# ---- unidade_controle_mc ----
**unidade_controle_mc: gate-type map**

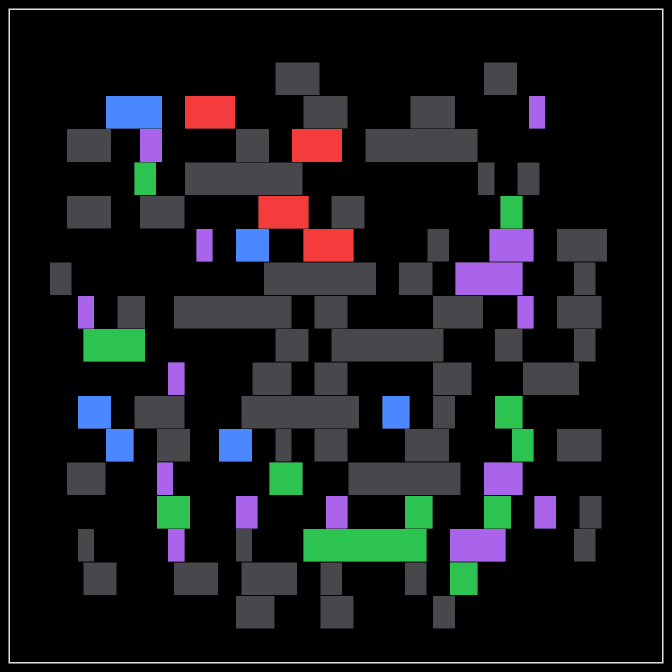

**src/rtl/unidade_controle_mc.sv**
```systemverilog
// Multicycle control FSM for the 8-bit datapath: sequences fetch/decode/execute/memory/writeback
// and drives the datapath mux selects and the PC/IR/register-file/data-memory write enables.
module unidade_controle_mc #(
    parameter int OPW       = 4,
    parameter int WIDTH_SEL = 2
) (
    input  logic                 Clock,
    input  logic                 Resetn,
    input  logic                 Run,
    input  logic [OPW-1:0]       Opcode,
    input  logic                 Zero,
    output logic                 PCWrite,
    output logic                 IRWrite,
    output logic                 RegWrite,
    output logic                 MemRead,
    output logic                 MemWrite,
    output logic                 SelRegDst,
    output logic                 SelALUB,
    output logic [WIDTH_SEL-1:0] SelWB,
    output logic [WIDTH_SEL-1:0] SelPC,
    output logic [1:0]           ALUOp,
    output logic                 Halted
);

    typedef enum logic [2:0] {
        S_IDLE,
        S_FETCH,
        S_DECODE,
        S_EXEC,
        S_MEM,
        S_WB,
        S_HALT
    } state_t;

    localparam logic [OPW-1:0] OP_OR   = OPW'(3);
    localparam logic [OPW-1:0] OP_ADDI = OPW'(4);
    localparam logic [OPW-1:0] OP_LW   = OPW'(5);
    localparam logic [OPW-1:0] OP_SW   = OPW'(6);
    localparam logic [OPW-1:0] OP_BEQ  = OPW'(7);
    localparam logic [OPW-1:0] OP_J    = OPW'(8);
    localparam logic [OPW-1:0] OP_NOPL = OPW'(9);
    localparam logic [OPW-1:0] OP_NOPH = OPW'(14);
    localparam logic [OPW-1:0] OP_HALT = OPW'(15);

    state_t         state_q, state_d;
    logic [OPW-1:0] op_q, op_d;

    always_ff @(posedge Clock or negedge Resetn) begin
        if (!Resetn) begin
            state_q <= S_IDLE;
            op_q    <= '0;
        end else begin
            state_q <= state_d;
            op_q    <= op_d;
        end
    end

    always_comb begin
        state_d   = state_q;
        op_d      = op_q;
        PCWrite   = 1'b0;
        IRWrite   = 1'b0;
        RegWrite  = 1'b0;
        MemRead   = 1'b0;
        MemWrite  = 1'b0;
        SelRegDst = 1'b0;
        SelALUB   = 1'b0;
        SelWB     = '0;
        SelPC     = '0;
        ALUOp     = 2'b00;
        Halted    = 1'b0;

        case (state_q)
            S_IDLE: begin
                if (Run) state_d = S_FETCH;
            end
            S_FETCH: begin
                IRWrite = 1'b1;
                PCWrite = 1'b1;
                state_d = S_DECODE;
            end
            S_DECODE: begin
                op_d = Opcode;
                if (Opcode == OP_HALT)
                    state_d = S_HALT;
                else if (Opcode >= OP_NOPL && Opcode <= OP_NOPH)
                    state_d = S_FETCH;
                else
                    state_d = S_EXEC;
            end
            S_EXEC: begin
                state_d = S_FETCH;
                if (op_q <= OP_OR) begin
                    ALUOp   = op_q[1:0];
                    state_d = S_WB;
                end else if (op_q == OP_ADDI) begin
                    SelALUB = 1'b1;
                    state_d = S_WB;
                end else if (op_q == OP_LW || op_q == OP_SW) begin
                    SelALUB = 1'b1;
                    state_d = S_MEM;
                end else if (op_q == OP_BEQ) begin
                    ALUOp = 2'b01;
                    if (Zero) begin
                        PCWrite = 1'b1;
                        SelPC   = WIDTH_SEL'(1);
                    end
                end else if (op_q == OP_J) begin
                    PCWrite = 1'b1;
                    SelPC   = WIDTH_SEL'(2);
                end
            end
            S_MEM: begin
                state_d = S_FETCH;
                if (op_q == OP_LW) begin
                    MemRead = 1'b1;
                    state_d = S_WB;
                end else if (op_q == OP_SW) begin
                    MemWrite = 1'b1;
                end
            end
            S_WB: begin
                RegWrite = 1'b1;
                // R-type writes rd; ADDI/LW write rt; only LW takes memory data
                if (op_q <= OP_OR) SelRegDst = 1'b1;
                if (op_q == OP_LW) SelWB = WIDTH_SEL'(1);
                state_d = S_FETCH;
            end
            S_HALT: begin
                Halted = 1'b1;
            end
            default: state_d = S_IDLE;
        endcase
    end

endmodule

```
**config.mk**
```make
export PLATFORM = sky130hd
export DESIGN_NAME = unidade_controle_mc
export DESIGN_NICKNAME = d
export VERILOG_FILES = /design/src/rtl/unidade_controle_mc.sv
export SDC_FILE = /design/constraint.sdc
export NUM_CORES = 1
export LEC_CHECK = 0
export CELL_PAD_IN_SITES_DETAIL_PLACEMENT = 2
export CELL_PAD_IN_SITES_GLOBAL_PLACEMENT = 2
export CORE_MARGIN = 2
export CORE_UTILIZATION = 22
export CTS_CLUSTER_DIAMETER = 50
export DETAILED_ROUTE_END_ITERATION = 6
export GPL_TIMING_DRIVEN = 0
export PLACE_DENSITY_LB_ADDON = 0.1
export SYNTH_ARGS = -nofsm -noshare
export SYNTH_HDL_FRONTEND = slang
export SYNTH_SLANG_ARGS = --single-unit
```
**constraint.sdc**
```tcl
create_clock -name Clock -period 1.9 [get_ports Clock]
set_input_delay 0.38 -clock Clock [delete_from_list [all_inputs] [get_ports Clock]]
set_output_delay 0.38 -clock Clock [all_outputs]
set_load 0.01 [all_outputs]
```
# ---- score_sequencer ----
===== src/rtl/score_sequencer.sv =====
// Game-round controller: converts start/win/die levels into counter commands,
// tracks the high score and runs the timed end-of-round display.
module score_sequencer #(
  parameter int unsigned TICK_DIV   = 1024,
  parameter int unsigned HOLD_TICKS = 8
) (
  input  logic        clock,
  input  logic        reset,
  input  logic        start,
  input  logic        win,
  input  logic        die,
  input  logic [11:0] score_bcd,
  output logic        score_inc,
  output logic        score_clr,
  output logic [11:0] disp_bcd,
  output logic        disp_blank,
  output logic        playing,
  output logic        new_record
);

  localparam int unsigned TW = $clog2(TICK_DIV);
  localparam int unsigned HW = $clog2(HOLD_TICKS + 1);

  typedef enum logic [1:0] {IDLE, PLAY, WRAP, OVER} state_t;

  state_t        state, state_nx;
  logic          start_q, win_q, die_q;
  logic          start_e, win_e, die_e;
  logic [TW-1:0] tick_cnt;
  logic          tick;
  logic          wrap_cnt, wrap_nx;
  logic [HW-1:0] hold_cnt, hold_nx;
  logic          blink_ph, blink_nx;
  logic [11:0]   high_bcd, high_nx;
  logic          rec_nx, inc_nx, clr_nx;

  assign start_e = start & ~start_q;
  assign win_e   = win & ~win_q;
  assign die_e   = die & ~die_q;
  assign tick    = (tick_cnt == TW'(TICK_DIV - 1));

  always_ff @(posedge clock) begin
    if (reset) begin
      start_q  <= 1'b0;
      win_q    <= 1'b0;
      die_q    <= 1'b0;
      tick_cnt <= '0;
    end else begin
      start_q  <= start;
      win_q    <= win;
      die_q    <= die;
      tick_cnt <= tick ? '0 : tick_cnt + 1'b1;
    end
  end

  always_comb begin
    state_nx = state;
    wrap_nx  = wrap_cnt;
    hold_nx  = hold_cnt;
    blink_nx = blink_ph;
    high_nx  = high_bcd;
    rec_nx   = new_record;
    inc_nx   = 1'b0;
    clr_nx   = 1'b0;
    case (state)
      IDLE: begin
        if (start_e) begin
          state_nx = PLAY;
          clr_nx   = 1'b1;
          rec_nx   = 1'b0;
        end
      end
      PLAY: begin
        // die takes priority so a simultaneous win never reaches the counter
        if (die_e) begin
          state_nx = WRAP;
          wrap_nx  = 1'b0;
        end else if (win_e && score_bcd != 12'h999) begin
          inc_nx = 1'b1;
        end
      end
      WRAP: begin
        if (wrap_cnt) begin
          if (score_bcd > high_bcd) begin
            high_nx = score_bcd;
            rec_nx  = 1'b1;
          end
          state_nx = OVER;
          hold_nx  = '0;
          blink_nx = 1'b0;
        end else begin
          wrap_nx = 1'b1;
        end
      end
      OVER: begin
        if (tick) begin
          hold_nx  = hold_cnt + 1'b1;
          blink_nx = ~blink_ph;
          if (hold_nx == HW'(HOLD_TICKS)) state_nx = IDLE;
        end
      end
      default: state_nx = IDLE;
    endcase
  end

  always_ff @(posedge clock) begin
    if (reset) begin
      state      <= IDLE;
      wrap_cnt   <= 1'b0;
      hold_cnt   <= '0;
      blink_ph   <= 1'b0;
      high_bcd   <= '0;
      new_record <= 1'b0;
      score_inc  <= 1'b0;
      score_clr  <= 1'b0;
      playing    <= 1'b0;
      disp_blank <= 1'b0;
    end else begin
      state      <= state_nx;
      wrap_cnt   <= wrap_nx;
      hold_cnt   <= hold_nx;
      blink_ph   <= blink_nx;
      high_bcd   <= high_nx;
      new_record <= rec_nx;
      score_inc  <= inc_nx;
      score_clr  <= clr_nx;
      playing    <= (state_nx == PLAY);
      disp_blank <= (state_nx == OVER) & rec_nx & blink_nx;
    end
  end

  always_comb begin
    disp_bcd = (state == IDLE) ? high_bcd : score_bcd;
  end

endmodule


===== config.mk =====
export PLATFORM = sky130hd
export DESIGN_NAME = score_sequencer
export DESIGN_NICKNAME = d
export VERILOG_FILES = /design/src/rtl/score_sequencer.sv
export SDC_FILE = /design/constraint.sdc
export NUM_CORES = 1
export LEC_CHECK = 0
export CAP_MARGIN = 30
export CELL_PAD_IN_SITES_DETAIL_PLACEMENT = 1
export CELL_PAD_IN_SITES_GLOBAL_PLACEMENT = 2
export CORE_MARGIN = 1
export CORE_UTILIZATION = 38
export DETAILED_ROUTE_END_ITERATION = 16
export DONT_BUFFER_PORTS = 1
export PLACE_DENSITY = 0.87
export REMOVE_ABC_BUFFERS = 1
export SETUP_SLACK_MARGIN = 0.4
export SLEW_MARGIN = 20
export SYNTH_ARGS = -nofsm -noshare
export SYNTH_HDL_FRONTEND = slang
export SYNTH_SLANG_ARGS = --single-unit

===== constraint.sdc =====
create_clock -name clock -period 2.2 [get_ports clock]
set_input_delay 0.44 -clock clock [delete_from_list [all_inputs] [get_ports clock]]
set_output_delay 0.44 -clock clock [all_outputs]
set_load 0.02 [all_outputs]

# ---- syscall_display_scanner_flat ----
`src/rtl/syscall_display_pkg.sv`:
```
// syscall_display_pkg: shared constants for the syscall display scanner.
// Holds the digit geometry, idle/off patterns and the hex glyph table
// (active-low cathodes, bit order {g,f,e,d,c,b,a}).
package syscall_display_pkg;

  localparam int DIGIT_COUNT = 8;
  localparam int DIGIT_BITS  = 3;

  localparam logic [7:0] ANODES_IDLE = 8'hFF;
  localparam logic [6:0] SEG_OFF     = 7'h7F;

  // Glyphs 0-9, A, b, C, d, E, F ('b' and 'd' lowercase so they differ from 8 and 0)
  localparam logic [6:0] HEX_GLYPHS [16] = '{
    7'h40, 7'h79, 7'h24, 7'h30,
    7'h19, 7'h12, 7'h02, 7'h78,
    7'h00, 7'h10, 7'h08, 7'h03,
    7'h46, 7'h21, 7'h06, 7'h0E
  };

endpackage

```
`src/rtl/syscall_display_scanner_if.sv`:
```
// syscall_display_scanner_if: value/control inputs from the syscall
// controller plus the multiplexed display drive outputs.
interface syscall_display_scanner_if;

  logic [31:0] valueIn;
  logic        running;
  logic        blank;
  logic [7:0]  anodes;
  logic [6:0]  segments;
  logic        dp;

  // Source side: drives the value and controls, watches the display pins
  modport master (
    output valueIn, running, blank,
    input  anodes, segments, dp
  );

  // Scanner side
  modport slave (
    input  valueIn, running, blank,
    output anodes, segments, dp
  );

endinterface

```
`src/rtl/syscall_display_scanner_hex_to_seg.sv`:
```
// hex_to_seg: combinational nibble to active-low seven-segment glyph.
module hex_to_seg
  import syscall_display_pkg::*;
(
  input  logic [3:0] nibble_i,
  output logic [6:0] seg_o
);

  // Table lookup of the glyph for the selected nibble
  always_comb begin
    seg_o = HEX_GLYPHS[nibble_i];
  end

endmodule

```
`src/rtl/syscall_display_scanner.sv`:
```
// syscall_display_scanner: scans a 32-bit value as 8 hex digits onto a
// common-anode multiplexed display. The value is latched only at frame
// boundaries so a frame never tears; digit 0's decimal point blinks while
// the CPU is halted.
// Optional build macro SYSCALL_DISPLAY_LEADING_ZERO_BLANK_EN darkens digits
// above the highest nonzero nibble (digit 0 always shown).
module syscall_display_scanner
  import syscall_display_pkg::*;
#(
  parameter int SCAN_DIVIDER = 100000,
  parameter int BLINK_FRAMES = 64
) (
  input logic                      clock,
  input logic                      reset,
  syscall_display_scanner_if.slave bus
);

  localparam int PRE_W = $clog2(SCAN_DIVIDER);
  localparam int FRM_W = (BLINK_FRAMES > 1) ? $clog2(BLINK_FRAMES) : 1;
  localparam logic [PRE_W-1:0]      PRE_LAST   = PRE_W'(SCAN_DIVIDER - 1);
  localparam logic [FRM_W-1:0]      FRM_LAST   = FRM_W'(BLINK_FRAMES - 1);
  localparam logic [DIGIT_BITS-1:0] DIGIT_LAST = DIGIT_BITS'(DIGIT_COUNT - 1);
  localparam logic [DIGIT_BITS-1:0] DIGIT_ZERO = DIGIT_BITS'(0);

  logic [PRE_W-1:0]      prescaler_q, prescaler_d;
  logic [DIGIT_BITS-1:0] digit_q, digit_d;
  logic [31:0]           shadow_q, shadow_d;
  logic [FRM_W-1:0]      frame_q, frame_d;
  logic                  blink_q, blink_d;
  logic [7:0]            anodes_q, anodes_d;
  logic [6:0]            segments_q, segments_d;
  logic                  dp_q, dp_d;

  logic                  tick_s;
  logic                  boundary_s;
  logic [DIGIT_BITS-1:0] digit_next_s;
  logic [31:0]           src_s;
  logic [3:0]            nibble_s;
  logic [6:0]            glyph_s;
  logic                  lit_s;

  // Scan timing and selection of the nibble for the digit about to be shown;
  // at a frame boundary the incoming value is used so digit 0 of the new
  // frame already reflects the freshly latched shadow.
  always_comb begin
    tick_s       = (prescaler_q == PRE_LAST);
    boundary_s   = tick_s && (digit_q == DIGIT_LAST);
    digit_next_s = digit_q + DIGIT_BITS'(1);
    if (boundary_s) begin
      src_s = bus.valueIn;
    end else begin
      src_s = shadow_q;
    end
    nibble_s = src_s[{digit_next_s, 2'b00} +: 4];
`ifdef SYSCALL_DISPLAY_LEADING_ZERO_BLANK_EN
    if (digit_next_s == DIGIT_ZERO) begin
      lit_s = 1'b1;
    end else begin
      lit_s = ((src_s >> {digit_next_s, 2'b00}) != 32'd0);
    end
`else
    lit_s = 1'b1;
`endif
  end

  hex_to_seg u_hex_to_seg (
    .nibble_i (nibble_s),
    .seg_o    (glyph_s)
  );

  // Next-state for counters, shadow latch, halt blinker and display outputs
  always_comb begin
    if (tick_s) begin
      prescaler_d = PRE_W'(0);
      digit_d     = digit_next_s;
      segments_d  = glyph_s;
      if (bus.blank || !lit_s) begin
        anodes_d = ANODES_IDLE;
      end else begin
        anodes_d = ~(8'h01 << digit_next_s);
      end
    end else begin
      prescaler_d = prescaler_q + PRE_W'(1);
      digit_d     = digit_q;
      segments_d  = segments_q;
      anodes_d    = anodes_q;
    end

    if (boundary_s) begin
      shadow_d = bus.valueIn;
    end else begin
      shadow_d = shadow_q;
    end

    // Running clears the blinker every cycle, winning over a boundary update
    if (bus.running) begin
      frame_d = FRM_W'(0);
      blink_d = 1'b0;
    end else if (boundary_s) begin
      if (frame_q == FRM_LAST) begin
        frame_d = FRM_W'(0);
        blink_d = ~blink_q;
      end else begin
        frame_d = frame_q + FRM_W'(1);
        blink_d = blink_q;
      end
    end else begin
      frame_d = frame_q;
      blink_d = blink_q;
    end

    // Decimal point extinguished immediately on run, else refreshed per tick
    if (bus.running) begin
      dp_d = 1'b1;
    end else if (tick_s) begin
      dp_d = ~((digit_next_s == DIGIT_ZERO) && blink_q);
    end else begin
      dp_d = dp_q;
    end
  end

  // State registers with asynchronous reset to digit 0 showing "0"
  always_ff @(posedge clock or posedge reset) begin
    if (reset) begin
      prescaler_q <= PRE_W'(0);
      digit_q     <= DIGIT_ZERO;
      shadow_q    <= 32'd0;
      frame_q     <= FRM_W'(0);
      blink_q     <= 1'b0;
      anodes_q    <= 8'hFE;
      segments_q  <= 7'b1000000;
      dp_q        <= 1'b1;
    end else begin
      prescaler_q <= prescaler_d;
      digit_q     <= digit_d;
      shadow_q    <= shadow_d;
      frame_q     <= frame_d;
      blink_q     <= blink_d;
      anodes_q    <= anodes_d;
      segments_q  <= segments_d;
      dp_q        <= dp_d;
    end
  end

  assign bus.anodes   = anodes_q;
  assign bus.segments = segments_q;
  assign bus.dp       = dp_q;

endmodule
```
`src/flat_wrapper.sv`:
```
// flat-port wrapper written by rule: the top's interface ports become plain ports
module syscall_display_scanner_flat import syscall_display_pkg::*;
#(
  parameter int SCAN_DIVIDER = 100000,
  parameter int BLINK_FRAMES = 64
)
  (clock, reset, bus_valueIn, bus_running, bus_blank, bus_anodes, bus_segments, bus_dp);
  syscall_display_scanner_if bus_i ();
  input logic clock;
  input logic reset;
  input wire logic [$bits(bus_i.valueIn)-1:0] bus_valueIn;
  input wire logic [$bits(bus_i.running)-1:0] bus_running;
  input wire logic [$bits(bus_i.blank)-1:0] bus_blank;
  output wire logic [$bits(bus_i.anodes)-1:0] bus_anodes;
  output wire logic [$bits(bus_i.segments)-1:0] bus_segments;
  output wire logic [$bits(bus_i.dp)-1:0] bus_dp;
  assign bus_i.valueIn = bus_valueIn;
  assign bus_i.running = bus_running;
  assign bus_i.blank = bus_blank;
  assign bus_anodes = bus_i.anodes;
  assign bus_segments = bus_i.segments;
  assign bus_dp = bus_i.dp;
  syscall_display_scanner #(.SCAN_DIVIDER(SCAN_DIVIDER), .BLINK_FRAMES(BLINK_FRAMES)) u_core (.clock(clock), .reset(reset), .bus(bus_i));
endmodule
```
`config.mk`:
```
export PLATFORM = sky130hd
export DESIGN_NAME = syscall_display_scanner_flat
export DESIGN_NICKNAME = d
export VERILOG_FILES = /design/src/rtl/syscall_display_pkg.sv /design/src/rtl/syscall_display_scanner_if.sv /design/src/rtl/syscall_display_scanner_hex_to_seg.sv /design/src/rtl/syscall_display_scanner.sv /design/src/flat_wrapper.sv
export SDC_FILE = /design/constraint.sdc
export NUM_CORES = 1
export LEC_CHECK = 0
export ABC_AREA = 1
export CAP_MARGIN = 20
export CORE_MARGIN = 3
export CORE_UTILIZATION = 60
export CTS_CLUSTER_DIAMETER = 150
export CTS_CLUSTER_SIZE = 20
export DETAILED_ROUTE_END_ITERATION = 10
export GPL_TIMING_DRIVEN = 0
export PLACE_DENSITY = 0.86
export REMOVE_ABC_BUFFERS = 1
export SETUP_SLACK_MARGIN = 0.2
export SKIP_LAST_GASP = 1
export SYNTH_ARGS = -nofsm -noshare
export SYNTH_HDL_FRONTEND = slang
export SYNTH_SLANG_ARGS = --single-unit
```
`constraint.sdc`:
```
create_clock -name clock -period 4.6 [get_ports clock]
set_input_delay 1.38 -clock clock [delete_from_list [all_inputs] [get_ports clock]]
set_output_delay 1.38 -clock clock [all_outputs]
set_load 0.03 [all_outputs]
```
# ---- lm_sm_sequencer ----
--- src/rtl/lmsm_pkg.sv ---
// Shared types and widths for the LM/SM multi-register transfer sequencer.
package lmsm_pkg;

  localparam int unsigned REG_AW = 3;
  localparam int unsigned DATA_W = 16;
  localparam int unsigned MASK_W = 8;

  typedef enum logic [1:0] {
    IDLE = 2'd0,
    RUN  = 2'd1,
    DONE = 2'd2
  } lmsm_state_e;

endpackage

--- src/rtl/prio_enc8.sv ---
// Lowest-set-bit priority encoder: index of the lowest 1 in i_mask, plus an any-bit-set flag.
module prio_enc8
  import lmsm_pkg::*;
(
  input  logic [MASK_W-1:0] i_mask,
  output logic [REG_AW-1:0] o_idx,
  output logic              o_any
);

  always_comb begin
    o_idx = '0;
    // Scan downwards so the lowest set bit is the last assignment and wins.
    for (int i = MASK_W - 1; i >= 0; i--) begin
      if (i_mask[i]) o_idx = REG_AW'(i);
    end
    o_any = |i_mask;
  end

endmodule

--- src/rtl/lm_sm_sequencer.sv ---
// LM/SM sequencer: walks the register mask in ascending order, one transfer per accepted beat.
// Build option LMSM_R7_SKIP_EN drops mask bit 7 (the PC) at capture.
module lm_sm_sequencer
  import lmsm_pkg::*;
(
  input  logic              clk,
  input  logic              reset,
  input  logic              start,
  input  logic              is_load,
  input  logic [MASK_W-1:0] mask,
  input  logic [DATA_W-1:0] base_addr,
  input  logic              ready,
  output logic [REG_AW-1:0] reg_addr,
  output logic [DATA_W-1:0] mem_addr,
  output logic              valid,
  output logic              load_o,
  output logic              reg_we,
  output logic              busy,
  output logic              done,
  output logic [3:0]        xfer_count
);

  lmsm_state_e       r_state, w_state_d;
  logic [MASK_W-1:0] r_mask;
  logic [DATA_W-1:0] r_mem_addr;
  logic              r_load;
  logic [3:0]        r_count;

  logic [MASK_W-1:0] w_cap_mask;
  logic [MASK_W-1:0] w_mask_next;
  logic [REG_AW-1:0] w_idx;
  logic              w_any;
  logic              w_fire;

`ifdef LMSM_R7_SKIP_EN
  assign w_cap_mask = mask & 8'h7F;
`else
  assign w_cap_mask = mask;
`endif

  prio_enc8 u_prio_enc8 (
    .i_mask (r_mask),
    .o_idx  (w_idx),
    .o_any  (w_any)
  );

  assign valid       = (r_state == RUN) && w_any;
  assign w_fire      = valid && ready;
  // Clearing the lowest set bit matches the encoder's pick.
  assign w_mask_next = r_mask & (r_mask - 8'd1);

  always_comb begin
    w_state_d = r_state;
    unique case (r_state)
      IDLE:    if (start) w_state_d = (|w_cap_mask) ? RUN : DONE;
      RUN:     if (w_fire && (w_mask_next == '0)) w_state_d = DONE;
      DONE:    w_state_d = IDLE;
      default: w_state_d = IDLE;
    endcase
  end

  always_ff @(posedge clk or negedge reset) begin
    if (!reset) begin
      r_state    <= IDLE;
      r_mask     <= '0;
      r_mem_addr <= '0;
      r_load     <= 1'b0;
      r_count    <= '0;
    end else begin
      r_state <= w_state_d;
      if ((r_state == IDLE) && start) begin
        r_mask     <= w_cap_mask;
        r_mem_addr <= base_addr;
        r_load     <= is_load;
        r_count    <= '0;
      end else if (w_fire) begin
        r_mask     <= w_mask_next;
        r_mem_addr <= r_mem_addr + 16'd1;
        r_count    <= r_count + 4'd1;
      end
    end
  end

  assign reg_addr   = w_idx;
  assign mem_addr   = r_mem_addr;
  assign load_o     = r_load;
  assign reg_we     = w_fire && r_load;
  assign busy       = (r_state != IDLE);
  assign done       = (r_state == DONE);
  assign xfer_count = r_count;

endmodule

--- config.mk ---
export PLATFORM = sky130hd
export DESIGN_NAME = lm_sm_sequencer
export DESIGN_NICKNAME = d
export VERILOG_FILES = /design/src/rtl/lmsm_pkg.sv /design/src/rtl/prio_enc8.sv /design/src/rtl/lm_sm_sequencer.sv
export SDC_FILE = /design/constraint.sdc
export NUM_CORES = 1
export LEC_CHECK = 0
export ABC_CLOCK_PERIOD_IN_PS = 4000
export CORE_MARGIN = 4
export CORE_UTILIZATION = 49
export DETAILED_ROUTE_END_ITERATION = 6
export PLACE_DENSITY = 0.84
export SLEW_MARGIN = 20
export SYNTH_ARGS = -nofsm -noshare
export SYNTH_HDL_FRONTEND = slang
export SYNTH_SLANG_ARGS = --single-unit
--- constraint.sdc ---
create_clock -name clk -period 4 [get_ports clk]
set_input_delay 0.4 -clock clk [delete_from_list [all_inputs] [get_ports clk]]
set_output_delay 0.4 -clock clk [all_outputs]
set_load 0.01 [all_outputs]
**unidade_controle_mc: placement by cell class**

Bar = 20 µm.
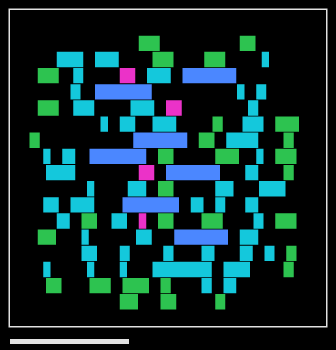
class	color	cells	share of their area
remaining logic cells	cyan	49	45%
registers	blue	7	22%
clock drivers and dummy loads	magenta	4	3.2%
remaining buffers and delay cells	green	30	30%

**unidade_controle_mc: where the registers sit**

Bar = 20 µm. Other cells in gray.
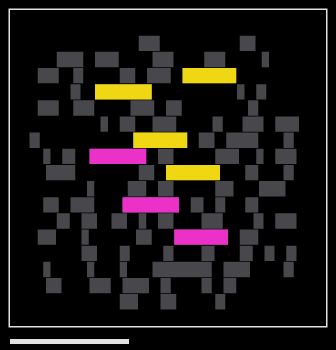
netlist name	color	sequential cells
op_q	yellow	4
state_q	magenta	3

Notes on 'gate-type map' of unidade_controle_mc above:
family	color	cells
mux cells	red	4
and/or cells	blue	6
nand cells	green	11
nor cells	purple	15

==> results.txt, unidade_controle_mc <==
Cell Rows - 17
Max power group - combinational cells
CP Depth - 4
Share of power burned in registers - 0.245
Crit Path Max Fanout - 5
Gr busiest metal - met2
Non-clk buf share - 0.284
Count of library flops with an enable pin - 0
Logic share of the area - 0.426
Most frequent cells in the layout - 8 x buf_4, 7 x nor2_1, 7 x clkdlybuf4s50_1
Tool warnings - 26
Setup violators final - 0
Layout Nets - 99
RSZ-0062 raised after global routing - no
Outcome - complete, no violations
Leakage - 0.387 nW
Post-route setup slack - 0.0819 ns
Reg-to-Reg End - state_q[0]$_DFFE_PN0P_
CTS tree - yes
HP Class - in -> async
Max FFs per register - 4
Clock network power - 0.140 mW
Fin crit period - 1.82 ns
Largest net degree at the start of global routing - 11
Worst-path clk slew - 0.06 ns
Synthesized instance count - 61
Slowest stage cell, crit path - dfrtp_2
Ys cells - 61
XORs/XNORs by Area - 0.0164
DRT iter0 DRCs - 5
Period utilization - 0.957
Mapped cell area - 533 µm²
Buffers excl. clock - 30
Met2 global-route usage - 0.245
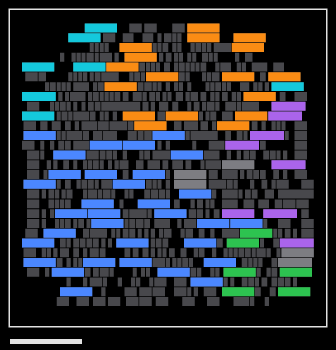
**Above:** syscall_display_scanner_flat (where the registers sit).
Bar = 20 µm. Other sequential cells in the stronger gray, the rest of the logic in the fainter gray.
netlist name	color	sequential cells
u_core.bus.anodes	purple	8
u_core.frame_q	green	6
u_core.prescaler_q	orange	17
u_core.shadow_q	blue	32
u_core.bus.segments	cyan	7
not colored	5

==> results.txt, syscall_display_scanner_flat <==
Worst-Margin Slew - 0.743 ns
Clk tree area frac - 0.0424
Clk pwr share - 0.414
Critical Path Source Type - flip-flop
DR WL met3 - 488 µm
Fin crit period - 4.17 ns
Clk buf depth - 2
Outcome - complete, no violations
PD cells - 257 nW/µm²
DR vias/cell - 5.63
DP HPWL - 6170 µm
CTS Sinks - 75
Crit Path Max Fanout - 19
Cell depth of the worst flop-to-flop path - 13
Comb gates - 365
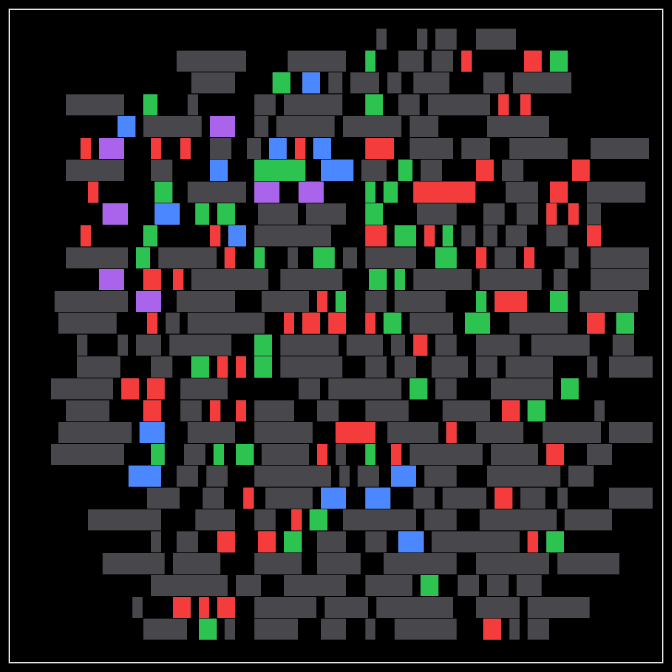
**Above:** score_sequencer (gate-type map).
family	color	cells	most used
xor and xnor cells	purple	7	xor2_1
nor cells	red	58	nor2_1
nand cells	green	43	nand4_1
and/or cells	blue	14	and3_1

==> results.txt, score_sequencer <==
Outcome - complete, no violations
Hold_ws - 0.210 ns
Final core occ - 0.552
Clock network power - 0.643 mW
Initial DRT Pass Iterations - 4
Async set-or-reset flop fraction in the synthesized netlist - 0
Highest metal used - met4
MUX area fraction - 0.0610
Comb gates - 208
Post-route setup slack - 0.229 ns
DRC Markers - 0
Non-clock inverter count - 16
Cts hold-fix bufs - 0
Worst hold stages - 1
Largest net degree at the start of global routing - 57
Vias in the first global route - 2363
DP HPWL - 4260 µm
Crit Path Max Fanout - 5
Slew Limit Headroom - 0.626
Post-Layout Cell Count - 378
Register Area - 782 µm²
Biggest area cells - dfxtp_1 32%, ha_1 7.4%, o311ai_1 6.6%
Final TNS setup - 0 ns
Cell Rows - 28
Num ports - 34
Yosys warnings - 0
Clock Latency Late Sink - 0.31 ns
Synthesized instance count - 277
F_max - 507 MHz
Logic share of the area - 0.592
Antenna violations before repair - 0
Met1 Track Usage GR - 0.314
Mapped cell area - 2380 µm²
Ys cells - 277
Fin. Hold Viols - 0
RSZ-0062 raised after global routing - yes
ANT cells - 0
Max-cap check violation count - 0
DRT iter0 DRCs - 170
Tally of buffers added on design ports - 0
Psw - 0.466 mW
PD cells - 504 nW/µm²
DR WL met3 - 584 µm
Gr busiest metal - met2
Comb pwr - 0.303 mW
**lm_sm_sequencer: gate-type map**

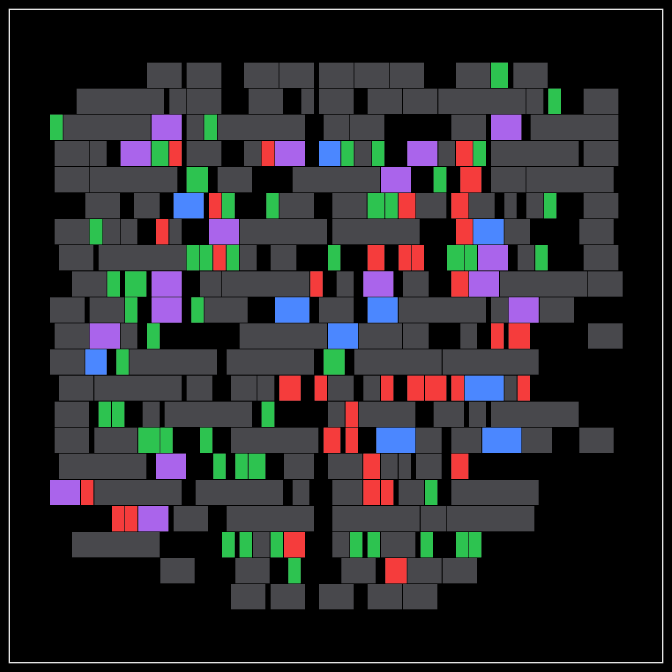
family	color	cells
nand cells	green	49
and/or cells	blue	10
xor and xnor cells	purple	17
nor cells	red	36

==> results.txt, lm_sm_sequencer <==
DR WL met3 - 163 µm
Crit Path Max Fanout - 11
Pint - 1.01 mW
Antenna violations before repair - 0
Clk pwr share - 0.108
Synthesized instance count - 200
Root Driver - clkbuf_4
Routability cong. - 0.844
Largest delay share family, worst path - simple AND/OR/NAND/NOR gates
DP HPWL - 3140 µm
Slew Limit Headroom - 0.513
Comb gates - 154
Post-route setup slack - 1.05 ns
Switching share of power - 0.424
Num ports - 57
ANT cells - 0
Antenna viol nets, final - 0
Yosys top cell by area - dfrtp_1
Biggest area cells - dfrtp_1 44%, nand2_1 8.5%, xnor2_1 7.0%
Worst-path clk slew - 0.11 ns
VDD IR max - 426 µV
F_max - 339 MHz
Slew Viols, Final - 0
Yosys reg bits - 31
Commonest flop - dfrtp_1
Post-synth seq share - 0.440
Endpoint type of the worst setup path - output pin
Register Area - 776 µm²
Main logic family - simple AND/OR/NAND/NOR gates
Largest net degree at the start of global routing - 44
Top area contributor share - 0.440
Initial DRT Pass Iterations - 4
Largest class - logic gates
Slowest stage cell, crit path - or4_4
Ao+oa area frac - 0.155
CTS tree - yes
AND/OR/NAND/NOR Cells, Area Fraction - 0.258
Psw - 0.739 mW
Area grow syn2layout - 35.9%
Async set-or-reset flop fraction in the synthesized netlist - 1.00
Count of library flops with an enable pin - 0
Mapped cell area - 1760 µm²
Most frequent cells in the layout - 56 x clkdlybuf4s50_1, 40 x nand2_1, 31 x dfrtp_1
Synth Net Count - 231
Flop+latch power - 0.647 mW
CP Depth - 4
Distinct cells, synth - 39
Outcome - complete, no violations
Setup Fix Bufs, Post-CTS - 0
Final TNS setup - 0 ns
Comb area - 912 µm²
Die Ht - 68.0 µm
Clock network power - 0.188 mW
Post-Layout Cell Count - 302
XORs/XNORs by Area - 0.0844
DRT iter0 DRCs - 185
Die area - 4620 µm²

# ---- regfile_write_port_flat ----
**regfile_write_port_flat: track usage over the die**

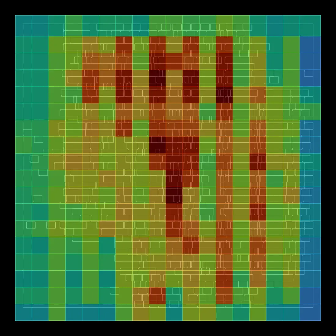

==> config.mk <==
export PLATFORM = sky130hd
export DESIGN_NAME = regfile_write_port_flat
export DESIGN_NICKNAME = d
export VERILOG_FILES = /design/src/rtl/regfile_write_port_if.sv /design/src/rtl/regfile_write_port.sv /design/src/flat_wrapper.sv
export SDC_FILE = /design/constraint.sdc
export NUM_CORES = 1
export LEC_CHECK = 0
export ABC_CLOCK_PERIOD_IN_PS = 2680
export CAP_MARGIN = 5
export CORE_MARGIN = 3
export CORE_UTILIZATION = 45
export DETAILED_ROUTE_END_ITERATION = 12
export PLACE_DENSITY = 0.82
export SYNTH_ARGS = -nofsm -noshare
export SYNTH_HDL_FRONTEND = slang
export SYNTH_SLANG_ARGS = --single-unit
==> constraint.sdc <==
create_clock -name clk -period 2.68 [get_ports clk]
set_input_delay 0.402 -clock clk [delete_from_list [all_inputs] [get_ports clk]]
set_output_delay 0.402 -clock clk [all_outputs]
set_load 0.01 [all_outputs]
==> src/rtl/regfile_write_port_if.sv <==
// Write-request handshake bundle for the register bank write port.
// The master issues {wr_sel, wr_data} under wr_valid; the slave answers with wr_ready.
interface regfile_write_port_if #(
  parameter int unsigned WIDTH = 16
);
  logic             wr_valid;
  logic             wr_ready;
  logic [2:0]       wr_sel;
  logic [WIDTH-1:0] wr_data;

  modport master (
    output wr_valid,
    output wr_sel,
    output wr_data,
    input  wr_ready
  );

  modport slave (
    input  wr_valid,
    input  wr_sel,
    input  wr_data,
    output wr_ready
  );
endinterface

==> src/rtl/regfile_write_port.sv <==
// Write side of the 8-entry register bank: an in-order request queue that commits
// one entry per cycle into the addressed register and exposes all registers as A..H.
module regfile_write_port #(
  parameter int unsigned WIDTH = 16,
  parameter int unsigned DEPTH = 2
) (
  input  logic                         clk,
  input  logic                         rst_n,
  regfile_write_port_if.slave          wr,
  input  logic                         hold,
  output logic                         busy,
  output logic [$clog2(DEPTH+1)-1:0]   count,
  output logic [WIDTH-1:0]             A,
  output logic [WIDTH-1:0]             B,
  output logic [WIDTH-1:0]             C,
  output logic [WIDTH-1:0]             D,
  output logic [WIDTH-1:0]             E,
  output logic [WIDTH-1:0]             F,
  output logic [WIDTH-1:0]             G,
  output logic [WIDTH-1:0]             H
);
  localparam int unsigned CW = $clog2(DEPTH + 1);
  localparam int unsigned PW = (DEPTH > 1) ? $clog2(DEPTH) : 1;

  logic [2:0]       sel_mem  [DEPTH];
  logic [WIDTH-1:0] data_mem [DEPTH];
  logic [PW-1:0]    rd_ptr_q;
  logic [PW-1:0]    wr_ptr_q;
  logic [CW-1:0]    count_q;
  logic [WIDTH-1:0] regs_q   [8];
  logic             push;
  logic             pop;
  logic [2:0]       head_sel;
  logic [WIDTH-1:0] head_data;

  function automatic logic [PW-1:0] next_ptr(input logic [PW-1:0] ptr);
    return (ptr == PW'(DEPTH - 1)) ? '0 : ptr + PW'(1);
  endfunction

  // Ready looks only at occupancy, so a same-cycle commit never frees a slot early.
  assign wr.wr_ready = (count_q < CW'(DEPTH)) & rst_n;
  assign push        = wr.wr_valid & wr.wr_ready;
  assign pop         = (count_q != '0) & ~hold;
  assign head_sel    = sel_mem[rd_ptr_q];
  assign head_data   = data_mem[rd_ptr_q];

  always_ff @(posedge clk) begin
    if (!rst_n) begin
      rd_ptr_q <= '0;
      wr_ptr_q <= '0;
      count_q  <= '0;
      for (int i = 0; i < 8; i++) begin
        regs_q[i] <= '0;
      end
    end else begin
      if (push) begin
        sel_mem[wr_ptr_q]  <= wr.wr_sel;
        data_mem[wr_ptr_q] <= wr.wr_data;
        wr_ptr_q           <= next_ptr(wr_ptr_q);
      end
      if (pop) begin
        rd_ptr_q <= next_ptr(rd_ptr_q);
        // Literal matching leaves every register untouched for an X/Z select.
        case (head_sel)
          3'b111:  regs_q[7] <= head_data;
          3'b110:  regs_q[6] <= head_data;
          3'b101:  regs_q[5] <= head_data;
          3'b100:  regs_q[4] <= head_data;
          3'b011:  regs_q[3] <= head_data;
          3'b010:  regs_q[2] <= head_data;
          3'b001:  regs_q[1] <= head_data;
          3'b000:  regs_q[0] <= head_data;
          default: ;
        endcase
      end
      case ({push, pop})
        2'b10:   count_q <= count_q + CW'(1);
        2'b01:   count_q <= count_q - CW'(1);
        default: ;
      endcase
    end
  end

  assign busy  = (count_q != '0);
  assign count = count_q;
  assign A     = regs_q[7];
  assign B     = regs_q[6];
  assign C     = regs_q[5];
  assign D     = regs_q[4];
  assign E     = regs_q[3];
  assign F     = regs_q[2];
  assign G     = regs_q[1];
  assign H     = regs_q[0];
endmodule

==> src/flat_wrapper.sv <==
// flat-port wrapper written by rule: the top's interface ports become plain ports
module regfile_write_port_flat 
#(
  parameter int unsigned WIDTH = 16,
  parameter int unsigned DEPTH = 2
)
  (clk, rst_n, hold, busy, count, A, B, C, D, E, F, G, H, wr_wr_valid, wr_wr_sel, wr_wr_data, wr_wr_ready);
  regfile_write_port_if #(.WIDTH(WIDTH)) wr_i ();
  input  logic clk;
  input  logic rst_n;
  input  logic hold;
  output logic busy;
  output logic [$clog2(DEPTH+1)-1:0] count;
  output logic [WIDTH-1:0] A;
  output logic [WIDTH-1:0] B;
  output logic [WIDTH-1:0] C;
  output logic [WIDTH-1:0] D;
  output logic [WIDTH-1:0] E;
  output logic [WIDTH-1:0] F;
  output logic [WIDTH-1:0] G;
  output logic [WIDTH-1:0] H;
  input wire logic [$bits(wr_i.wr_valid)-1:0] wr_wr_valid;
  input wire logic [$bits(wr_i.wr_sel)-1:0] wr_wr_sel;
  input wire logic [$bits(wr_i.wr_data)-1:0] wr_wr_data;
  output wire logic [$bits(wr_i.wr_ready)-1:0] wr_wr_ready;
  assign wr_i.wr_valid = wr_wr_valid;
  assign wr_i.wr_sel = wr_wr_sel;
  assign wr_i.wr_data = wr_wr_data;
  assign wr_wr_ready = wr_i.wr_ready;
  regfile_write_port #(.WIDTH(WIDTH), .DEPTH(DEPTH)) u_core (.clk(clk), .rst_n(rst_n), .wr(wr_i), .hold(hold), .busy(busy), .count(count), .A(A), .B(B), .C(C), .D(D), .E(E), .F(F), .G(G), .H(H));
endmodule
# ---- oled_scene_sequencer ----
## src/rtl/oled_scene_sequencer.sv

```systemverilog
// Scene sequencer for the 96x64 OLED: MENU/PLAY/PAUSE/RESULT with frame-aligned commits, x/y decode, pixel mux.
// Optional SCENE_BLANK_EN: blank oled_data for the full frame after each scene commit.
module oled_scene_sequencer #(
  parameter int BLINK_FRAMES   = 30,
  parameter int TIMEOUT_FRAMES = 180
) (
  input  logic        clk,
  input  logic        rst_n,
  input  logic        frame_begin,
  input  logic [12:0] pixel_index,
  input  logic        btn_start,
  input  logic        btn_pause,
  input  logic        game_over,
  input  logic        game_won,
  input  logic [15:0] menu_data,
  input  logic [15:0] play_data,
  input  logic [15:0] pause_data,
  input  logic [15:0] result_data,
  output logic [6:0]  x,
  output logic [5:0]  y,
  output logic [1:0]  scene,
  output logic        result_won,
  output logic        blink_active,
  output logic [15:0] oled_data
);
  typedef enum logic [1:0] {MENU = 2'd0, PLAY = 2'd1, PAUSE = 2'd2, RESULT = 2'd3} scene_t;
  typedef struct packed {
    logic   vld;
    scene_t tgt;
    logic   won;
  } req_t;

  scene_t      cur;
  req_t        pend, req;
  logic        start_q, pause_q, start_edge, pause_edge, adv, blank;
  logic [7:0]  blink_cnt;
  logic [9:0]  to_cnt;
  logic [12:0] rem;
  logic [5:0]  quo;
  logic        pix_ok, ok_q;
  scene_t      scene_q;
  logic [3:0][15:0] src;

  assign start_edge = btn_start & ~start_q;
  assign pause_edge = btn_pause & ~pause_q;
  assign scene      = cur;
  assign src        = {result_data, pause_data, play_data, menu_data};

`ifdef SCENE_BLANK_EN
  // The frame_begin that closes a blank frame does not count as a displayed frame.
  assign adv = frame_begin & ~blank;
`else
  assign blank = 1'b0;
  assign adv   = frame_begin;
`endif

  always_comb begin
    req = '0;
    unique case (cur)
      MENU:   if (start_edge) req = '{vld: 1'b1, tgt: PLAY, won: 1'b0};
      PLAY: begin
        if (game_over || game_won) req = '{vld: 1'b1, tgt: RESULT, won: game_won};
        else if (pause_edge)       req = '{vld: 1'b1, tgt: PAUSE, won: 1'b0};
      end
      PAUSE: begin
        if (start_edge)      req = '{vld: 1'b1, tgt: MENU, won: 1'b0};
        else if (pause_edge) req = '{vld: 1'b1, tgt: PLAY, won: 1'b0};
      end
      RESULT: if (start_edge || (frame_begin && to_cnt == 10'(TIMEOUT_FRAMES - 1)))
                req = '{vld: 1'b1, tgt: MENU, won: 1'b0};
      default: req = '0;
    endcase
  end

  always_ff @(posedge clk or negedge rst_n) begin
    if (!rst_n) begin
      cur          <= MENU;
      pend         <= '0;
      start_q      <= 1'b0;
      pause_q      <= 1'b0;
      blink_cnt    <= '0;
      to_cnt       <= '0;
      blink_active <= 1'b0;
      result_won   <= 1'b0;
`ifdef SCENE_BLANK_EN
      blank        <= 1'b0;
`endif
    end else begin
      start_q <= btn_start;
      pause_q <= btn_pause;
      if (frame_begin && pend.vld) begin
        cur          <= pend.tgt;
        if (pend.tgt == RESULT) result_won <= pend.won;
        pend         <= '0;
        blink_cnt    <= '0;
        to_cnt       <= '0;
        blink_active <= 1'b0;
`ifdef SCENE_BLANK_EN
        blank        <= 1'b1;
`endif
      end else begin
        if (!pend.vld && req.vld) pend <= req;
`ifdef SCENE_BLANK_EN
        if (frame_begin) blank <= 1'b0;
`endif
        if (cur == PLAY || cur == PAUSE) begin
          blink_cnt    <= '0;
          blink_active <= 1'b0;
        end else if (adv) begin
          if (blink_cnt == 8'(BLINK_FRAMES - 1)) begin
            blink_cnt    <= '0;
            blink_active <= ~blink_active;
          end else begin
            blink_cnt <= blink_cnt + 8'd1;
          end
        end
        // Frozen once a request is pending; the commit clears it.
        if (cur == RESULT && adv && !pend.vld) to_cnt <= to_cnt + 10'd1;
      end
    end
  end

  // Restoring division by 96: one compare/subtract per quotient bit.
  always_comb begin
    rem = pixel_index;
    quo = '0;
    for (int k = 5; k >= 0; k--) begin
      if (rem >= (13'd96 << k)) begin
        rem    = rem - (13'd96 << k);
        quo[k] = 1'b1;
      end
    end
  end

  assign pix_ok = (pixel_index < 13'd6144);

  always_ff @(posedge clk or negedge rst_n) begin
    if (!rst_n) begin
      x         <= '0;
      y         <= '0;
      ok_q      <= 1'b0;
      scene_q   <= MENU;
      oled_data <= '0;
    end else begin
      x         <= pix_ok ? rem[6:0] : 7'd0;
      y         <= pix_ok ? quo : 6'd0;
      ok_q      <= pix_ok;
      scene_q   <= cur;
      oled_data <= (ok_q && !blank) ? src[scene_q] : 16'h0000;
    end
  end
endmodule

```

## config.mk

```make
export PLATFORM = sky130hd
export DESIGN_NAME = oled_scene_sequencer
export DESIGN_NICKNAME = d
export VERILOG_FILES = /design/src/rtl/oled_scene_sequencer.sv
export SDC_FILE = /design/constraint.sdc
export NUM_CORES = 1
export LEC_CHECK = 0
export CAP_MARGIN = 25
export CORE_ASPECT_RATIO = 1.25
export CORE_MARGIN = 2
export CORE_UTILIZATION = 35
export DETAILED_ROUTE_END_ITERATION = 6
export MAX_ROUTING_LAYER = met4
export SLEW_MARGIN = 20
export SYNTH_ARGS = -nofsm -noshare
export SYNTH_HDL_FRONTEND = slang
export SYNTH_SLANG_ARGS = --single-unit
```

## constraint.sdc

```tcl
create_clock -name clk -period 2.6 [get_ports clk]
set_input_delay 0.52 -clock clk [delete_from_list [all_inputs] [get_ports clk]]
set_output_delay 0.52 -clock clk [all_outputs]
set_load 0.02 [all_outputs]
```

**regfile_write_port_flat: placement by cell class**

Bar = 50 µm.
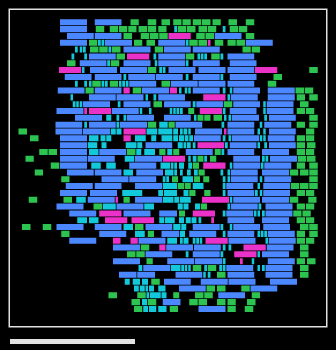
class	color	cells	share of their area
registers	blue	171	59%
remaining logic cells	cyan	224	15%
clock drivers and dummy loads	magenta	31	6.5%
remaining buffers and delay cells	green	178	20%

**regfile_write_port_flat: routed clock nets over the placement**

Bar = 50 µm.
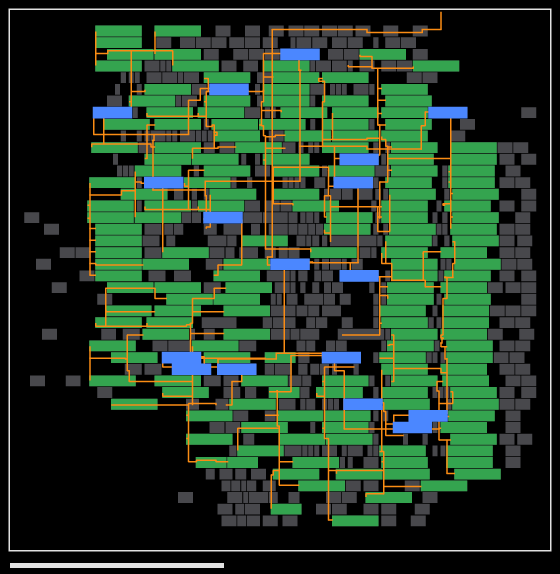
[clock-net drivers] blue | count: 17
[flip-flops] green | count: 171
[clock wires] orange | length: 1730 µm
routed clock nets	18

About 'track usage over the die' of regfile_write_port_flat:
met3 Use GR: 0.0534
total global-route track usage: 0.189

==> results.txt, regfile_write_port_flat <==
Outcome - complete, no violations
Fin crit period - 2.10 ns
Die Ht - 126 µm
Ratio of cells with drive above 1 in the final layout - 0.134
WL met2 - 7630 µm
Yosys top cell by area - edfxtp_1
Main logic family - simple AND/OR/NAND/NOR gates
Setup CP Type - reg -> reg
VDD IR max - 544 µV
Die x size - 126 µm
CP Depth - 4
Highest metal used - met4
Psw - 1.79 mW
Clock Latency Late Sink - 0.42 ns
Yosys reg bits - 171
Largest class - registers
CTS Sinks - 171
Leakage - 3.04 nW
Flop+latch power - 3.26 mW
Most frequent cells in the layout - 166 x edfxtp_1, 154 x clkdlybuf4s50_1, 131 x nor2_1
Clk buf depth - 2
Slowest stage cell, crit path - dfxtp_1
Yosys chip area - 6470 µm²
Non-clk buf share - 0.194
Logic share of the area - 0.142
Post-DP Area - 8300 µm²
Vias in the first global route - 4092
Largest net degree at the start of global routing - 46
Worst path max stage delay - 0.63 ns
Setup Fix Bufs, Post-CTS - 0
Count of library flops with an enable pin - 166
Max power group - registers
Crit Path Max Fanout - 11
Register Area - 5080 µm²
Combinational Power Share - 0.187
Reg-to-Reg End - u_core.regs_q[0][5]$_SDFFCE_PN0P_
DR WL met3 - 1220 µm
Clock network power - 2.31 mW
Pint - 5.07 mW
Commonest flop - edfxtp_1
Max-cap check violation count - 0
Critical path endpoint - u_core.regs_q[0][5]$_SDFFCE_PN0P_
Slew Limit Headroom - 0.666
DRC Markers - 0
Comb pwr - 1.28 mW
Tot Pwr - 6.85 mW
Area of the core - 14000 µm²
RSZ-0062 raised after global routing - no
CTS tree - yes
Initial DRT Pass Iterations - 7
Top reg by flops - u_core.regs_q
Layout Nets - 616
Antenna violations before repair - 0
First-pass GRT wire length - 22700 µm
**oled_scene_sequencer: where the registers sit**

Bar = 20 µm. Other sequential cells in the stronger gray, the rest of the logic in the fainter gray.
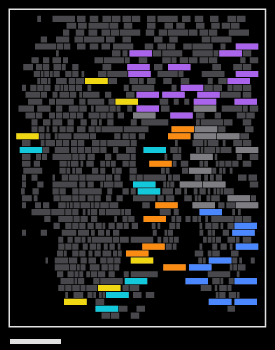
netlist name	color	sequential cells
oled_data	purple	16
blink_cnt	orange	8
x	cyan	7
to_cnt	blue	10
y	yellow	6
not colored	13

==> results.txt, oled_scene_sequencer <==
Outcome - finished, violations left
Violated checks - setup timing
WL met2 - 6800 µm
Logic share of the area - 0.389
Routed length on met1 - 5050 µm
Avg Inst Size Synth - 10.4 µm²
Leakage - 2.97 nW
Synth Net Count - 489
Yosys top cell by area - dfrtp_1
Post-route setup slack - -3.35 ns
Yosys chip area - 4070 µm²
Fin Clk Skew - 0.00905 ns
PD cells - 752 nW/µm²
Die x size - 100 µm
Setup violators final - 6
Endpoint type of the worst setup path - flip-flop
Yosys warnings - 0

# ---- hazard_ctrl ----
### config.mk
export PLATFORM = sky130hd
export DESIGN_NAME = hazard_ctrl
export DESIGN_NICKNAME = d
export VERILOG_FILES = /design/src/rtl/hazard_ctrl.sv
export SDC_FILE = /design/constraint.sdc
export NUM_CORES = 1
export LEC_CHECK = 0
export ABC_AREA = 0
export ABC_CLOCK_PERIOD_IN_PS = 1100
export CAP_MARGIN = 25
export CORE_MARGIN = 2
export CORE_UTILIZATION = 31
export DETAILED_ROUTE_END_ITERATION = 6
export PLACE_DENSITY = 0.72
export SLEW_MARGIN = 20
export SYNTH_ARGS = -nofsm -noshare
export SYNTH_HDL_FRONTEND = slang
export SYNTH_SLANG_ARGS = --single-unit
### constraint.sdc
create_clock -name clk -period 1.1 [get_ports clk]
set_input_delay 0.22 -clock clk [delete_from_list [all_inputs] [get_ports clk]]
set_output_delay 0.22 -clock clk [all_outputs]
set_load 0.02 [all_outputs]
### src/rtl/hazard_ctrl.sv
// Pipeline hazard controller: load-use stalls, taken-branch flushes and mul/div EX occupancy.
// Optional HAZARD_CTRL_PERF_EN adds saturating stall/flush performance counters.
module hazard_ctrl #(
  parameter int unsigned MUL_LAT = 4
) (
  input  logic       clk,
  input  logic       rst_n,
  input  logic [4:0] id_rs,
  input  logic [4:0] id_rt,
  input  logic       id_uses_rt,
  input  logic       id_mul,
  input  logic       ex_memread,
  input  logic [4:0] ex_rt,
  input  logic       ex_branch_taken,
  output logic       pc_write,
  output logic       ifid_write,
  output logic       ifid_flush,
  output logic       idex_bubble,
  output logic       ex_hold,
  output logic       mul_busy
`ifdef HAZARD_CTRL_PERF_EN
  ,
  input  logic        perf_clr,
  output logic [31:0] perf_stall_cnt,
  output logic [31:0] perf_flush_cnt
`endif
);

  localparam int unsigned CNT_W     = 4;
  localparam int unsigned PERF_W    = 32;
  localparam bit          MUL_MULTI = (MUL_LAT > 1);
  localparam logic [CNT_W-1:0] CNT_INIT = MUL_MULTI ? CNT_W'(MUL_LAT - 2) : '0;

  if (MUL_LAT < 1 || MUL_LAT > 16) begin : g_bad_mul_lat
    $error("hazard_ctrl: MUL_LAT=%0d outside legal range 1..16", MUL_LAT);
  end

  typedef enum logic {
    RUN      = 1'b0,
    MUL_WAIT = 1'b1
  } state_e;

  state_e             state_q, state_d;
  logic [CNT_W-1:0]   cnt_q, cnt_d;
  logic               lu;

  assign lu = ex_memread && (ex_rt != 5'd0) &&
              ((ex_rt == id_rs) || (id_uses_rt && (ex_rt == id_rt)));

  // Next state and same-cycle hazard outputs
  always_comb begin
    state_d     = state_q;
    cnt_d       = cnt_q;
    pc_write    = 1'b1;
    ifid_write  = 1'b1;
    ifid_flush  = 1'b0;
    idex_bubble = 1'b0;
    ex_hold     = 1'b0;
    mul_busy    = 1'b0;
    case (state_q)
      RUN: begin
        if (ex_branch_taken) begin
          ifid_flush  = 1'b1;
          idex_bubble = 1'b1;
        end else if (lu) begin
          pc_write    = 1'b0;
          ifid_write  = 1'b0;
          idex_bubble = 1'b1;
        end else if (id_mul && MUL_MULTI) begin
          state_d = MUL_WAIT;
          cnt_d   = CNT_INIT;
        end
      end
      MUL_WAIT: begin
        pc_write   = 1'b0;
        ifid_write = 1'b0;
        ex_hold    = 1'b1;
        mul_busy   = 1'b1;
        if (cnt_q == '0) begin
          state_d = RUN;
        end else begin
          cnt_d = cnt_q - CNT_W'(1);
        end
      end
      default: begin
        state_d = RUN;
        cnt_d   = '0;
      end
    endcase
  end

  always_ff @(posedge clk or negedge rst_n) begin
    if (!rst_n) begin
      state_q <= RUN;
      cnt_q   <= '0;
    end else begin
      state_q <= state_d;
      cnt_q   <= cnt_d;
    end
  end

`ifdef HAZARD_CTRL_PERF_EN
  logic [PERF_W-1:0] stall_cnt_q, stall_cnt_d;
  logic [PERF_W-1:0] flush_cnt_q, flush_cnt_d;

  // Saturating counters; clear wins over increment
  always_comb begin
    stall_cnt_d = stall_cnt_q;
    flush_cnt_d = flush_cnt_q;
    if (perf_clr) begin
      stall_cnt_d = '0;
      flush_cnt_d = '0;
    end else begin
      if (!pc_write && (stall_cnt_q != '1)) stall_cnt_d = stall_cnt_q + PERF_W'(1);
      if (ifid_flush && (flush_cnt_q != '1)) flush_cnt_d = flush_cnt_q + PERF_W'(1);
    end
  end

  always_ff @(posedge clk or negedge rst_n) begin
    if (!rst_n) begin
      stall_cnt_q <= '0;
      flush_cnt_q <= '0;
    end else begin
      stall_cnt_q <= stall_cnt_d;
      flush_cnt_q <= flush_cnt_d;
    end
  end

  assign perf_stall_cnt = stall_cnt_q;
  assign perf_flush_cnt = flush_cnt_q;
`endif

endmodule

# ---- csr_access_ctrl ----
<file path="src/rtl/csr_access_ctrl.sv">
// csr_access_ctrl: initiator side of the machine-mode CSR register file.
// Takes one decoded CSR/system instruction from EXU (valid/ready), sequences
// the CSR file's read/write/exception/return strobes, then returns rd data or
// a PC redirect over a valid/ready response.
//   clk, rst_n                         clock, async active-low reset
//   req_valid/req_ready, req_*         request handshake and payload
//   csr_re/csr_we/csr_num/csr_w*       CSR file read/write port
//   csr_rvalue, ex_entry               CSR file read data and trap vector
//   ex/ex_ret/epc/ecode                exception / mret strobes
//   rsp_valid/rsp_ready, rsp_*         response handshake and payload
module csr_access_ctrl #(
    parameter int unsigned XLEN         = 64,
    parameter int unsigned ECODE_ECALL  = 11,
    parameter int unsigned ECODE_EBREAK = 3
) (
    input  logic            clk,
    input  logic            rst_n,
    input  logic            req_valid,
    output logic            req_ready,
    input  logic [3:0]      req_op,
    input  logic [11:0]     req_csr,
    input  logic [XLEN-1:0] req_rs1_val,
    input  logic [4:0]      req_rs1_idx,
    input  logic [XLEN-1:0] req_pc,
    output logic            csr_re,
    output logic [11:0]     csr_num,
    input  logic [XLEN-1:0] csr_rvalue,
    output logic            csr_we,
    output logic [XLEN-1:0] csr_wmask,
    output logic [XLEN-1:0] csr_wvalue,
    output logic            ex,
    output logic            ex_ret,
    output logic [XLEN-1:0] epc,
    output logic [62:0]     ecode,
    input  logic [XLEN-1:0] ex_entry,
    output logic            rsp_valid,
    input  logic            rsp_ready,
    output logic [XLEN-1:0] rsp_rd_data,
    output logic            rsp_redirect,
    output logic [XLEN-1:0] rsp_target,
    output logic            rsp_illegal
);

    localparam logic [3:0]  OP_CSRRW  = 4'd0;
    localparam logic [3:0]  OP_CSRRS  = 4'd1;
    localparam logic [3:0]  OP_CSRRC  = 4'd2;
    localparam logic [3:0]  OP_CSRRWI = 4'd3;
    localparam logic [3:0]  OP_CSRRSI = 4'd4;
    localparam logic [3:0]  OP_CSRRCI = 4'd5;
    localparam logic [3:0]  OP_ECALL  = 4'd8;
    localparam logic [3:0]  OP_EBREAK = 4'd9;
    localparam logic [3:0]  OP_MRET   = 4'd10;
    localparam logic [11:0] CSR_MEPC  = 12'h341;

    typedef enum logic [2:0] {
        S_IDLE, S_READ, S_WRITE, S_TRAP, S_ENTRY, S_RET, S_RESP
    } state_t;

    state_t          r_state;
    state_t          w_next;

    logic [3:0]      r_op;
    logic [11:0]     r_csr;
    logic [XLEN-1:0] r_rs1_val;
    logic [4:0]      r_rs1_idx;
    logic [XLEN-1:0] r_pc;
    logic [XLEN-1:0] r_rd_data;
    logic [XLEN-1:0] r_target;
    logic            r_redirect;
    logic            r_illegal;

    logic            w_accept;
    logic            w_is_set;
    logic            w_is_clr;
    logic            w_suppress;
    logic            w_req_illegal;
    logic [XLEN-1:0] w_src;

    assign w_accept = req_valid && (r_state == S_IDLE);

    assign w_req_illegal = !((req_op <= OP_CSRRCI) || (req_op == OP_ECALL) ||
                             (req_op == OP_EBREAK) || (req_op == OP_MRET));

    // Operation class of the latched request
    assign w_is_set   = (r_op == OP_CSRRS) || (r_op == OP_CSRRSI);
    assign w_is_clr   = (r_op == OP_CSRRC) || (r_op == OP_CSRRCI);
    assign w_suppress = (w_is_set || w_is_clr) && (r_rs1_idx == 5'd0);
    assign w_src      = (r_op <= OP_CSRRC) ? r_rs1_val : XLEN'(r_rs1_idx);

    // State register
    always_ff @(posedge clk or negedge rst_n) begin
        if (!rst_n) r_state <= S_IDLE;
        else        r_state <= w_next;
    end

    // Next-state decode
    always_comb begin
        w_next = r_state;
        case (r_state)
            S_IDLE: begin
                if (req_valid) begin
                    if (req_op <= OP_CSRRCI)                          w_next = S_READ;
                    else if (req_op == OP_ECALL || req_op == OP_EBREAK) w_next = S_TRAP;
                    else if (req_op == OP_MRET)                       w_next = S_RET;
                    else                                              w_next = S_RESP;
                end
            end
            S_READ:  w_next = w_suppress ? S_RESP : S_WRITE;
            S_WRITE: w_next = S_RESP;
            S_TRAP:  w_next = S_ENTRY;
            S_ENTRY: w_next = S_RESP;
            S_RET:   w_next = S_RESP;
            S_RESP:  if (rsp_ready) w_next = S_IDLE;
            default: w_next = S_IDLE;
        endcase
    end

    // CSR-side and handshake outputs, decoded from state and latched request only
    always_comb begin
        req_ready  = 1'b0;
        csr_re     = 1'b0;
        csr_num    = '0;
        csr_we     = 1'b0;
        csr_wmask  = '0;
        csr_wvalue = '0;
        ex         = 1'b0;
        ex_ret     = 1'b0;
        epc        = '0;
        ecode      = '0;
        rsp_valid  = 1'b0;
        case (r_state)
            S_IDLE: req_ready = 1'b1;
            S_READ: begin
                csr_re  = 1'b1;
                csr_num = r_csr;
            end
            S_WRITE: begin
                csr_we  = 1'b1;
                csr_num = r_csr;
                if (w_is_set) begin
                    csr_wmask  = w_src;
                    csr_wvalue = '1;
                end else if (w_is_clr) begin
                    csr_wmask  = w_src;
                    csr_wvalue = '0;
                end else begin
                    csr_wmask  = '1;
                    csr_wvalue = w_src;
                end
            end
            S_TRAP: begin
                ex    = 1'b1;
                epc   = r_pc;
                ecode = (r_op == OP_EBREAK) ? 63'(ECODE_EBREAK) : 63'(ECODE_ECALL);
            end
            S_RET: begin
                ex_ret  = 1'b1;
                csr_re  = 1'b1;
                csr_num = CSR_MEPC;
            end
            S_RESP:  rsp_valid = 1'b1;
            default: ;
        endcase
    end

    // Request latch and response capture; response fields clear on accept
    always_ff @(posedge clk or negedge rst_n) begin
        if (!rst_n) begin
            r_op       <= '0;
            r_csr      <= '0;
            r_rs1_val  <= '0;
            r_rs1_idx  <= '0;
            r_pc       <= '0;
            r_rd_data  <= '0;
            r_target   <= '0;
            r_redirect <= 1'b0;
            r_illegal  <= 1'b0;
        end else if (w_accept) begin
            r_op       <= req_op;
            r_csr      <= req_csr;
            r_rs1_val  <= req_rs1_val;
            r_rs1_idx  <= req_rs1_idx;
            r_pc       <= req_pc;
            r_rd_data  <= '0;
            r_target   <= '0;
            r_redirect <= 1'b0;
            r_illegal  <= w_req_illegal;
        end else begin
            case (r_state)
                S_READ:  r_rd_data <= csr_rvalue;
                S_ENTRY: begin
                    r_target   <= ex_entry;
                    r_redirect <= 1'b1;
                end
                S_RET: begin
                    r_target   <= csr_rvalue;
                    r_redirect <= 1'b1;
                end
                default: ;
            endcase
        end
    end

    assign rsp_rd_data  = r_rd_data;
    assign rsp_redirect = r_redirect;
    assign rsp_target   = r_target;
    assign rsp_illegal  = r_illegal;

endmodule

</file>
<file path="config.mk">
export PLATFORM = sky130hd
export DESIGN_NAME = csr_access_ctrl
export DESIGN_NICKNAME = d
export VERILOG_FILES = /design/src/rtl/csr_access_ctrl.sv
export SDC_FILE = /design/constraint.sdc
export NUM_CORES = 1
export LEC_CHECK = 0
export ABC_CLOCK_PERIOD_IN_PS = 2100
export CORE_AREA = 2 2 264 266
export CTS_CLUSTER_SIZE = 28
export DETAILED_ROUTE_END_ITERATION = 7
export DIE_AREA = 0 0 266 268
export GPL_TIMING_DRIVEN = 1
export PLACE_DENSITY = 0.55
export SETUP_SLACK_MARGIN = 0.1
export SYNTH_ARGS = -nofsm -noshare
export SYNTH_HDL_FRONTEND = slang
export SYNTH_SLANG_ARGS = --single-unit
</file>
<file path="constraint.sdc">
create_clock -name clk -period 2.1 [get_ports clk]
set_input_delay 0.63 -clock clk [delete_from_list [all_inputs] [get_ports clk]]
set_output_delay 0.63 -clock clk [all_outputs]
set_load 0.05 [all_outputs]
</file>
# ---- decipher_stream ----
## config.mk

```make
export PLATFORM = sky130hd
export DESIGN_NAME = decipher_stream
export DESIGN_NICKNAME = d
export VERILOG_FILES = /design/src/rtl/decipher_stream.sv
export SDC_FILE = /design/constraint.sdc
export NUM_CORES = 1
export LEC_CHECK = 0
export CORE_MARGIN = 2
export CORE_UTILIZATION = 53
export DETAILED_ROUTE_END_ITERATION = 12
export PLACE_DENSITY_LB_ADDON = 0.12
export SYNTH_ARGS = -nofsm -noshare
export SYNTH_HDL_FRONTEND = slang
export SYNTH_SLANG_ARGS = --single-unit
```

## constraint.sdc

```tcl
create_clock -name clk -period 3.1 [get_ports clk]
set_clock_uncertainty 0.15 [all_clocks]
set_input_delay 0.465 -clock clk [delete_from_list [all_inputs] [get_ports clk]]
set_output_delay 0.465 -clock clk [all_outputs]
set_load 0.01 [all_outputs]
```

## src/rtl/decipher_stream.sv

```systemverilog
// decipher_stream
//   Byte-serial stream decipher. Each accepted ciphertext byte is XORed with a
//   keystream byte K = Q ^ KEY, where Q is an 8-bit XNOR LFSR that steps once
//   per accepted byte. The keystream restarts from SEED at every frame end, on
//   resync and on reset. Output is a one-deep registered stage with
//   valid/ready handshaking that sustains one byte per cycle.
//
// Ports
//   clk         rising-edge clock
//   reset       asynchronous reset, active low
//   resync      synchronous keystream restart; drops any pending output byte
//   in_valid    ciphertext byte present on in_data
//   in_data     ciphertext byte
//   in_ready    block can accept a byte this cycle (combinational)
//   out_valid   plaintext byte present on out_data
//   out_data    plaintext byte
//   out_ready   downstream takes out_data this cycle
//   frame_done  one-cycle pulse after the last byte of a frame is accepted
//   busy        high while a frame is in progress (state RUN)

module decipher_stream #(
  parameter logic [7:0] SEED      = 8'h00,
  parameter logic [7:0] KEY       = 8'b10011101,
  parameter int         FRAME_LEN = 16
) (
  input  logic       clk,
  input  logic       reset,
  input  logic       resync,
  input  logic       in_valid,
  input  logic [7:0] in_data,
  output logic       in_ready,
  output logic       out_valid,
  output logic [7:0] out_data,
  input  logic       out_ready,
  output logic       frame_done,
  output logic       busy
);

  typedef enum logic {
    IDLE = 1'b0,
    RUN  = 1'b1
  } state_t;

  // Count value held while the last byte of a frame is being accepted.
  localparam logic [7:0] LastCount = 8'(FRAME_LEN - 1);

  state_t     state_q, state_d;
  logic [7:0] lfsr_q, lfsr_d;
  logic [7:0] count_q, count_d;
  logic       outValid_q, outValid_d;
  logic [7:0] outData_q, outData_d;
  logic       frameDone_q, frameDone_d;

  logic       accept;
  logic       frameEnd;
  logic [7:0] lfsrStep;

  // The output register can take a new byte when it is empty or being drained
  // this cycle; resync blocks acceptance so the byte is not lost silently.
  assign in_ready = (!outValid_q || out_ready) && !resync;
  assign accept   = in_valid && in_ready;
  assign frameEnd = accept && (count_q == LastCount);

  // Q[1] is bit 0: shift toward the MSB and feed back XNOR of the end taps.
  assign lfsrStep = {lfsr_q[6:0], ~(lfsr_q[0] ^ lfsr_q[7])};

  // Next-state logic. resync overrides everything; otherwise an accept loads a
  // new plaintext byte and advances (or reloads at frame end) the keystream,
  // and a drain without a refill empties the output stage.
  always_comb begin
    state_d     = state_q;
    lfsr_d      = lfsr_q;
    count_d     = count_q;
    outValid_d  = outValid_q;
    outData_d   = outData_q;
    frameDone_d = 1'b0;

    if (resync) begin
      state_d    = IDLE;
      lfsr_d     = SEED;
      count_d    = 8'h00;
      outValid_d = 1'b0;
    end else if (accept) begin
      outData_d  = in_data ^ lfsr_q ^ KEY;
      outValid_d = 1'b1;
      if (frameEnd) begin
        state_d     = IDLE;
        lfsr_d      = SEED;
        count_d     = 8'h00;
        frameDone_d = 1'b1;
      end else begin
        state_d = RUN;
        lfsr_d  = lfsrStep;
        count_d = count_q + 8'd1;
      end
    end else if (out_ready) begin
      outValid_d = 1'b0;
    end
  end

  // State registers with asynchronous active-low reset.
  always_ff @(posedge clk or negedge reset) begin
    if (!reset) begin
      state_q     <= IDLE;
      lfsr_q      <= SEED;
      count_q     <= 8'h00;
      outValid_q  <= 1'b0;
      outData_q   <= 8'h00;
      frameDone_q <= 1'b0;
    end else begin
      state_q     <= state_d;
      lfsr_q      <= lfsr_d;
      count_q     <= count_d;
      outValid_q  <= outValid_d;
      outData_q   <= outData_d;
      frameDone_q <= frameDone_d;
    end
  end

  assign out_valid  = outValid_q;
  assign out_data   = outData_q;
  assign frame_done = frameDone_q;
  assign busy       = (state_q == RUN);

endmodule

```

# ---- mon_frame_transceiver ----
<file path="src/rtl/mon_frame_transceiver.sv">
// -----------------------------------------------------------------------------
// mon_frame_transceiver
// Bidirectional serial frame engine for the monitor link.
//   Rx: start bit (1), FRAME_W data bits MSB first, optional parity bit. The
//       frame is deserialised into a DEPTH-entry first-word-fall-through FIFO
//       that is read through a valid/ready interface.
//   Tx: a frame taken on a valid/ready handshake is sent with the same format
//       on from_mon. from_mon is registered.
// Optional feature macro: MON_PARITY_EN (even parity bit on both paths).
//
// Ports:
//   mon_clk      in   sole clock, rising edge
//   mon_rst_n    in   asynchronous active-low reset
//   to_mon       in   serial rx line, idle low
//   from_mon     out  serial tx line, registered, idle low
//   rx_data      out  FIFO head frame
//   rx_valid     out  FIFO not empty
//   rx_ready     in   pop head when rx_valid && rx_ready
//   rx_count     out  FIFO occupancy
//   rx_overflow  out  one-cycle pulse when a completed frame is dropped
//   parity_err   out  one-cycle pulse on rx parity mismatch (0 without parity)
//   tx_data      in   frame to send
//   tx_valid     in   tx request
//   tx_ready     out  high exactly when the tx FSM is idle
//
// Rx FSM   state   | meaning
//          RX_IDLE | waiting for a start bit
//          RX_DATA | sampling data bits, MSB first
//          RX_PAR  | sampling the parity bit (MON_PARITY_EN only)
// Tx FSM   state    | meaning
//          TX_IDLE  | line low, ready for a handshake
//          TX_START | driving the start bit
//          TX_DATA  | driving data bits, MSB first
//          TX_PAR   | driving the parity bit (MON_PARITY_EN only)
// -----------------------------------------------------------------------------
module mon_frame_transceiver #(
    parameter int FRAME_W = 40,
    parameter int DEPTH   = 4,
    parameter int CNT_W   = $clog2(DEPTH + 1)
) (
    input  logic               mon_clk,
    input  logic               mon_rst_n,
    input  logic               to_mon,
    output logic               from_mon,
    output logic [FRAME_W-1:0] rx_data,
    output logic               rx_valid,
    input  logic               rx_ready,
    output logic [CNT_W-1:0]   rx_count,
    output logic               rx_overflow,
    output logic               parity_err,
    input  logic [FRAME_W-1:0] tx_data,
    input  logic               tx_valid,
    output logic               tx_ready
);
    localparam int BIT_W = $clog2(FRAME_W);
    localparam int PTR_W = $clog2(DEPTH);
    localparam logic [BIT_W-1:0] LAST_BIT = BIT_W'(FRAME_W - 1);
    localparam logic [CNT_W-1:0] FULL_CNT = CNT_W'(DEPTH);

    typedef enum logic [1:0] {RX_IDLE, RX_DATA, RX_PAR} rx_state_e;
    typedef enum logic [1:0] {TX_IDLE, TX_START, TX_DATA, TX_PAR} tx_state_e;

    // ---------------------------------------------------------------- rx FSM
    rx_state_e          rx_state_q, rx_state_d;
    logic [BIT_W-1:0]   rx_cnt_q, rx_cnt_d;
    logic [FRAME_W-1:0] rx_sh_q, rx_sh_d;
    logic               rx_push;

    always_ff @(posedge mon_clk or negedge mon_rst_n) begin
        if (!mon_rst_n) begin
            rx_state_q <= RX_IDLE;
            rx_cnt_q   <= '0;
            rx_sh_q    <= '0;
        end else begin
            rx_state_q <= rx_state_d;
            rx_cnt_q   <= rx_cnt_d;
            rx_sh_q    <= rx_sh_d;
        end
    end

    always_comb begin
        rx_state_d = rx_state_q;
        rx_cnt_d   = rx_cnt_q;
        rx_sh_d    = rx_sh_q;
        case (rx_state_q)
            RX_IDLE: begin
                if (to_mon) begin
                    rx_state_d = RX_DATA;
                    rx_cnt_d   = '0;
                end
            end
            RX_DATA: begin
                rx_sh_d  = {rx_sh_q[FRAME_W-2:0], to_mon};
                rx_cnt_d = rx_cnt_q + 1'b1;
                if (rx_cnt_q == LAST_BIT) begin
`ifdef MON_PARITY_EN
                    rx_state_d = RX_PAR;
`else
                    rx_state_d = RX_IDLE;
`endif
                end
            end
            default: rx_state_d = RX_IDLE;
        endcase
    end

`ifdef MON_PARITY_EN
    logic rx_par_fail;
    logic par_err_q;

    always_comb begin
        rx_push     = 1'b0;
        rx_par_fail = 1'b0;
        if (rx_state_q == RX_PAR) begin
            // even parity: data XOR parity bit must be zero
            if ((^rx_sh_q) == to_mon) rx_push = 1'b1;
            else rx_par_fail = 1'b1;
        end
    end

    always_ff @(posedge mon_clk or negedge mon_rst_n) begin
        if (!mon_rst_n) par_err_q <= 1'b0;
        else par_err_q <= rx_par_fail;
    end

    assign parity_err = par_err_q;
`else
    always_comb begin
        rx_push = 1'b0;
        if (rx_state_q == RX_DATA && rx_cnt_q == LAST_BIT) rx_push = 1'b1;
    end

    assign parity_err = 1'b0;
`endif

    // ---------------------------------------------------------------- rx FIFO
    logic [FRAME_W-1:0] mem_q [DEPTH];
    logic [PTR_W-1:0]   wr_ptr_q, rd_ptr_q;
    logic [CNT_W-1:0]   count_q;
    logic               overflow_q;
    logic               pop, push_ok;

    assign rx_valid = (count_q != '0);
    assign pop      = rx_valid && rx_ready;
    // a pop on the same edge frees the slot, so a full FIFO still accepts
    assign push_ok  = rx_push && ((count_q != FULL_CNT) || pop);

    always_ff @(posedge mon_clk or negedge mon_rst_n) begin
        if (!mon_rst_n) begin
            for (int i = 0; i < DEPTH; i++) mem_q[i] <= '0;
            wr_ptr_q   <= '0;
            rd_ptr_q   <= '0;
            count_q    <= '0;
            overflow_q <= 1'b0;
        end else begin
            if (push_ok) begin
                mem_q[wr_ptr_q] <= rx_sh_d;
                wr_ptr_q        <= wr_ptr_q + 1'b1;
            end
            if (pop) rd_ptr_q <= rd_ptr_q + 1'b1;
            if (push_ok && !pop) count_q <= count_q + 1'b1;
            else if (!push_ok && pop) count_q <= count_q - 1'b1;
            overflow_q <= rx_push && !push_ok;
        end
    end

    assign rx_data     = mem_q[rd_ptr_q];
    assign rx_count    = count_q;
    assign rx_overflow = overflow_q;

    // ---------------------------------------------------------------- tx FSM
    tx_state_e          tx_state_q, tx_state_d;
    logic [BIT_W-1:0]   tx_cnt_q, tx_cnt_d;
    logic [FRAME_W-1:0] tx_sh_q, tx_sh_d;
    logic               from_mon_q, from_mon_d;

`ifdef MON_PARITY_EN
    logic tx_par_q;

    always_ff @(posedge mon_clk or negedge mon_rst_n) begin
        if (!mon_rst_n) tx_par_q <= 1'b0;
        else if (tx_state_q == TX_IDLE && tx_valid) tx_par_q <= ^tx_data;
    end
`endif

    always_ff @(posedge mon_clk or negedge mon_rst_n) begin
        if (!mon_rst_n) begin
            tx_state_q <= TX_IDLE;
            tx_cnt_q   <= '0;
            tx_sh_q    <= '0;
            from_mon_q <= 1'b0;
        end else begin
            tx_state_q <= tx_state_d;
            tx_cnt_q   <= tx_cnt_d;
            tx_sh_q    <= tx_sh_d;
            from_mon_q <= from_mon_d;
        end
    end

    always_comb begin
        tx_state_d = tx_state_q;
        tx_cnt_d   = tx_cnt_q;
        tx_sh_d    = tx_sh_q;
        case (tx_state_q)
            TX_IDLE: begin
                if (tx_valid) begin
                    tx_state_d = TX_START;
                    tx_sh_d    = tx_data;
                    tx_cnt_d   = '0;
                end
            end
            TX_START: tx_state_d = TX_DATA;
            TX_DATA: begin
                tx_sh_d  = tx_sh_q << 1;
                tx_cnt_d = tx_cnt_q + 1'b1;
                if (tx_cnt_q == LAST_BIT) begin
`ifdef MON_PARITY_EN
                    tx_state_d = TX_PAR;
`else
                    tx_state_d = TX_IDLE;
`endif
                end
            end
            default: tx_state_d = TX_IDLE;
        endcase
    end

    // from_mon is registered from the next state, so the line value always
    // matches the state the FSM is in during that cycle
    always_comb begin
        tx_ready = (tx_state_q == TX_IDLE);
        case (tx_state_d)
            TX_START: from_mon_d = 1'b1;
            TX_DATA:  from_mon_d = tx_sh_d[FRAME_W-1];
`ifdef MON_PARITY_EN
            TX_PAR:   from_mon_d = tx_par_q;
`endif
            default:  from_mon_d = 1'b0;
        endcase
    end

    assign from_mon = from_mon_q;

endmodule
</file>
<file path="config.mk">
export PLATFORM = sky130hd
export DESIGN_NAME = mon_frame_transceiver
export DESIGN_NICKNAME = d
export VERILOG_FILES = /design/src/rtl/mon_frame_transceiver.sv
export SDC_FILE = /design/constraint.sdc
export NUM_CORES = 1
export LEC_CHECK = 0
export ABC_CLOCK_PERIOD_IN_PS = 2310
export CELL_PAD_IN_SITES_DETAIL_PLACEMENT = 0
export CELL_PAD_IN_SITES_GLOBAL_PLACEMENT = 1
export CORE_MARGIN = 1
export CORE_UTILIZATION = 45
export DETAILED_ROUTE_END_ITERATION = 10
export MAX_ROUTING_LAYER = met4
export PLACE_DENSITY_LB_ADDON = 0.3
export SYNTH_ARGS = -nofsm -noshare
export SYNTH_HDL_FRONTEND = slang
export SYNTH_SLANG_ARGS = --single-unit
export TNS_END_PERCENT = 30
</file>
<file path="constraint.sdc">
create_clock -name mon_clk -period 2.31 [get_ports mon_clk]
set_input_delay 0.3465 -clock mon_clk [delete_from_list [all_inputs] [get_ports mon_clk]]
set_output_delay 0.3465 -clock mon_clk [all_outputs]
set_load 0.02 [all_outputs]
</file>

==> screenshots <==
Track usage over the die.
(a)
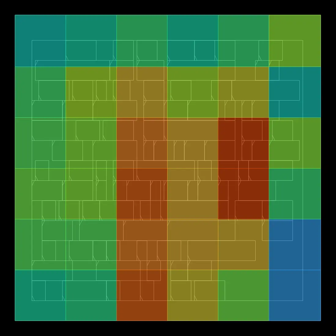
(b)
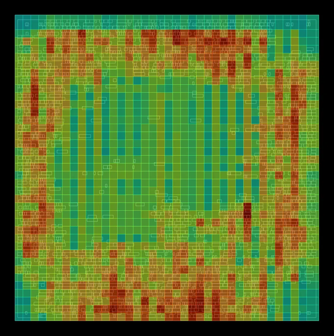
(c)
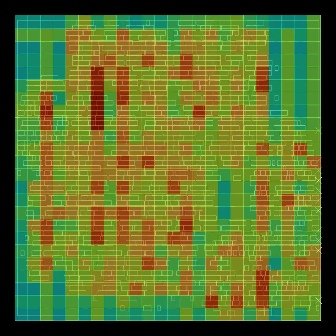
(d)
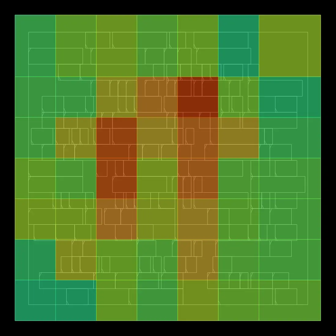
| picture | from |
|---|---|
| (b) | csr_access_ctrl |
| (a) | hazard_ctrl |
| (c) | mon_frame_transceiver |
| (d) | decipher_stream |
Of these, lowest utilization: (b)

**csr_access_ctrl: where the registers sit**

Bar = 100 µm. Other sequential cells in the stronger gray, the rest of the logic in the fainter gray.
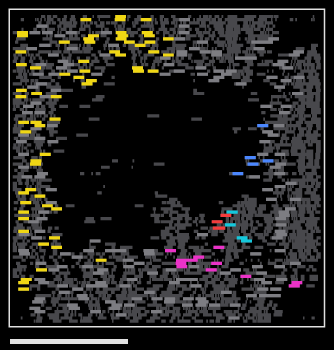
netlist name	color	sequential cells
r_op	cyan	4
r_rs1_idx	blue	5
r_state	red	3
rsp_target	yellow	64
r_csr	magenta	12
not colored	194

==> results.txt, csr_access_ctrl <==
Switching share of power - 0.503
DR vias/cell - 4.40
CTS Sinks - 282
Crit path from - r_op[0]$_DFFE_PN0P_
Critical Path Source Type - flip-flop
Max-cap check violation count - 0
Outcome - finished, violations left
H-tree depth - 2
Initial DRT Pass Iterations - 5
PD cells - 1620 nW/µm²
Most frequent cells in the layout - 646 x nand2_1, 280 x dfrtp_1, 279 x clkdlybuf4s50_1
AND/OR/NAND/NOR Cells, Area Fraction - 0.258
Vias in the first global route - 14.7k
Gr busiest metal - met2
Routed length on met1 - 29100 µm
Fp util - 0.204
Logic share of the area - 0.286
Fin. Hold Viols - 0
Comb gates - 1271
Final TNS setup - -134.42 ns
XORs/XNORs by Area - 0.000631
Buffers excl. clock - 874
Crit path DRT - 1.47 ns
Ys cells - 1697
Mapped cell area - 13900 µm²
Post-synth top cells - 702 x nand2_1, 282 x dfrtp_1, 190 x a21oi_1
Violated checks - setup timing
Fin Clk Skew - 0.0122 ns
Post_cts resized - 234
RSZ-0062 raised after global routing - yes
Post-route setup slack - -0.798 ns
Non-clk buf share - 0.387
Pint - 22.7 mW
Async set-or-reset flop fraction in the synthesized netlist - 1.00
Cts hold-fix bufs - 1
Comb area - 8030 µm²
R2R setup slack - -0.07 ns
Layout Nets - 2750
Min-Delay Endpoint - r_pc[42]$_DFFE_PN0P_
Yosys warnings - 0
Biggest area cells - dfrtp_1 51%, nand2_1 19%, a21oi_1 6.8%
Top logic cell by instance count in the layout - nand2_1
Setup violators final - 299
Clk pwr share - 0.122
Slowest stage cell, crit path - dfrtp_1
CP Depth - 7
Cell Rows - 96
Worst hold start - r_pc[42]$_DFFE_PN0P_
DRC Markers - 0
Routability cong. - 0.844
Yosys chip area - 13900 µm²
# clk buffers - 48
Tap cells - 882
R2r startpoint - r_state[2]$_DFFE_PN0P_
Crit-path cells - buf_4, xnor2_2, or3_4, buf_12, buf_16, a21oi_4, buf_6
Ratio of cells with drive above 1 in the final layout - 0.380
Worst Path Buf+Inv - 4
DR WL met3 - 4430 µm
Filler Cells Inserted - 6577
Largest delay share family, worst path - buffers and inverters
Die area - 71300 µm²
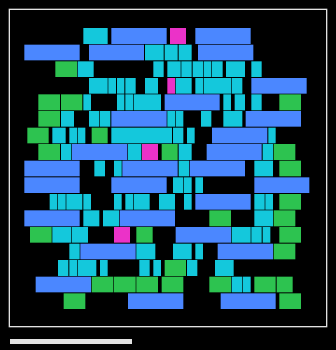
**Above:** decipher_stream (placement by cell class).
Bar = 20 µm.
class	color	cells	share of their area
remaining logic cells	cyan	87	35%
clock drivers and dummy loads	magenta	4	1.8%
remaining buffers and delay cells	green	28	18%
registers	blue	27	45%

==> results.txt, decipher_stream <==
Post-synth seq share - 0.556
Design area - 1520 µm²
XORs/XNORs by Area - 0.0793
Count of library flops with an enable pin - 0
Combinational Power Share - 0.199
Post-DP Area - 1500 µm²
Endpoint type of the worst setup path - output pin
Top area contributor share - 0.556
Cts bufs inserted - 3
Met3 Use GR - 0.0374
Flop+latch power - 0.405 mW
Fp util - 0.555
Grt ovf - 0
PD cells - 457 nW/µm²
Fin. Hold Viols - 0
Reg-to-Reg End - lfsr_q[0]$_DFFE_PN0P_
Root Driver - clkbuf_4
# clk buffers - 4
Switching share of power - 0.269
Cell Rows - 17
Outcome - complete, no violations
RSZ-0062 raised after global routing - no
Setup CP Type - in -> out
Final WL - 2250 µm
Worst path max stage delay - 0.54 ns
Commonest flop - dfrtp_1
Routability cong. - 0.779
Total global-route track usage - 0.194
Clock network power - 0.153 mW
Crit path from - resync
Psw - 0.188 mW
Flop count - 27
Critical Path Source Type - input port
R2r startpoint - count_q[0]$_DFFE_PN0P_
Synth Net Count - 132
Ys cells - 118
DR WL met3 - 140 µm
Slew Limit Headroom - 0.632
Pint - 0.509 mW
R2R setup slack - 0.91 ns
Leakage - 0.673 nW
Worst-Margin Slew - 0.552 ns
Crit-path cells - clkdlybuf4s50_1, buf_4, nor2_1, clkdlybuf4s50_1
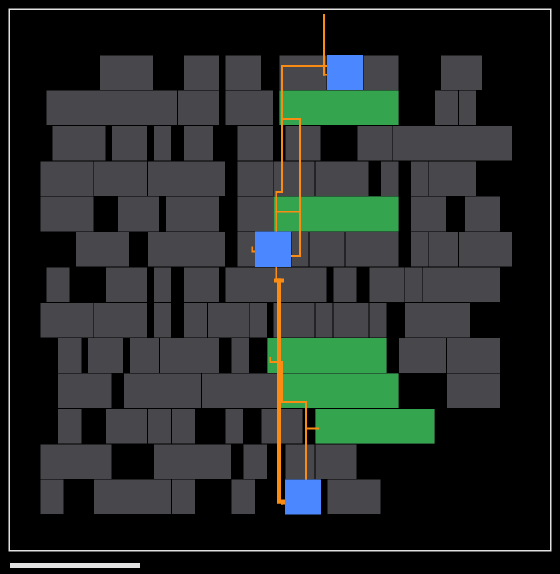
**Above:** hazard_ctrl (routed clock nets over the placement).
Bar = 10 µm.
[clock wires] orange | length: 79.7 µm
[clock-net drivers] blue | count: 3
[flip-flops] green | count: 5
routed clock nets	4

==> results.txt, hazard_ctrl <==
Flop count - 5
Max power group - combinational cells
Violated checks - setup timing
Crit-path cells - buf_8, xnor2_2, nand3_1, o22ai_2, a31oi_1, nor2_1, buf_4
Crit Path Max Fanout - 3
Area of the core - 1300 µm²
Ys cells - 53
Highest metal used - met4
R2R setup slack - -0.24 ns
Placed insts - 102
Max FFs per register - 4
Antenna violations before repair - 0
Reg-to-Reg End - cnt_q[3]$_DFFE_PN0P_
Switching share of power - 0.392
Post-Layout Cell Count - 113
Outcome - finished, violations left
DR WL met3 - 71 µm
Critical Path Source Type - input port
ANT cells - 0
HP Class - in -> async
Top reg by flops - cnt_q
Clk buf depth - 2
Buffers excl. clock - 44
Final WL - 1370 µm
Most frequent cells in the layout - 15 x buf_6, 15 x buf_4, 8 x buf_2
Worst-Margin Slew - 0.229 ns
Cell depth of the worst flop-to-flop path - 5
Ao+oa area frac - 0.166
Setup violators final - 11
Logic share of the area - 0.413
Non-clk buf share - 0.398
Yosys reg bits - 5
Post-route setup slack - -0.311 ns
Share of power burned in registers - 0.175
Synthesized instance count - 53
Setup Fix Bufs, Post-CTS - 6
Tally of buffers added on design ports - 26
WP data arrival - 1.19 ns
Filler Cells Inserted - 117
Non-clock inverter count - 3
**mon_frame_transceiver: where the registers sit**

Bar = 50 µm. Other sequential cells in the stronger gray, the rest of the logic in the fainter gray.
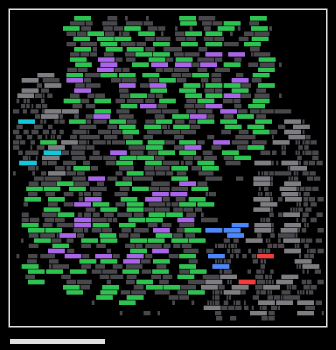
netlist name	color	sequential cells
tx_cnt_q	blue	6
rx_sh_q	purple	40
tx_state_q	red	2
rx_count	cyan	3
mem_q	green	160

==> results.txt, mon_frame_transceiver <==
Gr busiest metal - met2
Flop count - 264
Worst-Margin Slew - 0.666 ns
Post-route setup slack - -0.0332 ns
Most common cell in the netlist - dfrtp_1
Critical Path Source Type - flip-flop
Async set-or-reset flop fraction in the synthesized netlist - 1.00
Die x size - 166 µm
Cell depth of the worst flop-to-flop path - 8
Clk tree area frac - 0.0670
Routed length on met1 - 11500 µm
Cts hold-fix bufs - 1
Yosys warnings - 0
CP Depth - 5
Yosys top cell by area - dfrtp_1
Switching share of power - 0.313
CTS Sinks - 264
Met1 Track Usage GR - 0.260
Grt ovf - 0
Highest metal used - met4
VDD IR max - 594 µV
Setup CP Type - reg -> out
Design area - 14600 µm²
Pint - 12.3 mW
Post-synth top cells - 264 x dfrtp_1, 160 x mux2_4, 89 x nand2_1
HP Class - in -> async
Clk buf depth - 3
Register Area - 6610 µm²
Met3 Use GR - 0.0255
Worst Path Buf+Inv - 4
CTS tree - yes
Synthesized instance count - 761
Worst-path clk slew - 0.06 ns
Setup violators final - 4
Commonest flop - dfrtp_1
Crit path DRT - 1.96 ns
Setup Fix Bufs, Post-CTS - 12
Psw - 5.61 mW
Final TNS setup - -0.0562 ns
Detailed-route via count - 6600
Max-cap check violation count - 0
RSZ-0062 raised after global routing - yes
Top logic cell by instance count in the layout - dfrtp_1
Biggest area cells - dfrtp_1 54%, mux2_4 20%, mux4_2 7.4%
Post-Layout Cell Count - 1244
Met2 global-route usage - 0.308
Outcome - finished, violations left
Synth Net Count - 816
Buffers excl. clock - 146
AND/OR/NAND/NOR Cells, Area Fraction - 0.0493
DR WL met3 - 874 µm
DRC Markers - 11
Flop+latch power - 6.98 mW
Period utilization - 1.01
Combinational Power Share - 0.349
Tap cells - 335
Seq area share - 0.454
Yosys reg bits - 264
Count of library flops with an enable pin - 0
Pre-CTS WS - -0.233 ns
Vias in the first global route - 7614
Critical path endpoint - rx_data[19]
Hold_ws - 0.346 ns
Avg Inst Size Synth - 15.9 µm²
Fin Clk Skew - 0.0101 ns
Antenna violations before repair - 0
ANT cells - 0
Total global-route track usage - 0.191
Filler Cells Inserted - 2042
Violated checks - DRC, setup timing

# ---- array_arbiter ----
**array_arbiter: track usage over the die**

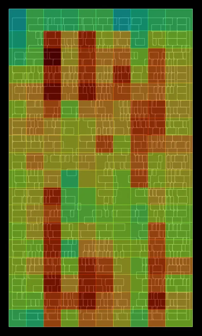

**config.mk**
```make
export PLATFORM = sky130hd
export DESIGN_NAME = array_arbiter
export DESIGN_NICKNAME = d
export VERILOG_FILES = /design/src/rtl/array_arbiter_pkg.sv /design/src/rtl/array_arbiter_rr_pick2.sv /design/src/rtl/array_arbiter.sv
export SDC_FILE = /design/constraint.sdc
export NUM_CORES = 1
export LEC_CHECK = 0
export ABC_AREA = 1
export CAP_MARGIN = 20
export CORE_ASPECT_RATIO = 1.75
export CORE_UTILIZATION = 40
export CTS_BUF_LIST = sky130_fd_sc_hd__clkbuf_2 sky130_fd_sc_hd__clkbuf_4 sky130_fd_sc_hd__clkbuf_8
export DETAILED_ROUTE_END_ITERATION = 6
export PLACE_DENSITY = 0.95
export SYNTH_ARGS = -nofsm -noshare
export SYNTH_HDL_FRONTEND = slang
export SYNTH_HIERARCHICAL = 1
export SYNTH_SLANG_ARGS = --single-unit
```
**constraint.sdc**
```tcl
create_clock -name clk -period 4.5 [get_ports clk]
set_input_delay 0.675 -clock clk [delete_from_list [all_inputs] [get_ports clk]]
set_output_delay 0.675 -clock clk [all_outputs]
set_load 0.005 [all_outputs]
```
**src/rtl/array_arbiter_pkg.sv**
```systemverilog
// Shared types and defaults for the two-client array port arbiter.
// The debug struct gives checkers direct visibility of the arbiter FSM.
package array_arbiter_pkg;

    localparam int ADDR_W_DEF   = 4;
    localparam int DATA_W_DEF   = 32;
    localparam int LOCK_MAX_DEF = 8;
    localparam int LOCK_CNT_W   = 8;

    typedef enum logic [1:0] {
        ARB   = 2'd0,
        LOCK0 = 2'd1,
        LOCK1 = 2'd2
    } arb_state_t;

    typedef struct packed {
        arb_state_t            state;
        logic                  last;
        logic [LOCK_CNT_W-1:0] lock_cnt;
    } arb_dbg_t;

    // True on the cycle whose closing edge must force a lock release.
    function automatic logic lock_expired(input logic [LOCK_CNT_W-1:0] cnt,
                                          input int                    lock_max);
        return cnt == LOCK_CNT_W'(lock_max - 1);
    endfunction

endpackage

```
**src/rtl/array_arbiter_rr_pick2.sv**
```systemverilog
// Combinational two-way grant selection: round-robin in ARB, pinned
// to the lock owner in LOCK0/LOCK1.
module rr_pick2
    import array_arbiter_pkg::*;
(
    input  logic       valid0,
    input  logic       valid1,
    input  logic       last,
    input  arb_state_t state,
    output logic       grant
);

    always_comb begin
        grant = ~last;
        case (state)
            ARB: begin
                if (valid0 && !valid1) begin
                    grant = 1'b0;
                end else if (valid1 && !valid0) begin
                    grant = 1'b1;
                end else begin
                    // Contention and idle both favour the client not served last.
                    grant = ~last;
                end
            end
            LOCK0:   grant = 1'b0;
            LOCK1:   grant = 1'b1;
            default: grant = ~last;
        endcase
    end

endmodule

```
**src/rtl/array_arbiter.sv**
```systemverilog
// Shares one asynchronous-read / synchronous-write array port between two
// clients with round-robin arbitration, bounded locking and registered reads.
module array_arbiter
    import array_arbiter_pkg::*;
#(
    parameter int ADDR_W   = ADDR_W_DEF,
    parameter int DATA_W   = DATA_W_DEF,
    parameter int LOCK_MAX = LOCK_MAX_DEF
)
(
    input  logic              clk,
    input  logic              rst_n,

    input  logic              c0_valid,
    output logic              c0_ready,
    input  logic [ADDR_W-1:0] c0_addr,
    input  logic              c0_we,
    input  logic [DATA_W-1:0] c0_di,
    input  logic              c0_lock,
    output logic              c0_rvalid,
    output logic [DATA_W-1:0] c0_rdata,

    input  logic              c1_valid,
    output logic              c1_ready,
    input  logic [ADDR_W-1:0] c1_addr,
    input  logic              c1_we,
    input  logic [DATA_W-1:0] c1_di,
    input  logic              c1_lock,
    output logic              c1_rvalid,
    output logic [DATA_W-1:0] c1_rdata,

    output logic              m_valid,
    input  logic              m_ready,
    output logic [ADDR_W-1:0] m_addr,
    output logic              m_we,
    output logic [DATA_W-1:0] m_di,
    input  logic [DATA_W-1:0] m_do,

    output arb_dbg_t          dbg
);

    // Handshake: a transfer happens on any edge where valid && ready; a client
    // holds valid, addr, we, di and lock stable until then, and ready is only
    // ever raised for the granted client while the array reports m_ready.

    arb_state_t            state_q, state_d;
    logic                  last_q, last_d;
    logic [LOCK_CNT_W-1:0] lock_cnt_q, lock_cnt_d;

    logic                  grant;
    logic                  sel_valid;
    logic                  sel_lock;
    logic                  xfer;
    logic                  expired;
    logic                  rd0, rd1;

    rr_pick2 u_pick (
        .valid0 (c0_valid),
        .valid1 (c1_valid),
        .last   (last_q),
        .state  (state_q),
        .grant  (grant)
    );

    assign sel_valid = grant ? c1_valid : c0_valid;
    assign sel_lock  = grant ? c1_lock  : c0_lock;
    assign m_addr    = grant ? c1_addr  : c0_addr;
    assign m_we      = grant ? c1_we    : c0_we;
    assign m_di      = grant ? c1_di    : c0_di;

    // Gating with rst_n keeps the array quiet while reset is held.
    assign m_valid   = rst_n && sel_valid;
    assign xfer      = m_valid && m_ready;
    assign c0_ready  = xfer && !grant;
    assign c1_ready  = xfer && grant;

    assign rd0       = c0_ready && !c0_we;
    assign rd1       = c1_ready && !c1_we;

    assign expired   = (state_q != ARB) && lock_expired(lock_cnt_q, LOCK_MAX);

    always_comb begin
        state_d    = state_q;
        last_d     = last_q;
        lock_cnt_d = lock_cnt_q;
        case (state_q)
            ARB: begin
                if (xfer) begin
                    last_d = grant;
                    if (sel_lock) begin
                        state_d    = grant ? LOCK1 : LOCK0;
                        lock_cnt_d = '0;
                    end
                end
            end
            LOCK0, LOCK1: begin
                // Counts through stalls too, so the hold time is bounded in cycles.
                lock_cnt_d = lock_cnt_q + LOCK_CNT_W'(1);
                if (expired || (xfer && !sel_lock)) begin
                    state_d = ARB;
                    last_d  = grant;
                end
            end
            default: begin
                state_d = ARB;
            end
        endcase
    end

    always_ff @(posedge clk) begin
        if (!rst_n) begin
            state_q    <= ARB;
            last_q     <= 1'b1;
            lock_cnt_q <= '0;
            c0_rvalid  <= 1'b0;
            c1_rvalid  <= 1'b0;
            c0_rdata   <= '0;
            c1_rdata   <= '0;
        end else begin
            state_q    <= state_d;
            last_q     <= last_d;
            lock_cnt_q <= lock_cnt_d;
            c0_rvalid  <= rd0;
            c1_rvalid  <= rd1;
            if (rd0) begin
                c0_rdata <= m_do;
            end
            if (rd1) begin
                c1_rdata <= m_do;
            end
        end
    end

    assign dbg = {state_q, last_q, lock_cnt_q};

endmodule

```
# ---- dec_syndrome_flat ----
[src/rtl/dec_pkg.sv]
// Shared constants, types and GF(2^m) helpers for the RS syndrome stage.
// No ports. Provides the code geometry (beats per codeword, pad lanes,
// beat counter width), the symbol type and two GF functions. gf_pow is
// used to fold every multiplier constant at elaboration time.
package dec_pkg;

  localparam int EGF_ORDER   = 8;
  localparam logic [EGF_ORDER:0] EGF_POLY = 9'h11D;
  localparam int ENC_SYM_NUM = 4;
  localparam int RS_COD_LEN  = 255;
  localparam int RS_PAR_LEN  = 16;
  localparam int RS_FCR      = 0;

  localparam int GF_MAX_EXP = (1 << EGF_ORDER) - 1;
  localparam int DEC_BEATS  = (RS_COD_LEN + ENC_SYM_NUM - 1) / ENC_SYM_NUM;
  localparam int DEC_PAD    = DEC_BEATS * ENC_SYM_NUM - RS_COD_LEN;
  localparam int DEC_CNT_W  = (DEC_BEATS > 1) ? $clog2(DEC_BEATS) : 1;
  localparam int LANE_W     = ENC_SYM_NUM * EGF_ORDER;
  localparam int SYN_W      = RS_PAR_LEN * EGF_ORDER;

  typedef logic [EGF_ORDER-1:0] sym_t;
  typedef logic [DEC_CNT_W-1:0] beat_cnt_t;

  // Shift-and-add GF(2^m) multiply, reducing by EGF_POLY on each shift.
  function automatic sym_t gf_mul(input sym_t a, input sym_t b);
    sym_t prod;
    sym_t sh;
    prod = {EGF_ORDER{1'b0}};
    sh   = a;
    for (int i = 0; i < EGF_ORDER; i++) begin
      if (b[i]) prod = prod ^ sh;
      else      prod = prod;
      if (sh[EGF_ORDER-1]) sh = (sh << 1) ^ EGF_POLY[EGF_ORDER-1:0];
      else                 sh = sh << 1;
    end
    return prod;
  endfunction

  // alpha^e by square-and-multiply; the exponent is reduced mod 2^m-1 first.
  function automatic sym_t gf_pow(input int e);
    int   ee;
    sym_t res;
    sym_t base;
    ee   = e % GF_MAX_EXP;
    res  = {{(EGF_ORDER-1){1'b0}}, 1'b1};
    base = {{(EGF_ORDER-2){1'b0}}, 2'b10};
    for (int i = 0; i < 16; i++) begin
      if (((ee >> i) & 1) == 1) res = gf_mul(res, base);
      else                      res = res;
      base = gf_mul(base, base);
    end
    return res;
  endfunction

endpackage

[src/rtl/dec_syndrome_if.sv]
// Handshake bundle between the codeword source, the syndrome stage and the
// key-equation solver.
//   in_valid/in_ready/in_data     : received symbols, one beat per transfer
//   out_valid/out_ready           : completed syndrome result handshake
//   syn_data/syn_err              : syndrome vector (S_0 at LSBs), nonzero flag
// master = source/sink side, slave = the syndrome stage.
interface dec_syndrome_if;
  import dec_pkg::*;

  logic              in_valid;
  logic              in_ready;
  logic [LANE_W-1:0] in_data;
  logic              out_valid;
  logic              out_ready;
  logic [SYN_W-1:0]  syn_data;
  logic              syn_err;

  modport master (
    output in_valid, in_data, out_ready,
    input  in_ready, out_valid, syn_data, syn_err
  );

  modport slave (
    input  in_valid, in_data, out_ready,
    output in_ready, out_valid, syn_data, syn_err
  );

endinterface

[src/rtl/dec_syn_cell.sv]
// One syndrome accumulator for root alpha^(FCR+J), parallel Horner form.
//   clk, rst     : clock, asynchronous active-high reset
//   beat_accept  : a beat is consumed this cycle
//   beat_first   : current beat is beat 0 (accumulator contribution ignored)
//   lanes        : pad-masked symbols, lane 0 = lowest degree
//   acc_next     : updated accumulator value for this beat (combinational)
module dec_syn_cell
  import dec_pkg::*;
#(
  parameter int J = 0
) (
  input  logic              clk,
  input  logic              rst,
  input  logic              beat_accept,
  input  logic              beat_first,
  input  logic [LANE_W-1:0] lanes,
  output sym_t              acc_next
);

  // Advancing the accumulator by one beat shifts it up N degrees.
  localparam sym_t STEP_C = gf_pow((RS_FCR + J) * ENC_SYM_NUM);

  sym_t acc_r;
  sym_t lane_prod_s [ENC_SYM_NUM];
  sym_t lane_sum_s;

  for (genvar k = 0; k < ENC_SYM_NUM; k++) begin : g_lane
    localparam sym_t LANE_C = gf_pow((RS_FCR + J) * k);
    assign lane_prod_s[k] = gf_mul(lanes[k*EGF_ORDER +: EGF_ORDER], LANE_C);
  end

  // XOR-sum of lane products plus the scaled accumulator; beat 0 starts fresh.
  always_comb begin
    lane_sum_s = {EGF_ORDER{1'b0}};
    for (int k = 0; k < ENC_SYM_NUM; k++) begin
      lane_sum_s = lane_sum_s ^ lane_prod_s[k];
    end
    if (beat_first) acc_next = lane_sum_s;
    else            acc_next = gf_mul(acc_r, STEP_C) ^ lane_sum_s;
  end

  // Accumulator register, advanced only on an accepted beat.
  always_ff @(posedge clk or posedge rst) begin
    if (rst)              acc_r <= {EGF_ORDER{1'b0}};
    else if (beat_accept) acc_r <= acc_next;
    else                  acc_r <= acc_r;
  end

endmodule

[src/rtl/dec_syndrome.sv]
// RS decoder input stage: accumulates RS_PAR_LEN syndromes over a codeword
// streamed ENC_SYM_NUM symbols per beat and hands the result downstream.
//   clk  : clock
//   rst  : asynchronous active-high reset (drops any partial codeword)
//   bus  : dec_syndrome_if.slave -- input beat handshake, result handshake,
//          syn_data (S_j in lane j) and syn_err (any S_j nonzero)
module dec_syndrome (
  input  logic                 clk,
  input  logic                 rst,
  dec_syndrome_if.slave        bus
);
  import dec_pkg::*;

  beat_cnt_t         beat_cnt_r;
  logic              beat_first_s;
  logic              beat_last_s;
  logic              accept_s;
  logic              in_ready_s;
  logic [LANE_W-1:0] lanes_s;
  sym_t              syn_next_s [RS_PAR_LEN];
  logic [SYN_W-1:0]  syn_next_flat_s;
  logic              out_valid_r;
  logic [SYN_W-1:0]  syn_data_r;
  logic              syn_err_r;

  // A pending unconsumed result blocks input so it cannot be overwritten.
  assign in_ready_s   = ~(out_valid_r & ~bus.out_ready);
  assign accept_s     = bus.in_valid & in_ready_s;
  assign beat_first_s = (beat_cnt_r == beat_cnt_t'(0));
  assign beat_last_s  = (beat_cnt_r == beat_cnt_t'(DEC_BEATS - 1));

  assign bus.in_ready  = in_ready_s;
  assign bus.out_valid = out_valid_r;
  assign bus.syn_data  = syn_data_r;
  assign bus.syn_err   = syn_err_r;

  // The codeword is end-aligned, so the top lanes of beat 0 carry no symbols.
  always_comb begin
    lanes_s = bus.in_data;
    for (int k = 0; k < ENC_SYM_NUM; k++) begin
      if (beat_first_s && (k >= ENC_SYM_NUM - DEC_PAD))
        lanes_s[k*EGF_ORDER +: EGF_ORDER] = {EGF_ORDER{1'b0}};
      else
        lanes_s[k*EGF_ORDER +: EGF_ORDER] = bus.in_data[k*EGF_ORDER +: EGF_ORDER];
    end
  end

  for (genvar j = 0; j < RS_PAR_LEN; j++) begin : g_cell
    dec_syn_cell #(.J(j)) u_cell (
      .clk         (clk),
      .rst         (rst),
      .beat_accept (accept_s),
      .beat_first  (beat_first_s),
      .lanes       (lanes_s),
      .acc_next    (syn_next_s[j])
    );
  end

  // Pack the per-root accumulator outputs into the lane layout of syn_data.
  always_comb begin
    syn_next_flat_s = {SYN_W{1'b0}};
    for (int j = 0; j < RS_PAR_LEN; j++) begin
      syn_next_flat_s[j*EGF_ORDER +: EGF_ORDER] = syn_next_s[j];
    end
  end

  // Beat position within the codeword; wraps after the last beat.
  always_ff @(posedge clk or posedge rst) begin
    if (rst)               beat_cnt_r <= beat_cnt_t'(0);
    else if (!accept_s)    beat_cnt_r <= beat_cnt_r;
    else if (beat_last_s)  beat_cnt_r <= beat_cnt_t'(0);
    else                   beat_cnt_r <= beat_cnt_r + beat_cnt_t'(1);
  end

  // Result register: a new last beat wins over a same-cycle consume.
  always_ff @(posedge clk or posedge rst) begin
    if (rst) begin
      out_valid_r <= 1'b0;
      syn_data_r  <= {SYN_W{1'b0}};
      syn_err_r   <= 1'b0;
    end else if (accept_s && beat_last_s) begin
      out_valid_r <= 1'b1;
      syn_data_r  <= syn_next_flat_s;
      syn_err_r   <= |syn_next_flat_s;
    end else if (out_valid_r && bus.out_ready) begin
      out_valid_r <= 1'b0;
    end else begin
      out_valid_r <= out_valid_r;
    end
  end

endmodule

[src/flat_wrapper.sv]
// flat-port wrapper written by rule: the top's interface ports become plain ports
module dec_syndrome_flat import dec_pkg::*;
  (clk, rst, bus_in_valid, bus_in_data, bus_out_ready, bus_in_ready, bus_out_valid, bus_syn_data, bus_syn_err);
  dec_syndrome_if bus_i ();
  input  logic clk;
  input  logic rst;
  input wire logic [$bits(bus_i.in_valid)-1:0] bus_in_valid;
  input wire logic [$bits(bus_i.in_data)-1:0] bus_in_data;
  input wire logic [$bits(bus_i.out_ready)-1:0] bus_out_ready;
  output wire logic [$bits(bus_i.in_ready)-1:0] bus_in_ready;
  output wire logic [$bits(bus_i.out_valid)-1:0] bus_out_valid;
  output wire logic [$bits(bus_i.syn_data)-1:0] bus_syn_data;
  output wire logic [$bits(bus_i.syn_err)-1:0] bus_syn_err;
  assign bus_i.in_valid = bus_in_valid;
  assign bus_i.in_data = bus_in_data;
  assign bus_i.out_ready = bus_out_ready;
  assign bus_in_ready = bus_i.in_ready;
  assign bus_out_valid = bus_i.out_valid;
  assign bus_syn_data = bus_i.syn_data;
  assign bus_syn_err = bus_i.syn_err;
  dec_syndrome u_core (.clk(clk), .rst(rst), .bus(bus_i));
endmodule
[config.mk]
export PLATFORM = sky130hd
export DESIGN_NAME = dec_syndrome_flat
export DESIGN_NICKNAME = d
export VERILOG_FILES = /design/src/rtl/dec_pkg.sv /design/src/rtl/dec_syndrome_if.sv /design/src/rtl/dec_syn_cell.sv /design/src/rtl/dec_syndrome.sv /design/src/flat_wrapper.sv
export SDC_FILE = /design/constraint.sdc
export NUM_CORES = 1
export LEC_CHECK = 0
export CORE_MARGIN = 10
export CORE_UTILIZATION = 39
export CTS_CLUSTER_SIZE = 8
export DETAILED_ROUTE_END_ITERATION = 10
export SLEW_MARGIN = 10
export SYNTH_ARGS = -nofsm -noshare
export SYNTH_HDL_FRONTEND = slang
export SYNTH_SLANG_ARGS = --single-unit
[constraint.sdc]
create_clock -name clk -period 19.9 [get_ports clk]
set_input_delay 2.985 -clock clk [delete_from_list [all_inputs] [get_ports clk]]
set_output_delay 2.985 -clock clk [all_outputs]
set_load 0.05 [all_outputs]
# ---- instruction_fetch ----
## src/rtl/instruction_fetch.sv

```systemverilog
// Instruction fetch stage: PC generation, 1-cycle synchronous imem interface and a
// 2-entry {instr, pc} buffer presented to decode over valid/ready, with redirect flush.
module instruction_fetch #(
    parameter int unsigned     PC_W     = 64,
    parameter logic [PC_W-1:0] RESET_PC = '0
) (
    input  logic            clk,
    input  logic            reset,
    output logic            imem_req,
    output logic [PC_W-1:0] imem_addr,
    input  logic [31:0]     imem_rdata,
    input  logic            redirect_valid,
    input  logic [PC_W-1:0] redirect_pc,
    output logic            out_valid,
    input  logic            out_ready,
    output logic [31:0]     out_instr,
    output logic [PC_W-1:0] out_pc,
    output logic [6:0]      out_opcode
);

    logic [PC_W-1:0] fetch_pc;
    logic [PC_W-1:0] inflight_pc;
    logic            inflight;
    logic [1:0]      count;
    logic [31:0]     instr_q [2];
    logic [PC_W-1:0] pc_q    [2];

    logic            pop;
    logic            push;
    logic            push_slot;
    logic [2:0]      occupancy;
    logic [PC_W-1:0] redirect_aligned;

    assign out_valid = (count != 2'd0);
    assign pop       = out_valid & out_ready;
    assign push      = inflight & ~redirect_valid;
    assign occupancy = {1'b0, count} + {2'b00, inflight};

    // occupancy - pop < 2, rearranged to avoid an unsigned underflow
    assign imem_req  = reset & ~redirect_valid & (occupancy < (3'd2 + {2'b00, pop}));
    assign imem_addr = fetch_pc;

    // Entry 0 is always the head; a push lands in the first slot left free after any pop
    assign push_slot = (count == 2'd2) || ((count == 2'd1) && !pop);

    assign redirect_aligned = redirect_pc & ~{{(PC_W-2){1'b0}}, 2'b11};

    assign out_instr  = out_valid ? instr_q[0] : '0;
    assign out_pc     = out_valid ? pc_q[0]    : '0;
    assign out_opcode = out_instr[6:0];

    always_ff @(posedge clk or negedge reset) begin
        if (!reset) begin
            fetch_pc    <= RESET_PC;
            inflight_pc <= '0;
            inflight    <= 1'b0;
            count       <= 2'd0;
            instr_q[0]  <= '0;
            instr_q[1]  <= '0;
            pc_q[0]     <= '0;
            pc_q[1]     <= '0;
        end else if (redirect_valid) begin
            fetch_pc <= redirect_aligned;
            inflight <= 1'b0;
            count    <= 2'd0;
        end else begin
            inflight <= imem_req;
            if (imem_req) begin
                fetch_pc    <= fetch_pc + PC_W'(4);
                inflight_pc <= fetch_pc;
            end
            if (pop) begin
                instr_q[0] <= instr_q[1];
                pc_q[0]    <= pc_q[1];
            end
            // Later assignment overrides the shift when push and pop target slot 0
            if (push) begin
                if (push_slot) begin
                    instr_q[1] <= imem_rdata;
                    pc_q[1]    <= inflight_pc;
                end else begin
                    instr_q[0] <= imem_rdata;
                    pc_q[0]    <= inflight_pc;
                end
            end
            count <= count + {1'b0, push} - {1'b0, pop};
        end
    end

endmodule

```

## config.mk

```make
export PLATFORM = sky130hd
export DESIGN_NAME = instruction_fetch
export DESIGN_NICKNAME = d
export VERILOG_FILES = /design/src/rtl/instruction_fetch.sv
export SDC_FILE = /design/constraint.sdc
export NUM_CORES = 1
export LEC_CHECK = 0
export CAP_MARGIN = 20
export CORE_ASPECT_RATIO = 1.5
export CORE_MARGIN = 2
export CORE_UTILIZATION = 53
export CTS_CLUSTER_SIZE = 14
export DETAILED_ROUTE_END_ITERATION = 16
export GPL_ROUTABILITY_DRIVEN = 0
export PLACE_DENSITY_LB_ADDON = 0.12
export SKIP_LAST_GASP = 1
export SYNTH_ARGS = -nofsm -noshare
export SYNTH_HDL_FRONTEND = slang
export SYNTH_SLANG_ARGS = --single-unit
```

## constraint.sdc

```tcl
create_clock -name clk -period 3 [get_ports clk]
set_input_delay 0.3 -clock clk [delete_from_list [all_inputs] [get_ports clk]]
set_output_delay 0.3 -clock clk [all_outputs]
set_load 0.05 [all_outputs]
```

**instruction_fetch: track usage over the die**

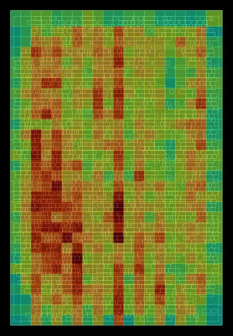
final core occ: 0.686
met2 global-route usage: 0.449

**instruction_fetch: routed clock nets over the placement**

Bar = 50 µm.
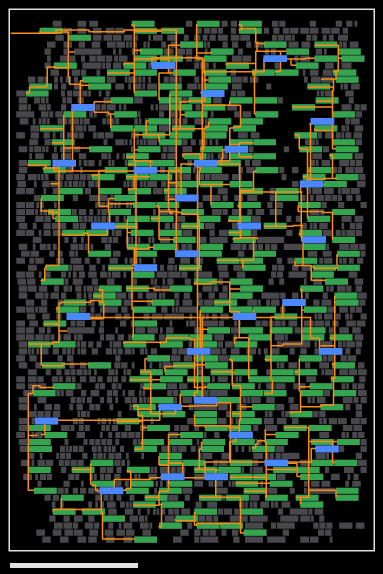
[clock wires] orange | length: 3600 µm
[clock-net drivers] blue | count: 30
[flip-flops] green | count: 317
flops lie	all over the die

==> results.txt, instruction_fetch <==
Outcome - complete, no violations
Crit-path cells - ha_1, ha_1, nor2_1, and2_1, nand2_4, inv_6, buf_4, buf_12
# clk buffers - 38
Total global-route track usage - 0.274
Area grow syn2layout - 27.1%
Distinct cells, synth - 55
F_max - 348 MHz
RSZ-0062 raised after global routing - no
Hold_ws - 0.152 ns
Ys cells - 1457
Reg-to-Reg End - imem_addr[56]$_DFFE_PN0P_
Max FFs per register - 126
Tool warnings - 31
CTS Sinks - 317
Grt ovf - 0
Fp util - 0.540
Met1 Track Usage GR - 0.379
Crit path from - count[0]$_DFF_PN0_
DRC Markers - 0
Avg Inst Size Synth - 10.4 µm²
XORs/XNORs by Area - 0.00232
Fin Clk Skew - 0.00812 ns
Highest metal used - met4
Clock Latency Late Sink - 0.56 ns
Slew Viols, Final - 0
Die area - 29900 µm²
Fin. Hold Viols - 0
Yosys reg bits - 317
Num ports - 269
Routed length on met1 - 17100 µm
Endpoint type of the worst setup path - output pin
Async set-or-reset flop fraction in the synthesized netlist - 1.00
WL met2 - 19700 µm
DRT iter0 DRCs - 928
Post-Synth Adder-Cell Area - 0.00414
Design area - 19200 µm²
Filler Cells Inserted - 2201
Register Area - 7930 µm²
Tap cells - 346
Main logic family - simple AND/OR/NAND/NOR gates
Seq area share - 0.413
Post-Layout Cell Count - 2053
Buffers excl. clock - 315
Mapped cell area - 15100 µm²
Cell depth of the worst flop-to-flop path - 7
Max-cap check violation count - 0
Setup CP Type - reg -> out
Worst Path Buf+Inv - 3
Yosys top cell by area - dfrtp_1
Worst path max stage delay - 0.46 ns
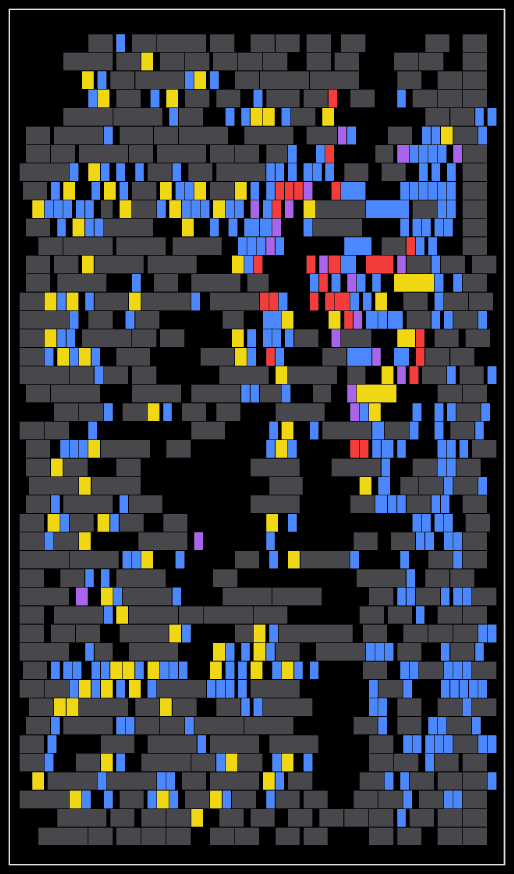
**Above:** array_arbiter (gate-type map).
family	color	cells	most used
nand cells	blue	295	nand2_1
aoi and oai cells	yellow	81	a21oi_1
nor cells	red	25	nor2_1
inv cells	purple	19	inv_1

Notes on 'track usage over the die' of array_arbiter above:
drt wl/cell: 15.9 µm
met3 Use GR: 0.107
gr busiest metal: met2
total global-route track usage: 0.290
final core occ: 0.716

==> results.txt, array_arbiter <==
Outcome - complete, no violations
Hold_ws - 0.467 ns
Period utilization - 0.835
Final WL - 13800 µm
CTS tree - yes
XORs/XNORs by Area - 0.00499
Regs by FF count - c0_rdata: 32 flops, c1_rdata: 32 flops, lock_cnt_q: 8 flops
# clk buffers - 11
Slowest stage cell, crit path - clkdlybuf4s50_1
Antenna viol nets, final - 0
Largest net degree at the start of global routing - 71
Tally of buffers added on design ports - 229
WL met2 - 6720 µm
Ratio of cells with drive above 1 in the final layout - 0.0453
Flop count - 77
Fin Clk Skew - 0.00859 ns
First-pass GRT wire length - 20000 µm
Antenna violations before repair - 0
Worst path max stage delay - 0.45 ns
CTS Sinks - 77
Post-Layout Cell Count - 865
Setup CP Type - in -> out
Worst-Margin Slew - 0.706 ns
Filler Cells Inserted - 663
Max-cap check violation count - 0
Fp util - 0.417
DR WL met3 - 1680 µm
Top area contributor share - 0.439
DRT iter0 DRCs - 168
Logic share of the area - 0.289
Met1 Track Usage GR - 0.298
Placed insts - 849
Avg Inst Size Synth - 6.62 µm²
Cts bufs inserted - 9
Count of library flops with an enable pin - 0
Worst hold start - c1_rdata[17]$_SDFFE_PN0P_
DP HPWL - 10600 µm
**dec_syndrome_flat: gate-type map**

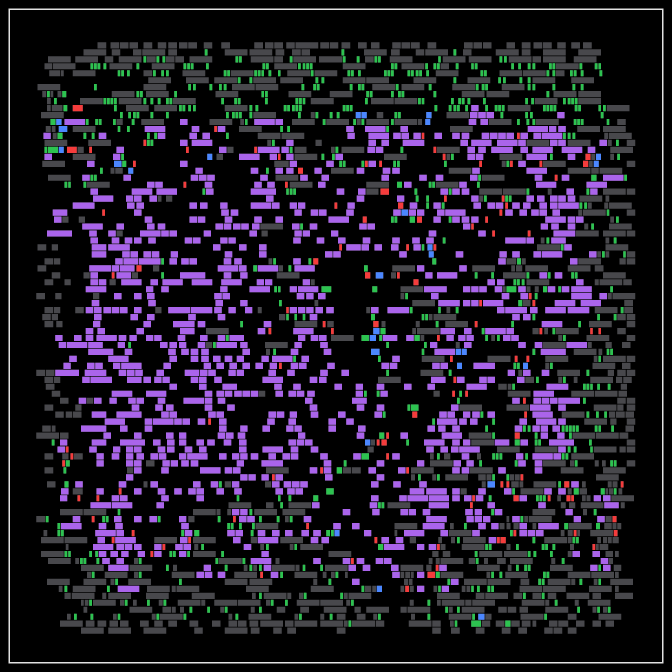
family	color	cells	most used
nand cells	green	610	nand2_1
nor cells	red	118	nor2_1
and/or cells	blue	28	or3_1
xor and xnor cells	purple	903	xnor2_1

==> results.txt, dec_syndrome_flat <==
Slew Viols, Final - 0
Avg Inst Size Synth - 9.38 µm²
Worst path max stage delay - 0.78 ns
Area grow syn2layout - 16.5%
Vias in the first global route - 16.7k
Clk tree area frac - 0.0432
Worst-Margin Slew - 1.41 ns
Final core occ - 0.462
Tap cells - 696
Yosys reg bits - 264
Max-cap check violation count - 0
Clk buf depth - 3
Non-clock inverter count - 9
Mapped cell area - 21500 µm²
Ys cells - 2286
Slew Limit Headroom - 0.0563
Area of the core - 54100 µm²
CTS Sinks - 264
Routability cong. - 1.06
Die area - 64800 µm²
DP HPWL - 77500 µm
Die Ht - 255 µm
Commonest flop - dfrtp_1
Met3 Use GR - 0.0529
AND/OR/NAND/NOR Cells, Area Fraction - 0.144
Non-clk buf share - 0.0842
Placed insts - 3074
Endpoint type of the worst setup path - flip-flop
Yosys top cell by area - dfrtp_1
XORs/XNORs by Area - 0.461
ANT cells - 2
Drt wl/cell - 31.9 µm
H-tree depth - 2
Clock Latency Late Sink - 0.57 ns
Crit path DRT - 20.34 ns
Tool warnings - 33
Num ports - 167
Post-synth seq share - 0.308
CP Depth - 11
Ratio of cells with drive above 1 in the final layout - 0.0618
Reg-to-Reg End - u_core.bus.syn_err$_DFFE_PP0P_
WP data arrival - 7.99 ns
Fp util - 0.396
Top area contributor share - 0.308
Yosys chip area - 21500 µm²
Biggest area cells - dfrtp_1 31%, xnor2_1 24%, nand2_1 10%
R2r startpoint - u_core.beat_cnt_r[0]$_DFFE_PP0P_
Worst-path clk slew - 0.07 ns
Seq area share - 0.264
Outcome - complete, no violations
Comb gates - 1882
Crit Path Max Fanout - 20
Cts hold-fix bufs - 0
DR WL met3 - 7090 µm
Worst hold start - u_core.bus.syn_data[120]$_DFFE_PP0P_

## Gallery

Placement by cell class.
panel A
Bar = 100 µm.
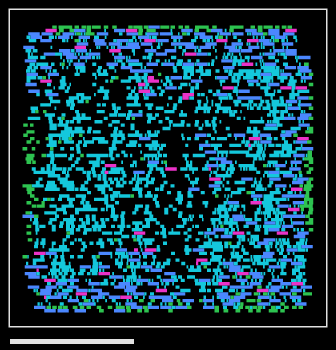
panel B
Bar = 50 µm.
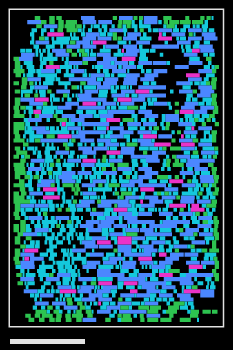
panel C
Bar = 20 µm.
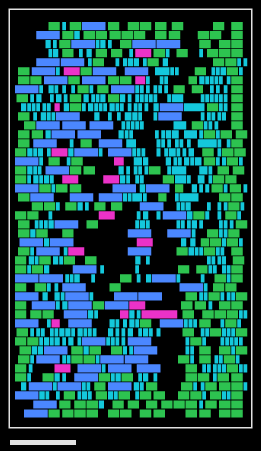
| from | picture |
|---|---|
| array_arbiter | panel C |
| instruction_fetch | panel B |
| dec_syndrome_flat | panel A |
- most cells: panel A

Key to panel C:
class	color	cells	share of their area
remaining buffers and delay cells	green	233	39%
registers	blue	77	26%
clock drivers and dummy loads	magenta	16	3.5%
remaining logic cells	cyan	424	31%



==> gallery <==
Where the registers sit.
picture 1
Bar = 20 µm. Other sequential cells in the stronger gray, the rest of the logic in the fainter gray.
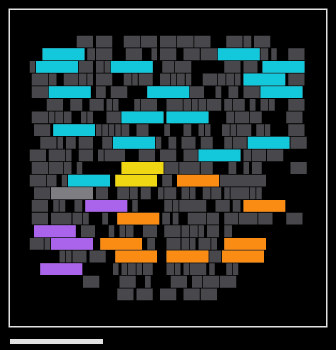
picture 2
Bar = 50 µm. Other sequential cells in the stronger gray, the rest of the logic in the fainter gray.
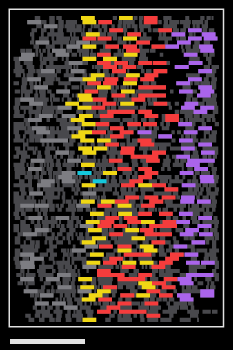
picture 3
Bar = 50 µm. Other sequential cells in the stronger gray, the rest of the logic in the fainter gray.
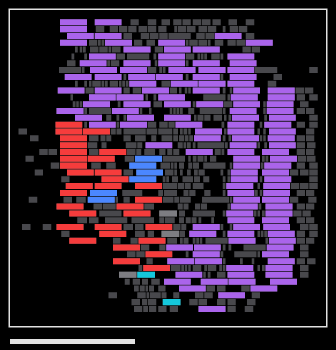
picture 4
Bar = 20 µm. Other sequential cells in the stronger gray, the rest of the logic in the fainter gray.
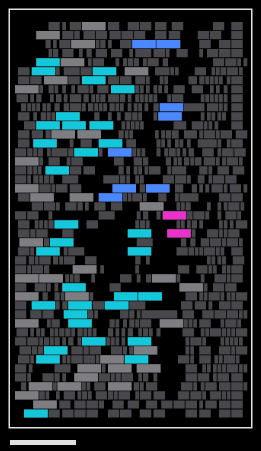
picture 5
Bar = 100 µm. Other sequential cells in the stronger gray, the rest of the logic in the fainter gray.
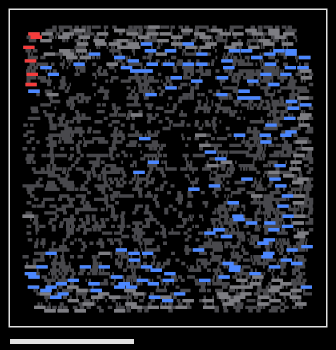
picture 6
Bar = 20 µm. Other sequential cells in the stronger gray, the rest of the logic in the fainter gray.
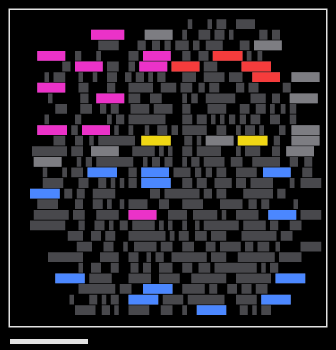
picture 5: dec_syndrome_flat
picture 4: array_arbiter
picture 1: lm_sm_sequencer
picture 3: regfile_write_port_flat
picture 6: score_sequencer
picture 2: instruction_fetch
Of these, fewest cells: picture 1
Of these, most sequential cells: picture 2


==> notes/layouts.md <==
Pictures saved along the way, in no particular order.

Gate-type map.
Plate I
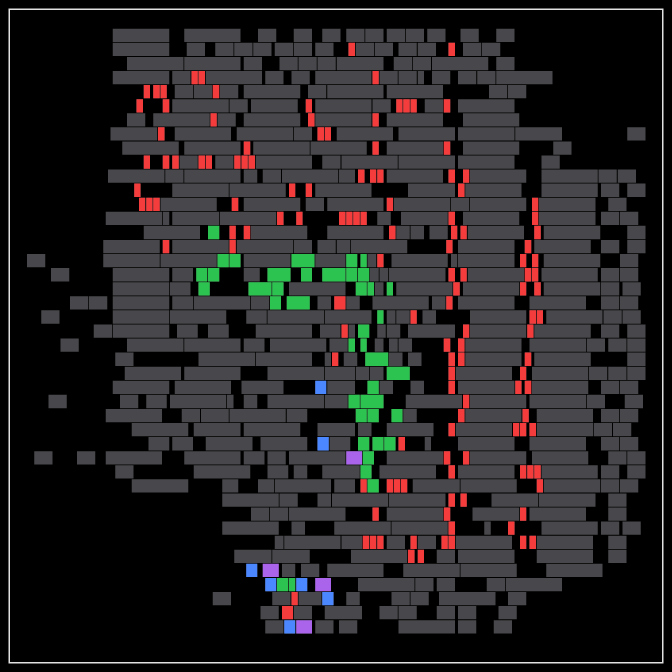
Plate II
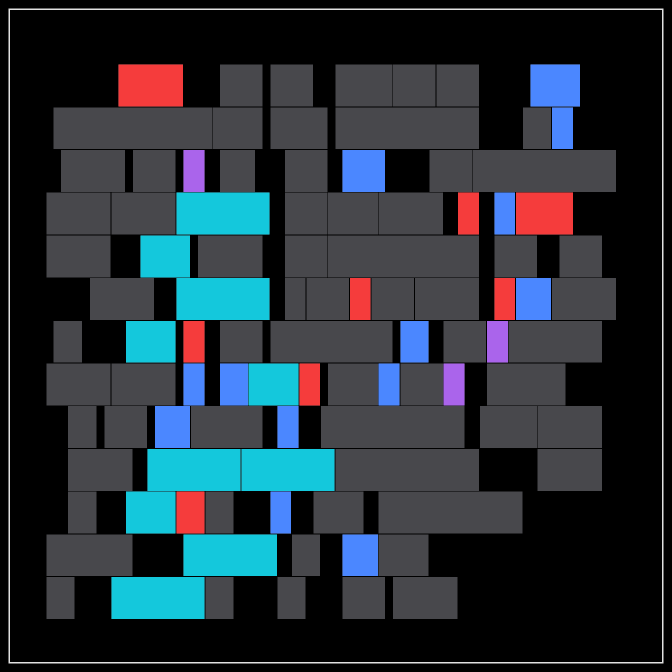
Plate III
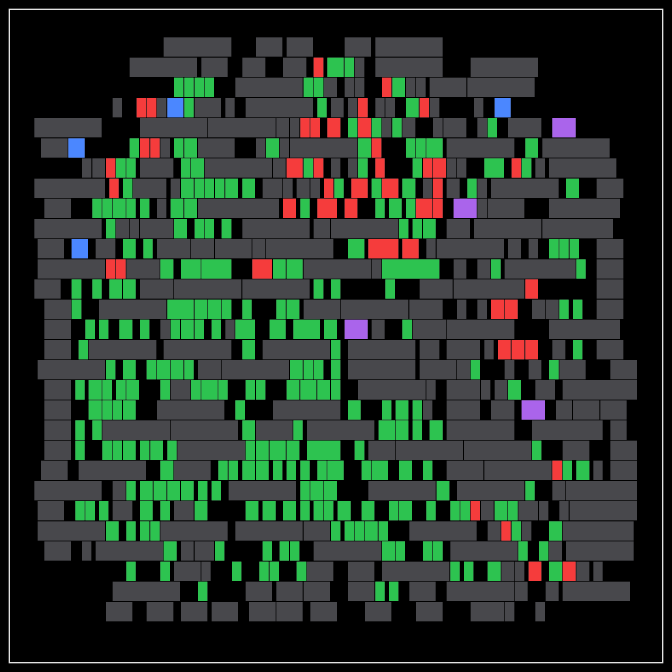
Plate IV
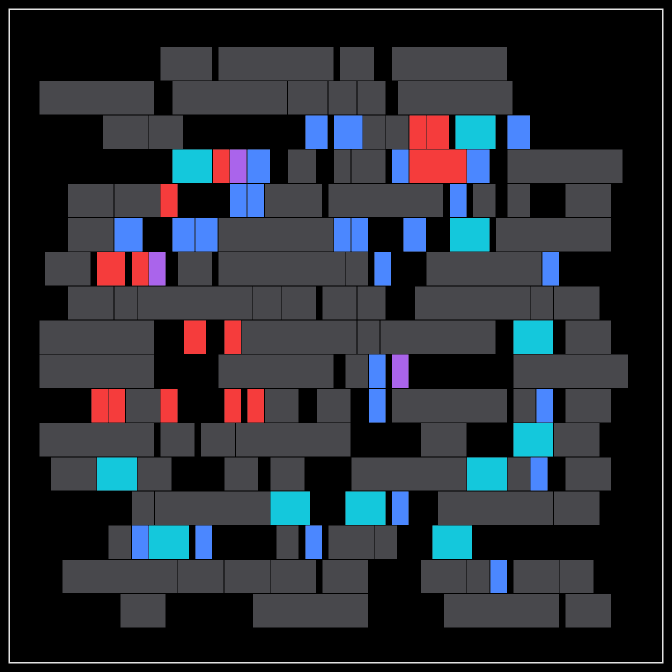
Plate V
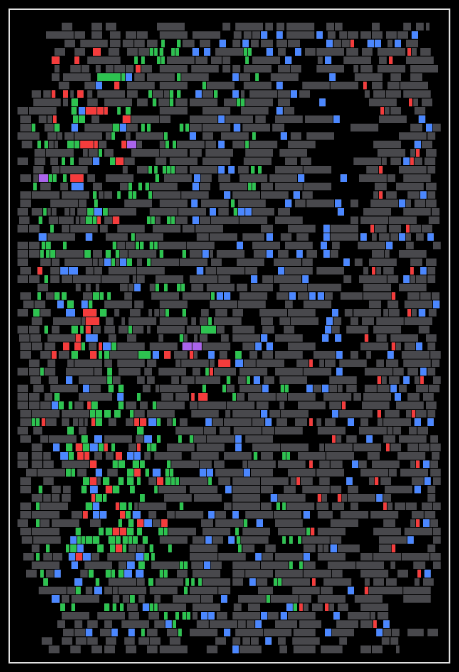
Plate VI
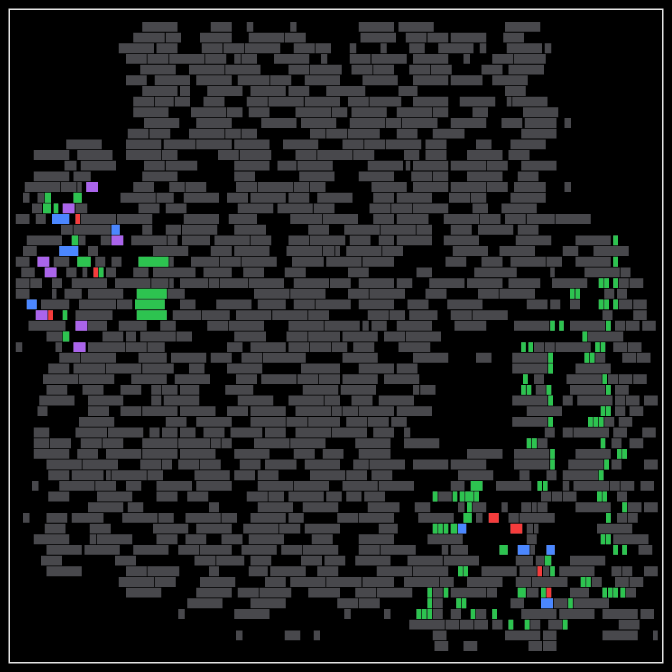
| from | picture |
|---|---|
| instruction_fetch | Plate V |
| regfile_write_port_flat | Plate I |
| mon_frame_transceiver | Plate VI |
| decipher_stream | Plate IV |
| hazard_ctrl | Plate II |
| syscall_display_scanner_flat | Plate III |
Of these, fewest cells: Plate II
Of these, most cells: Plate V

No activity file was given, so power comes from the tool's default toggle rates.
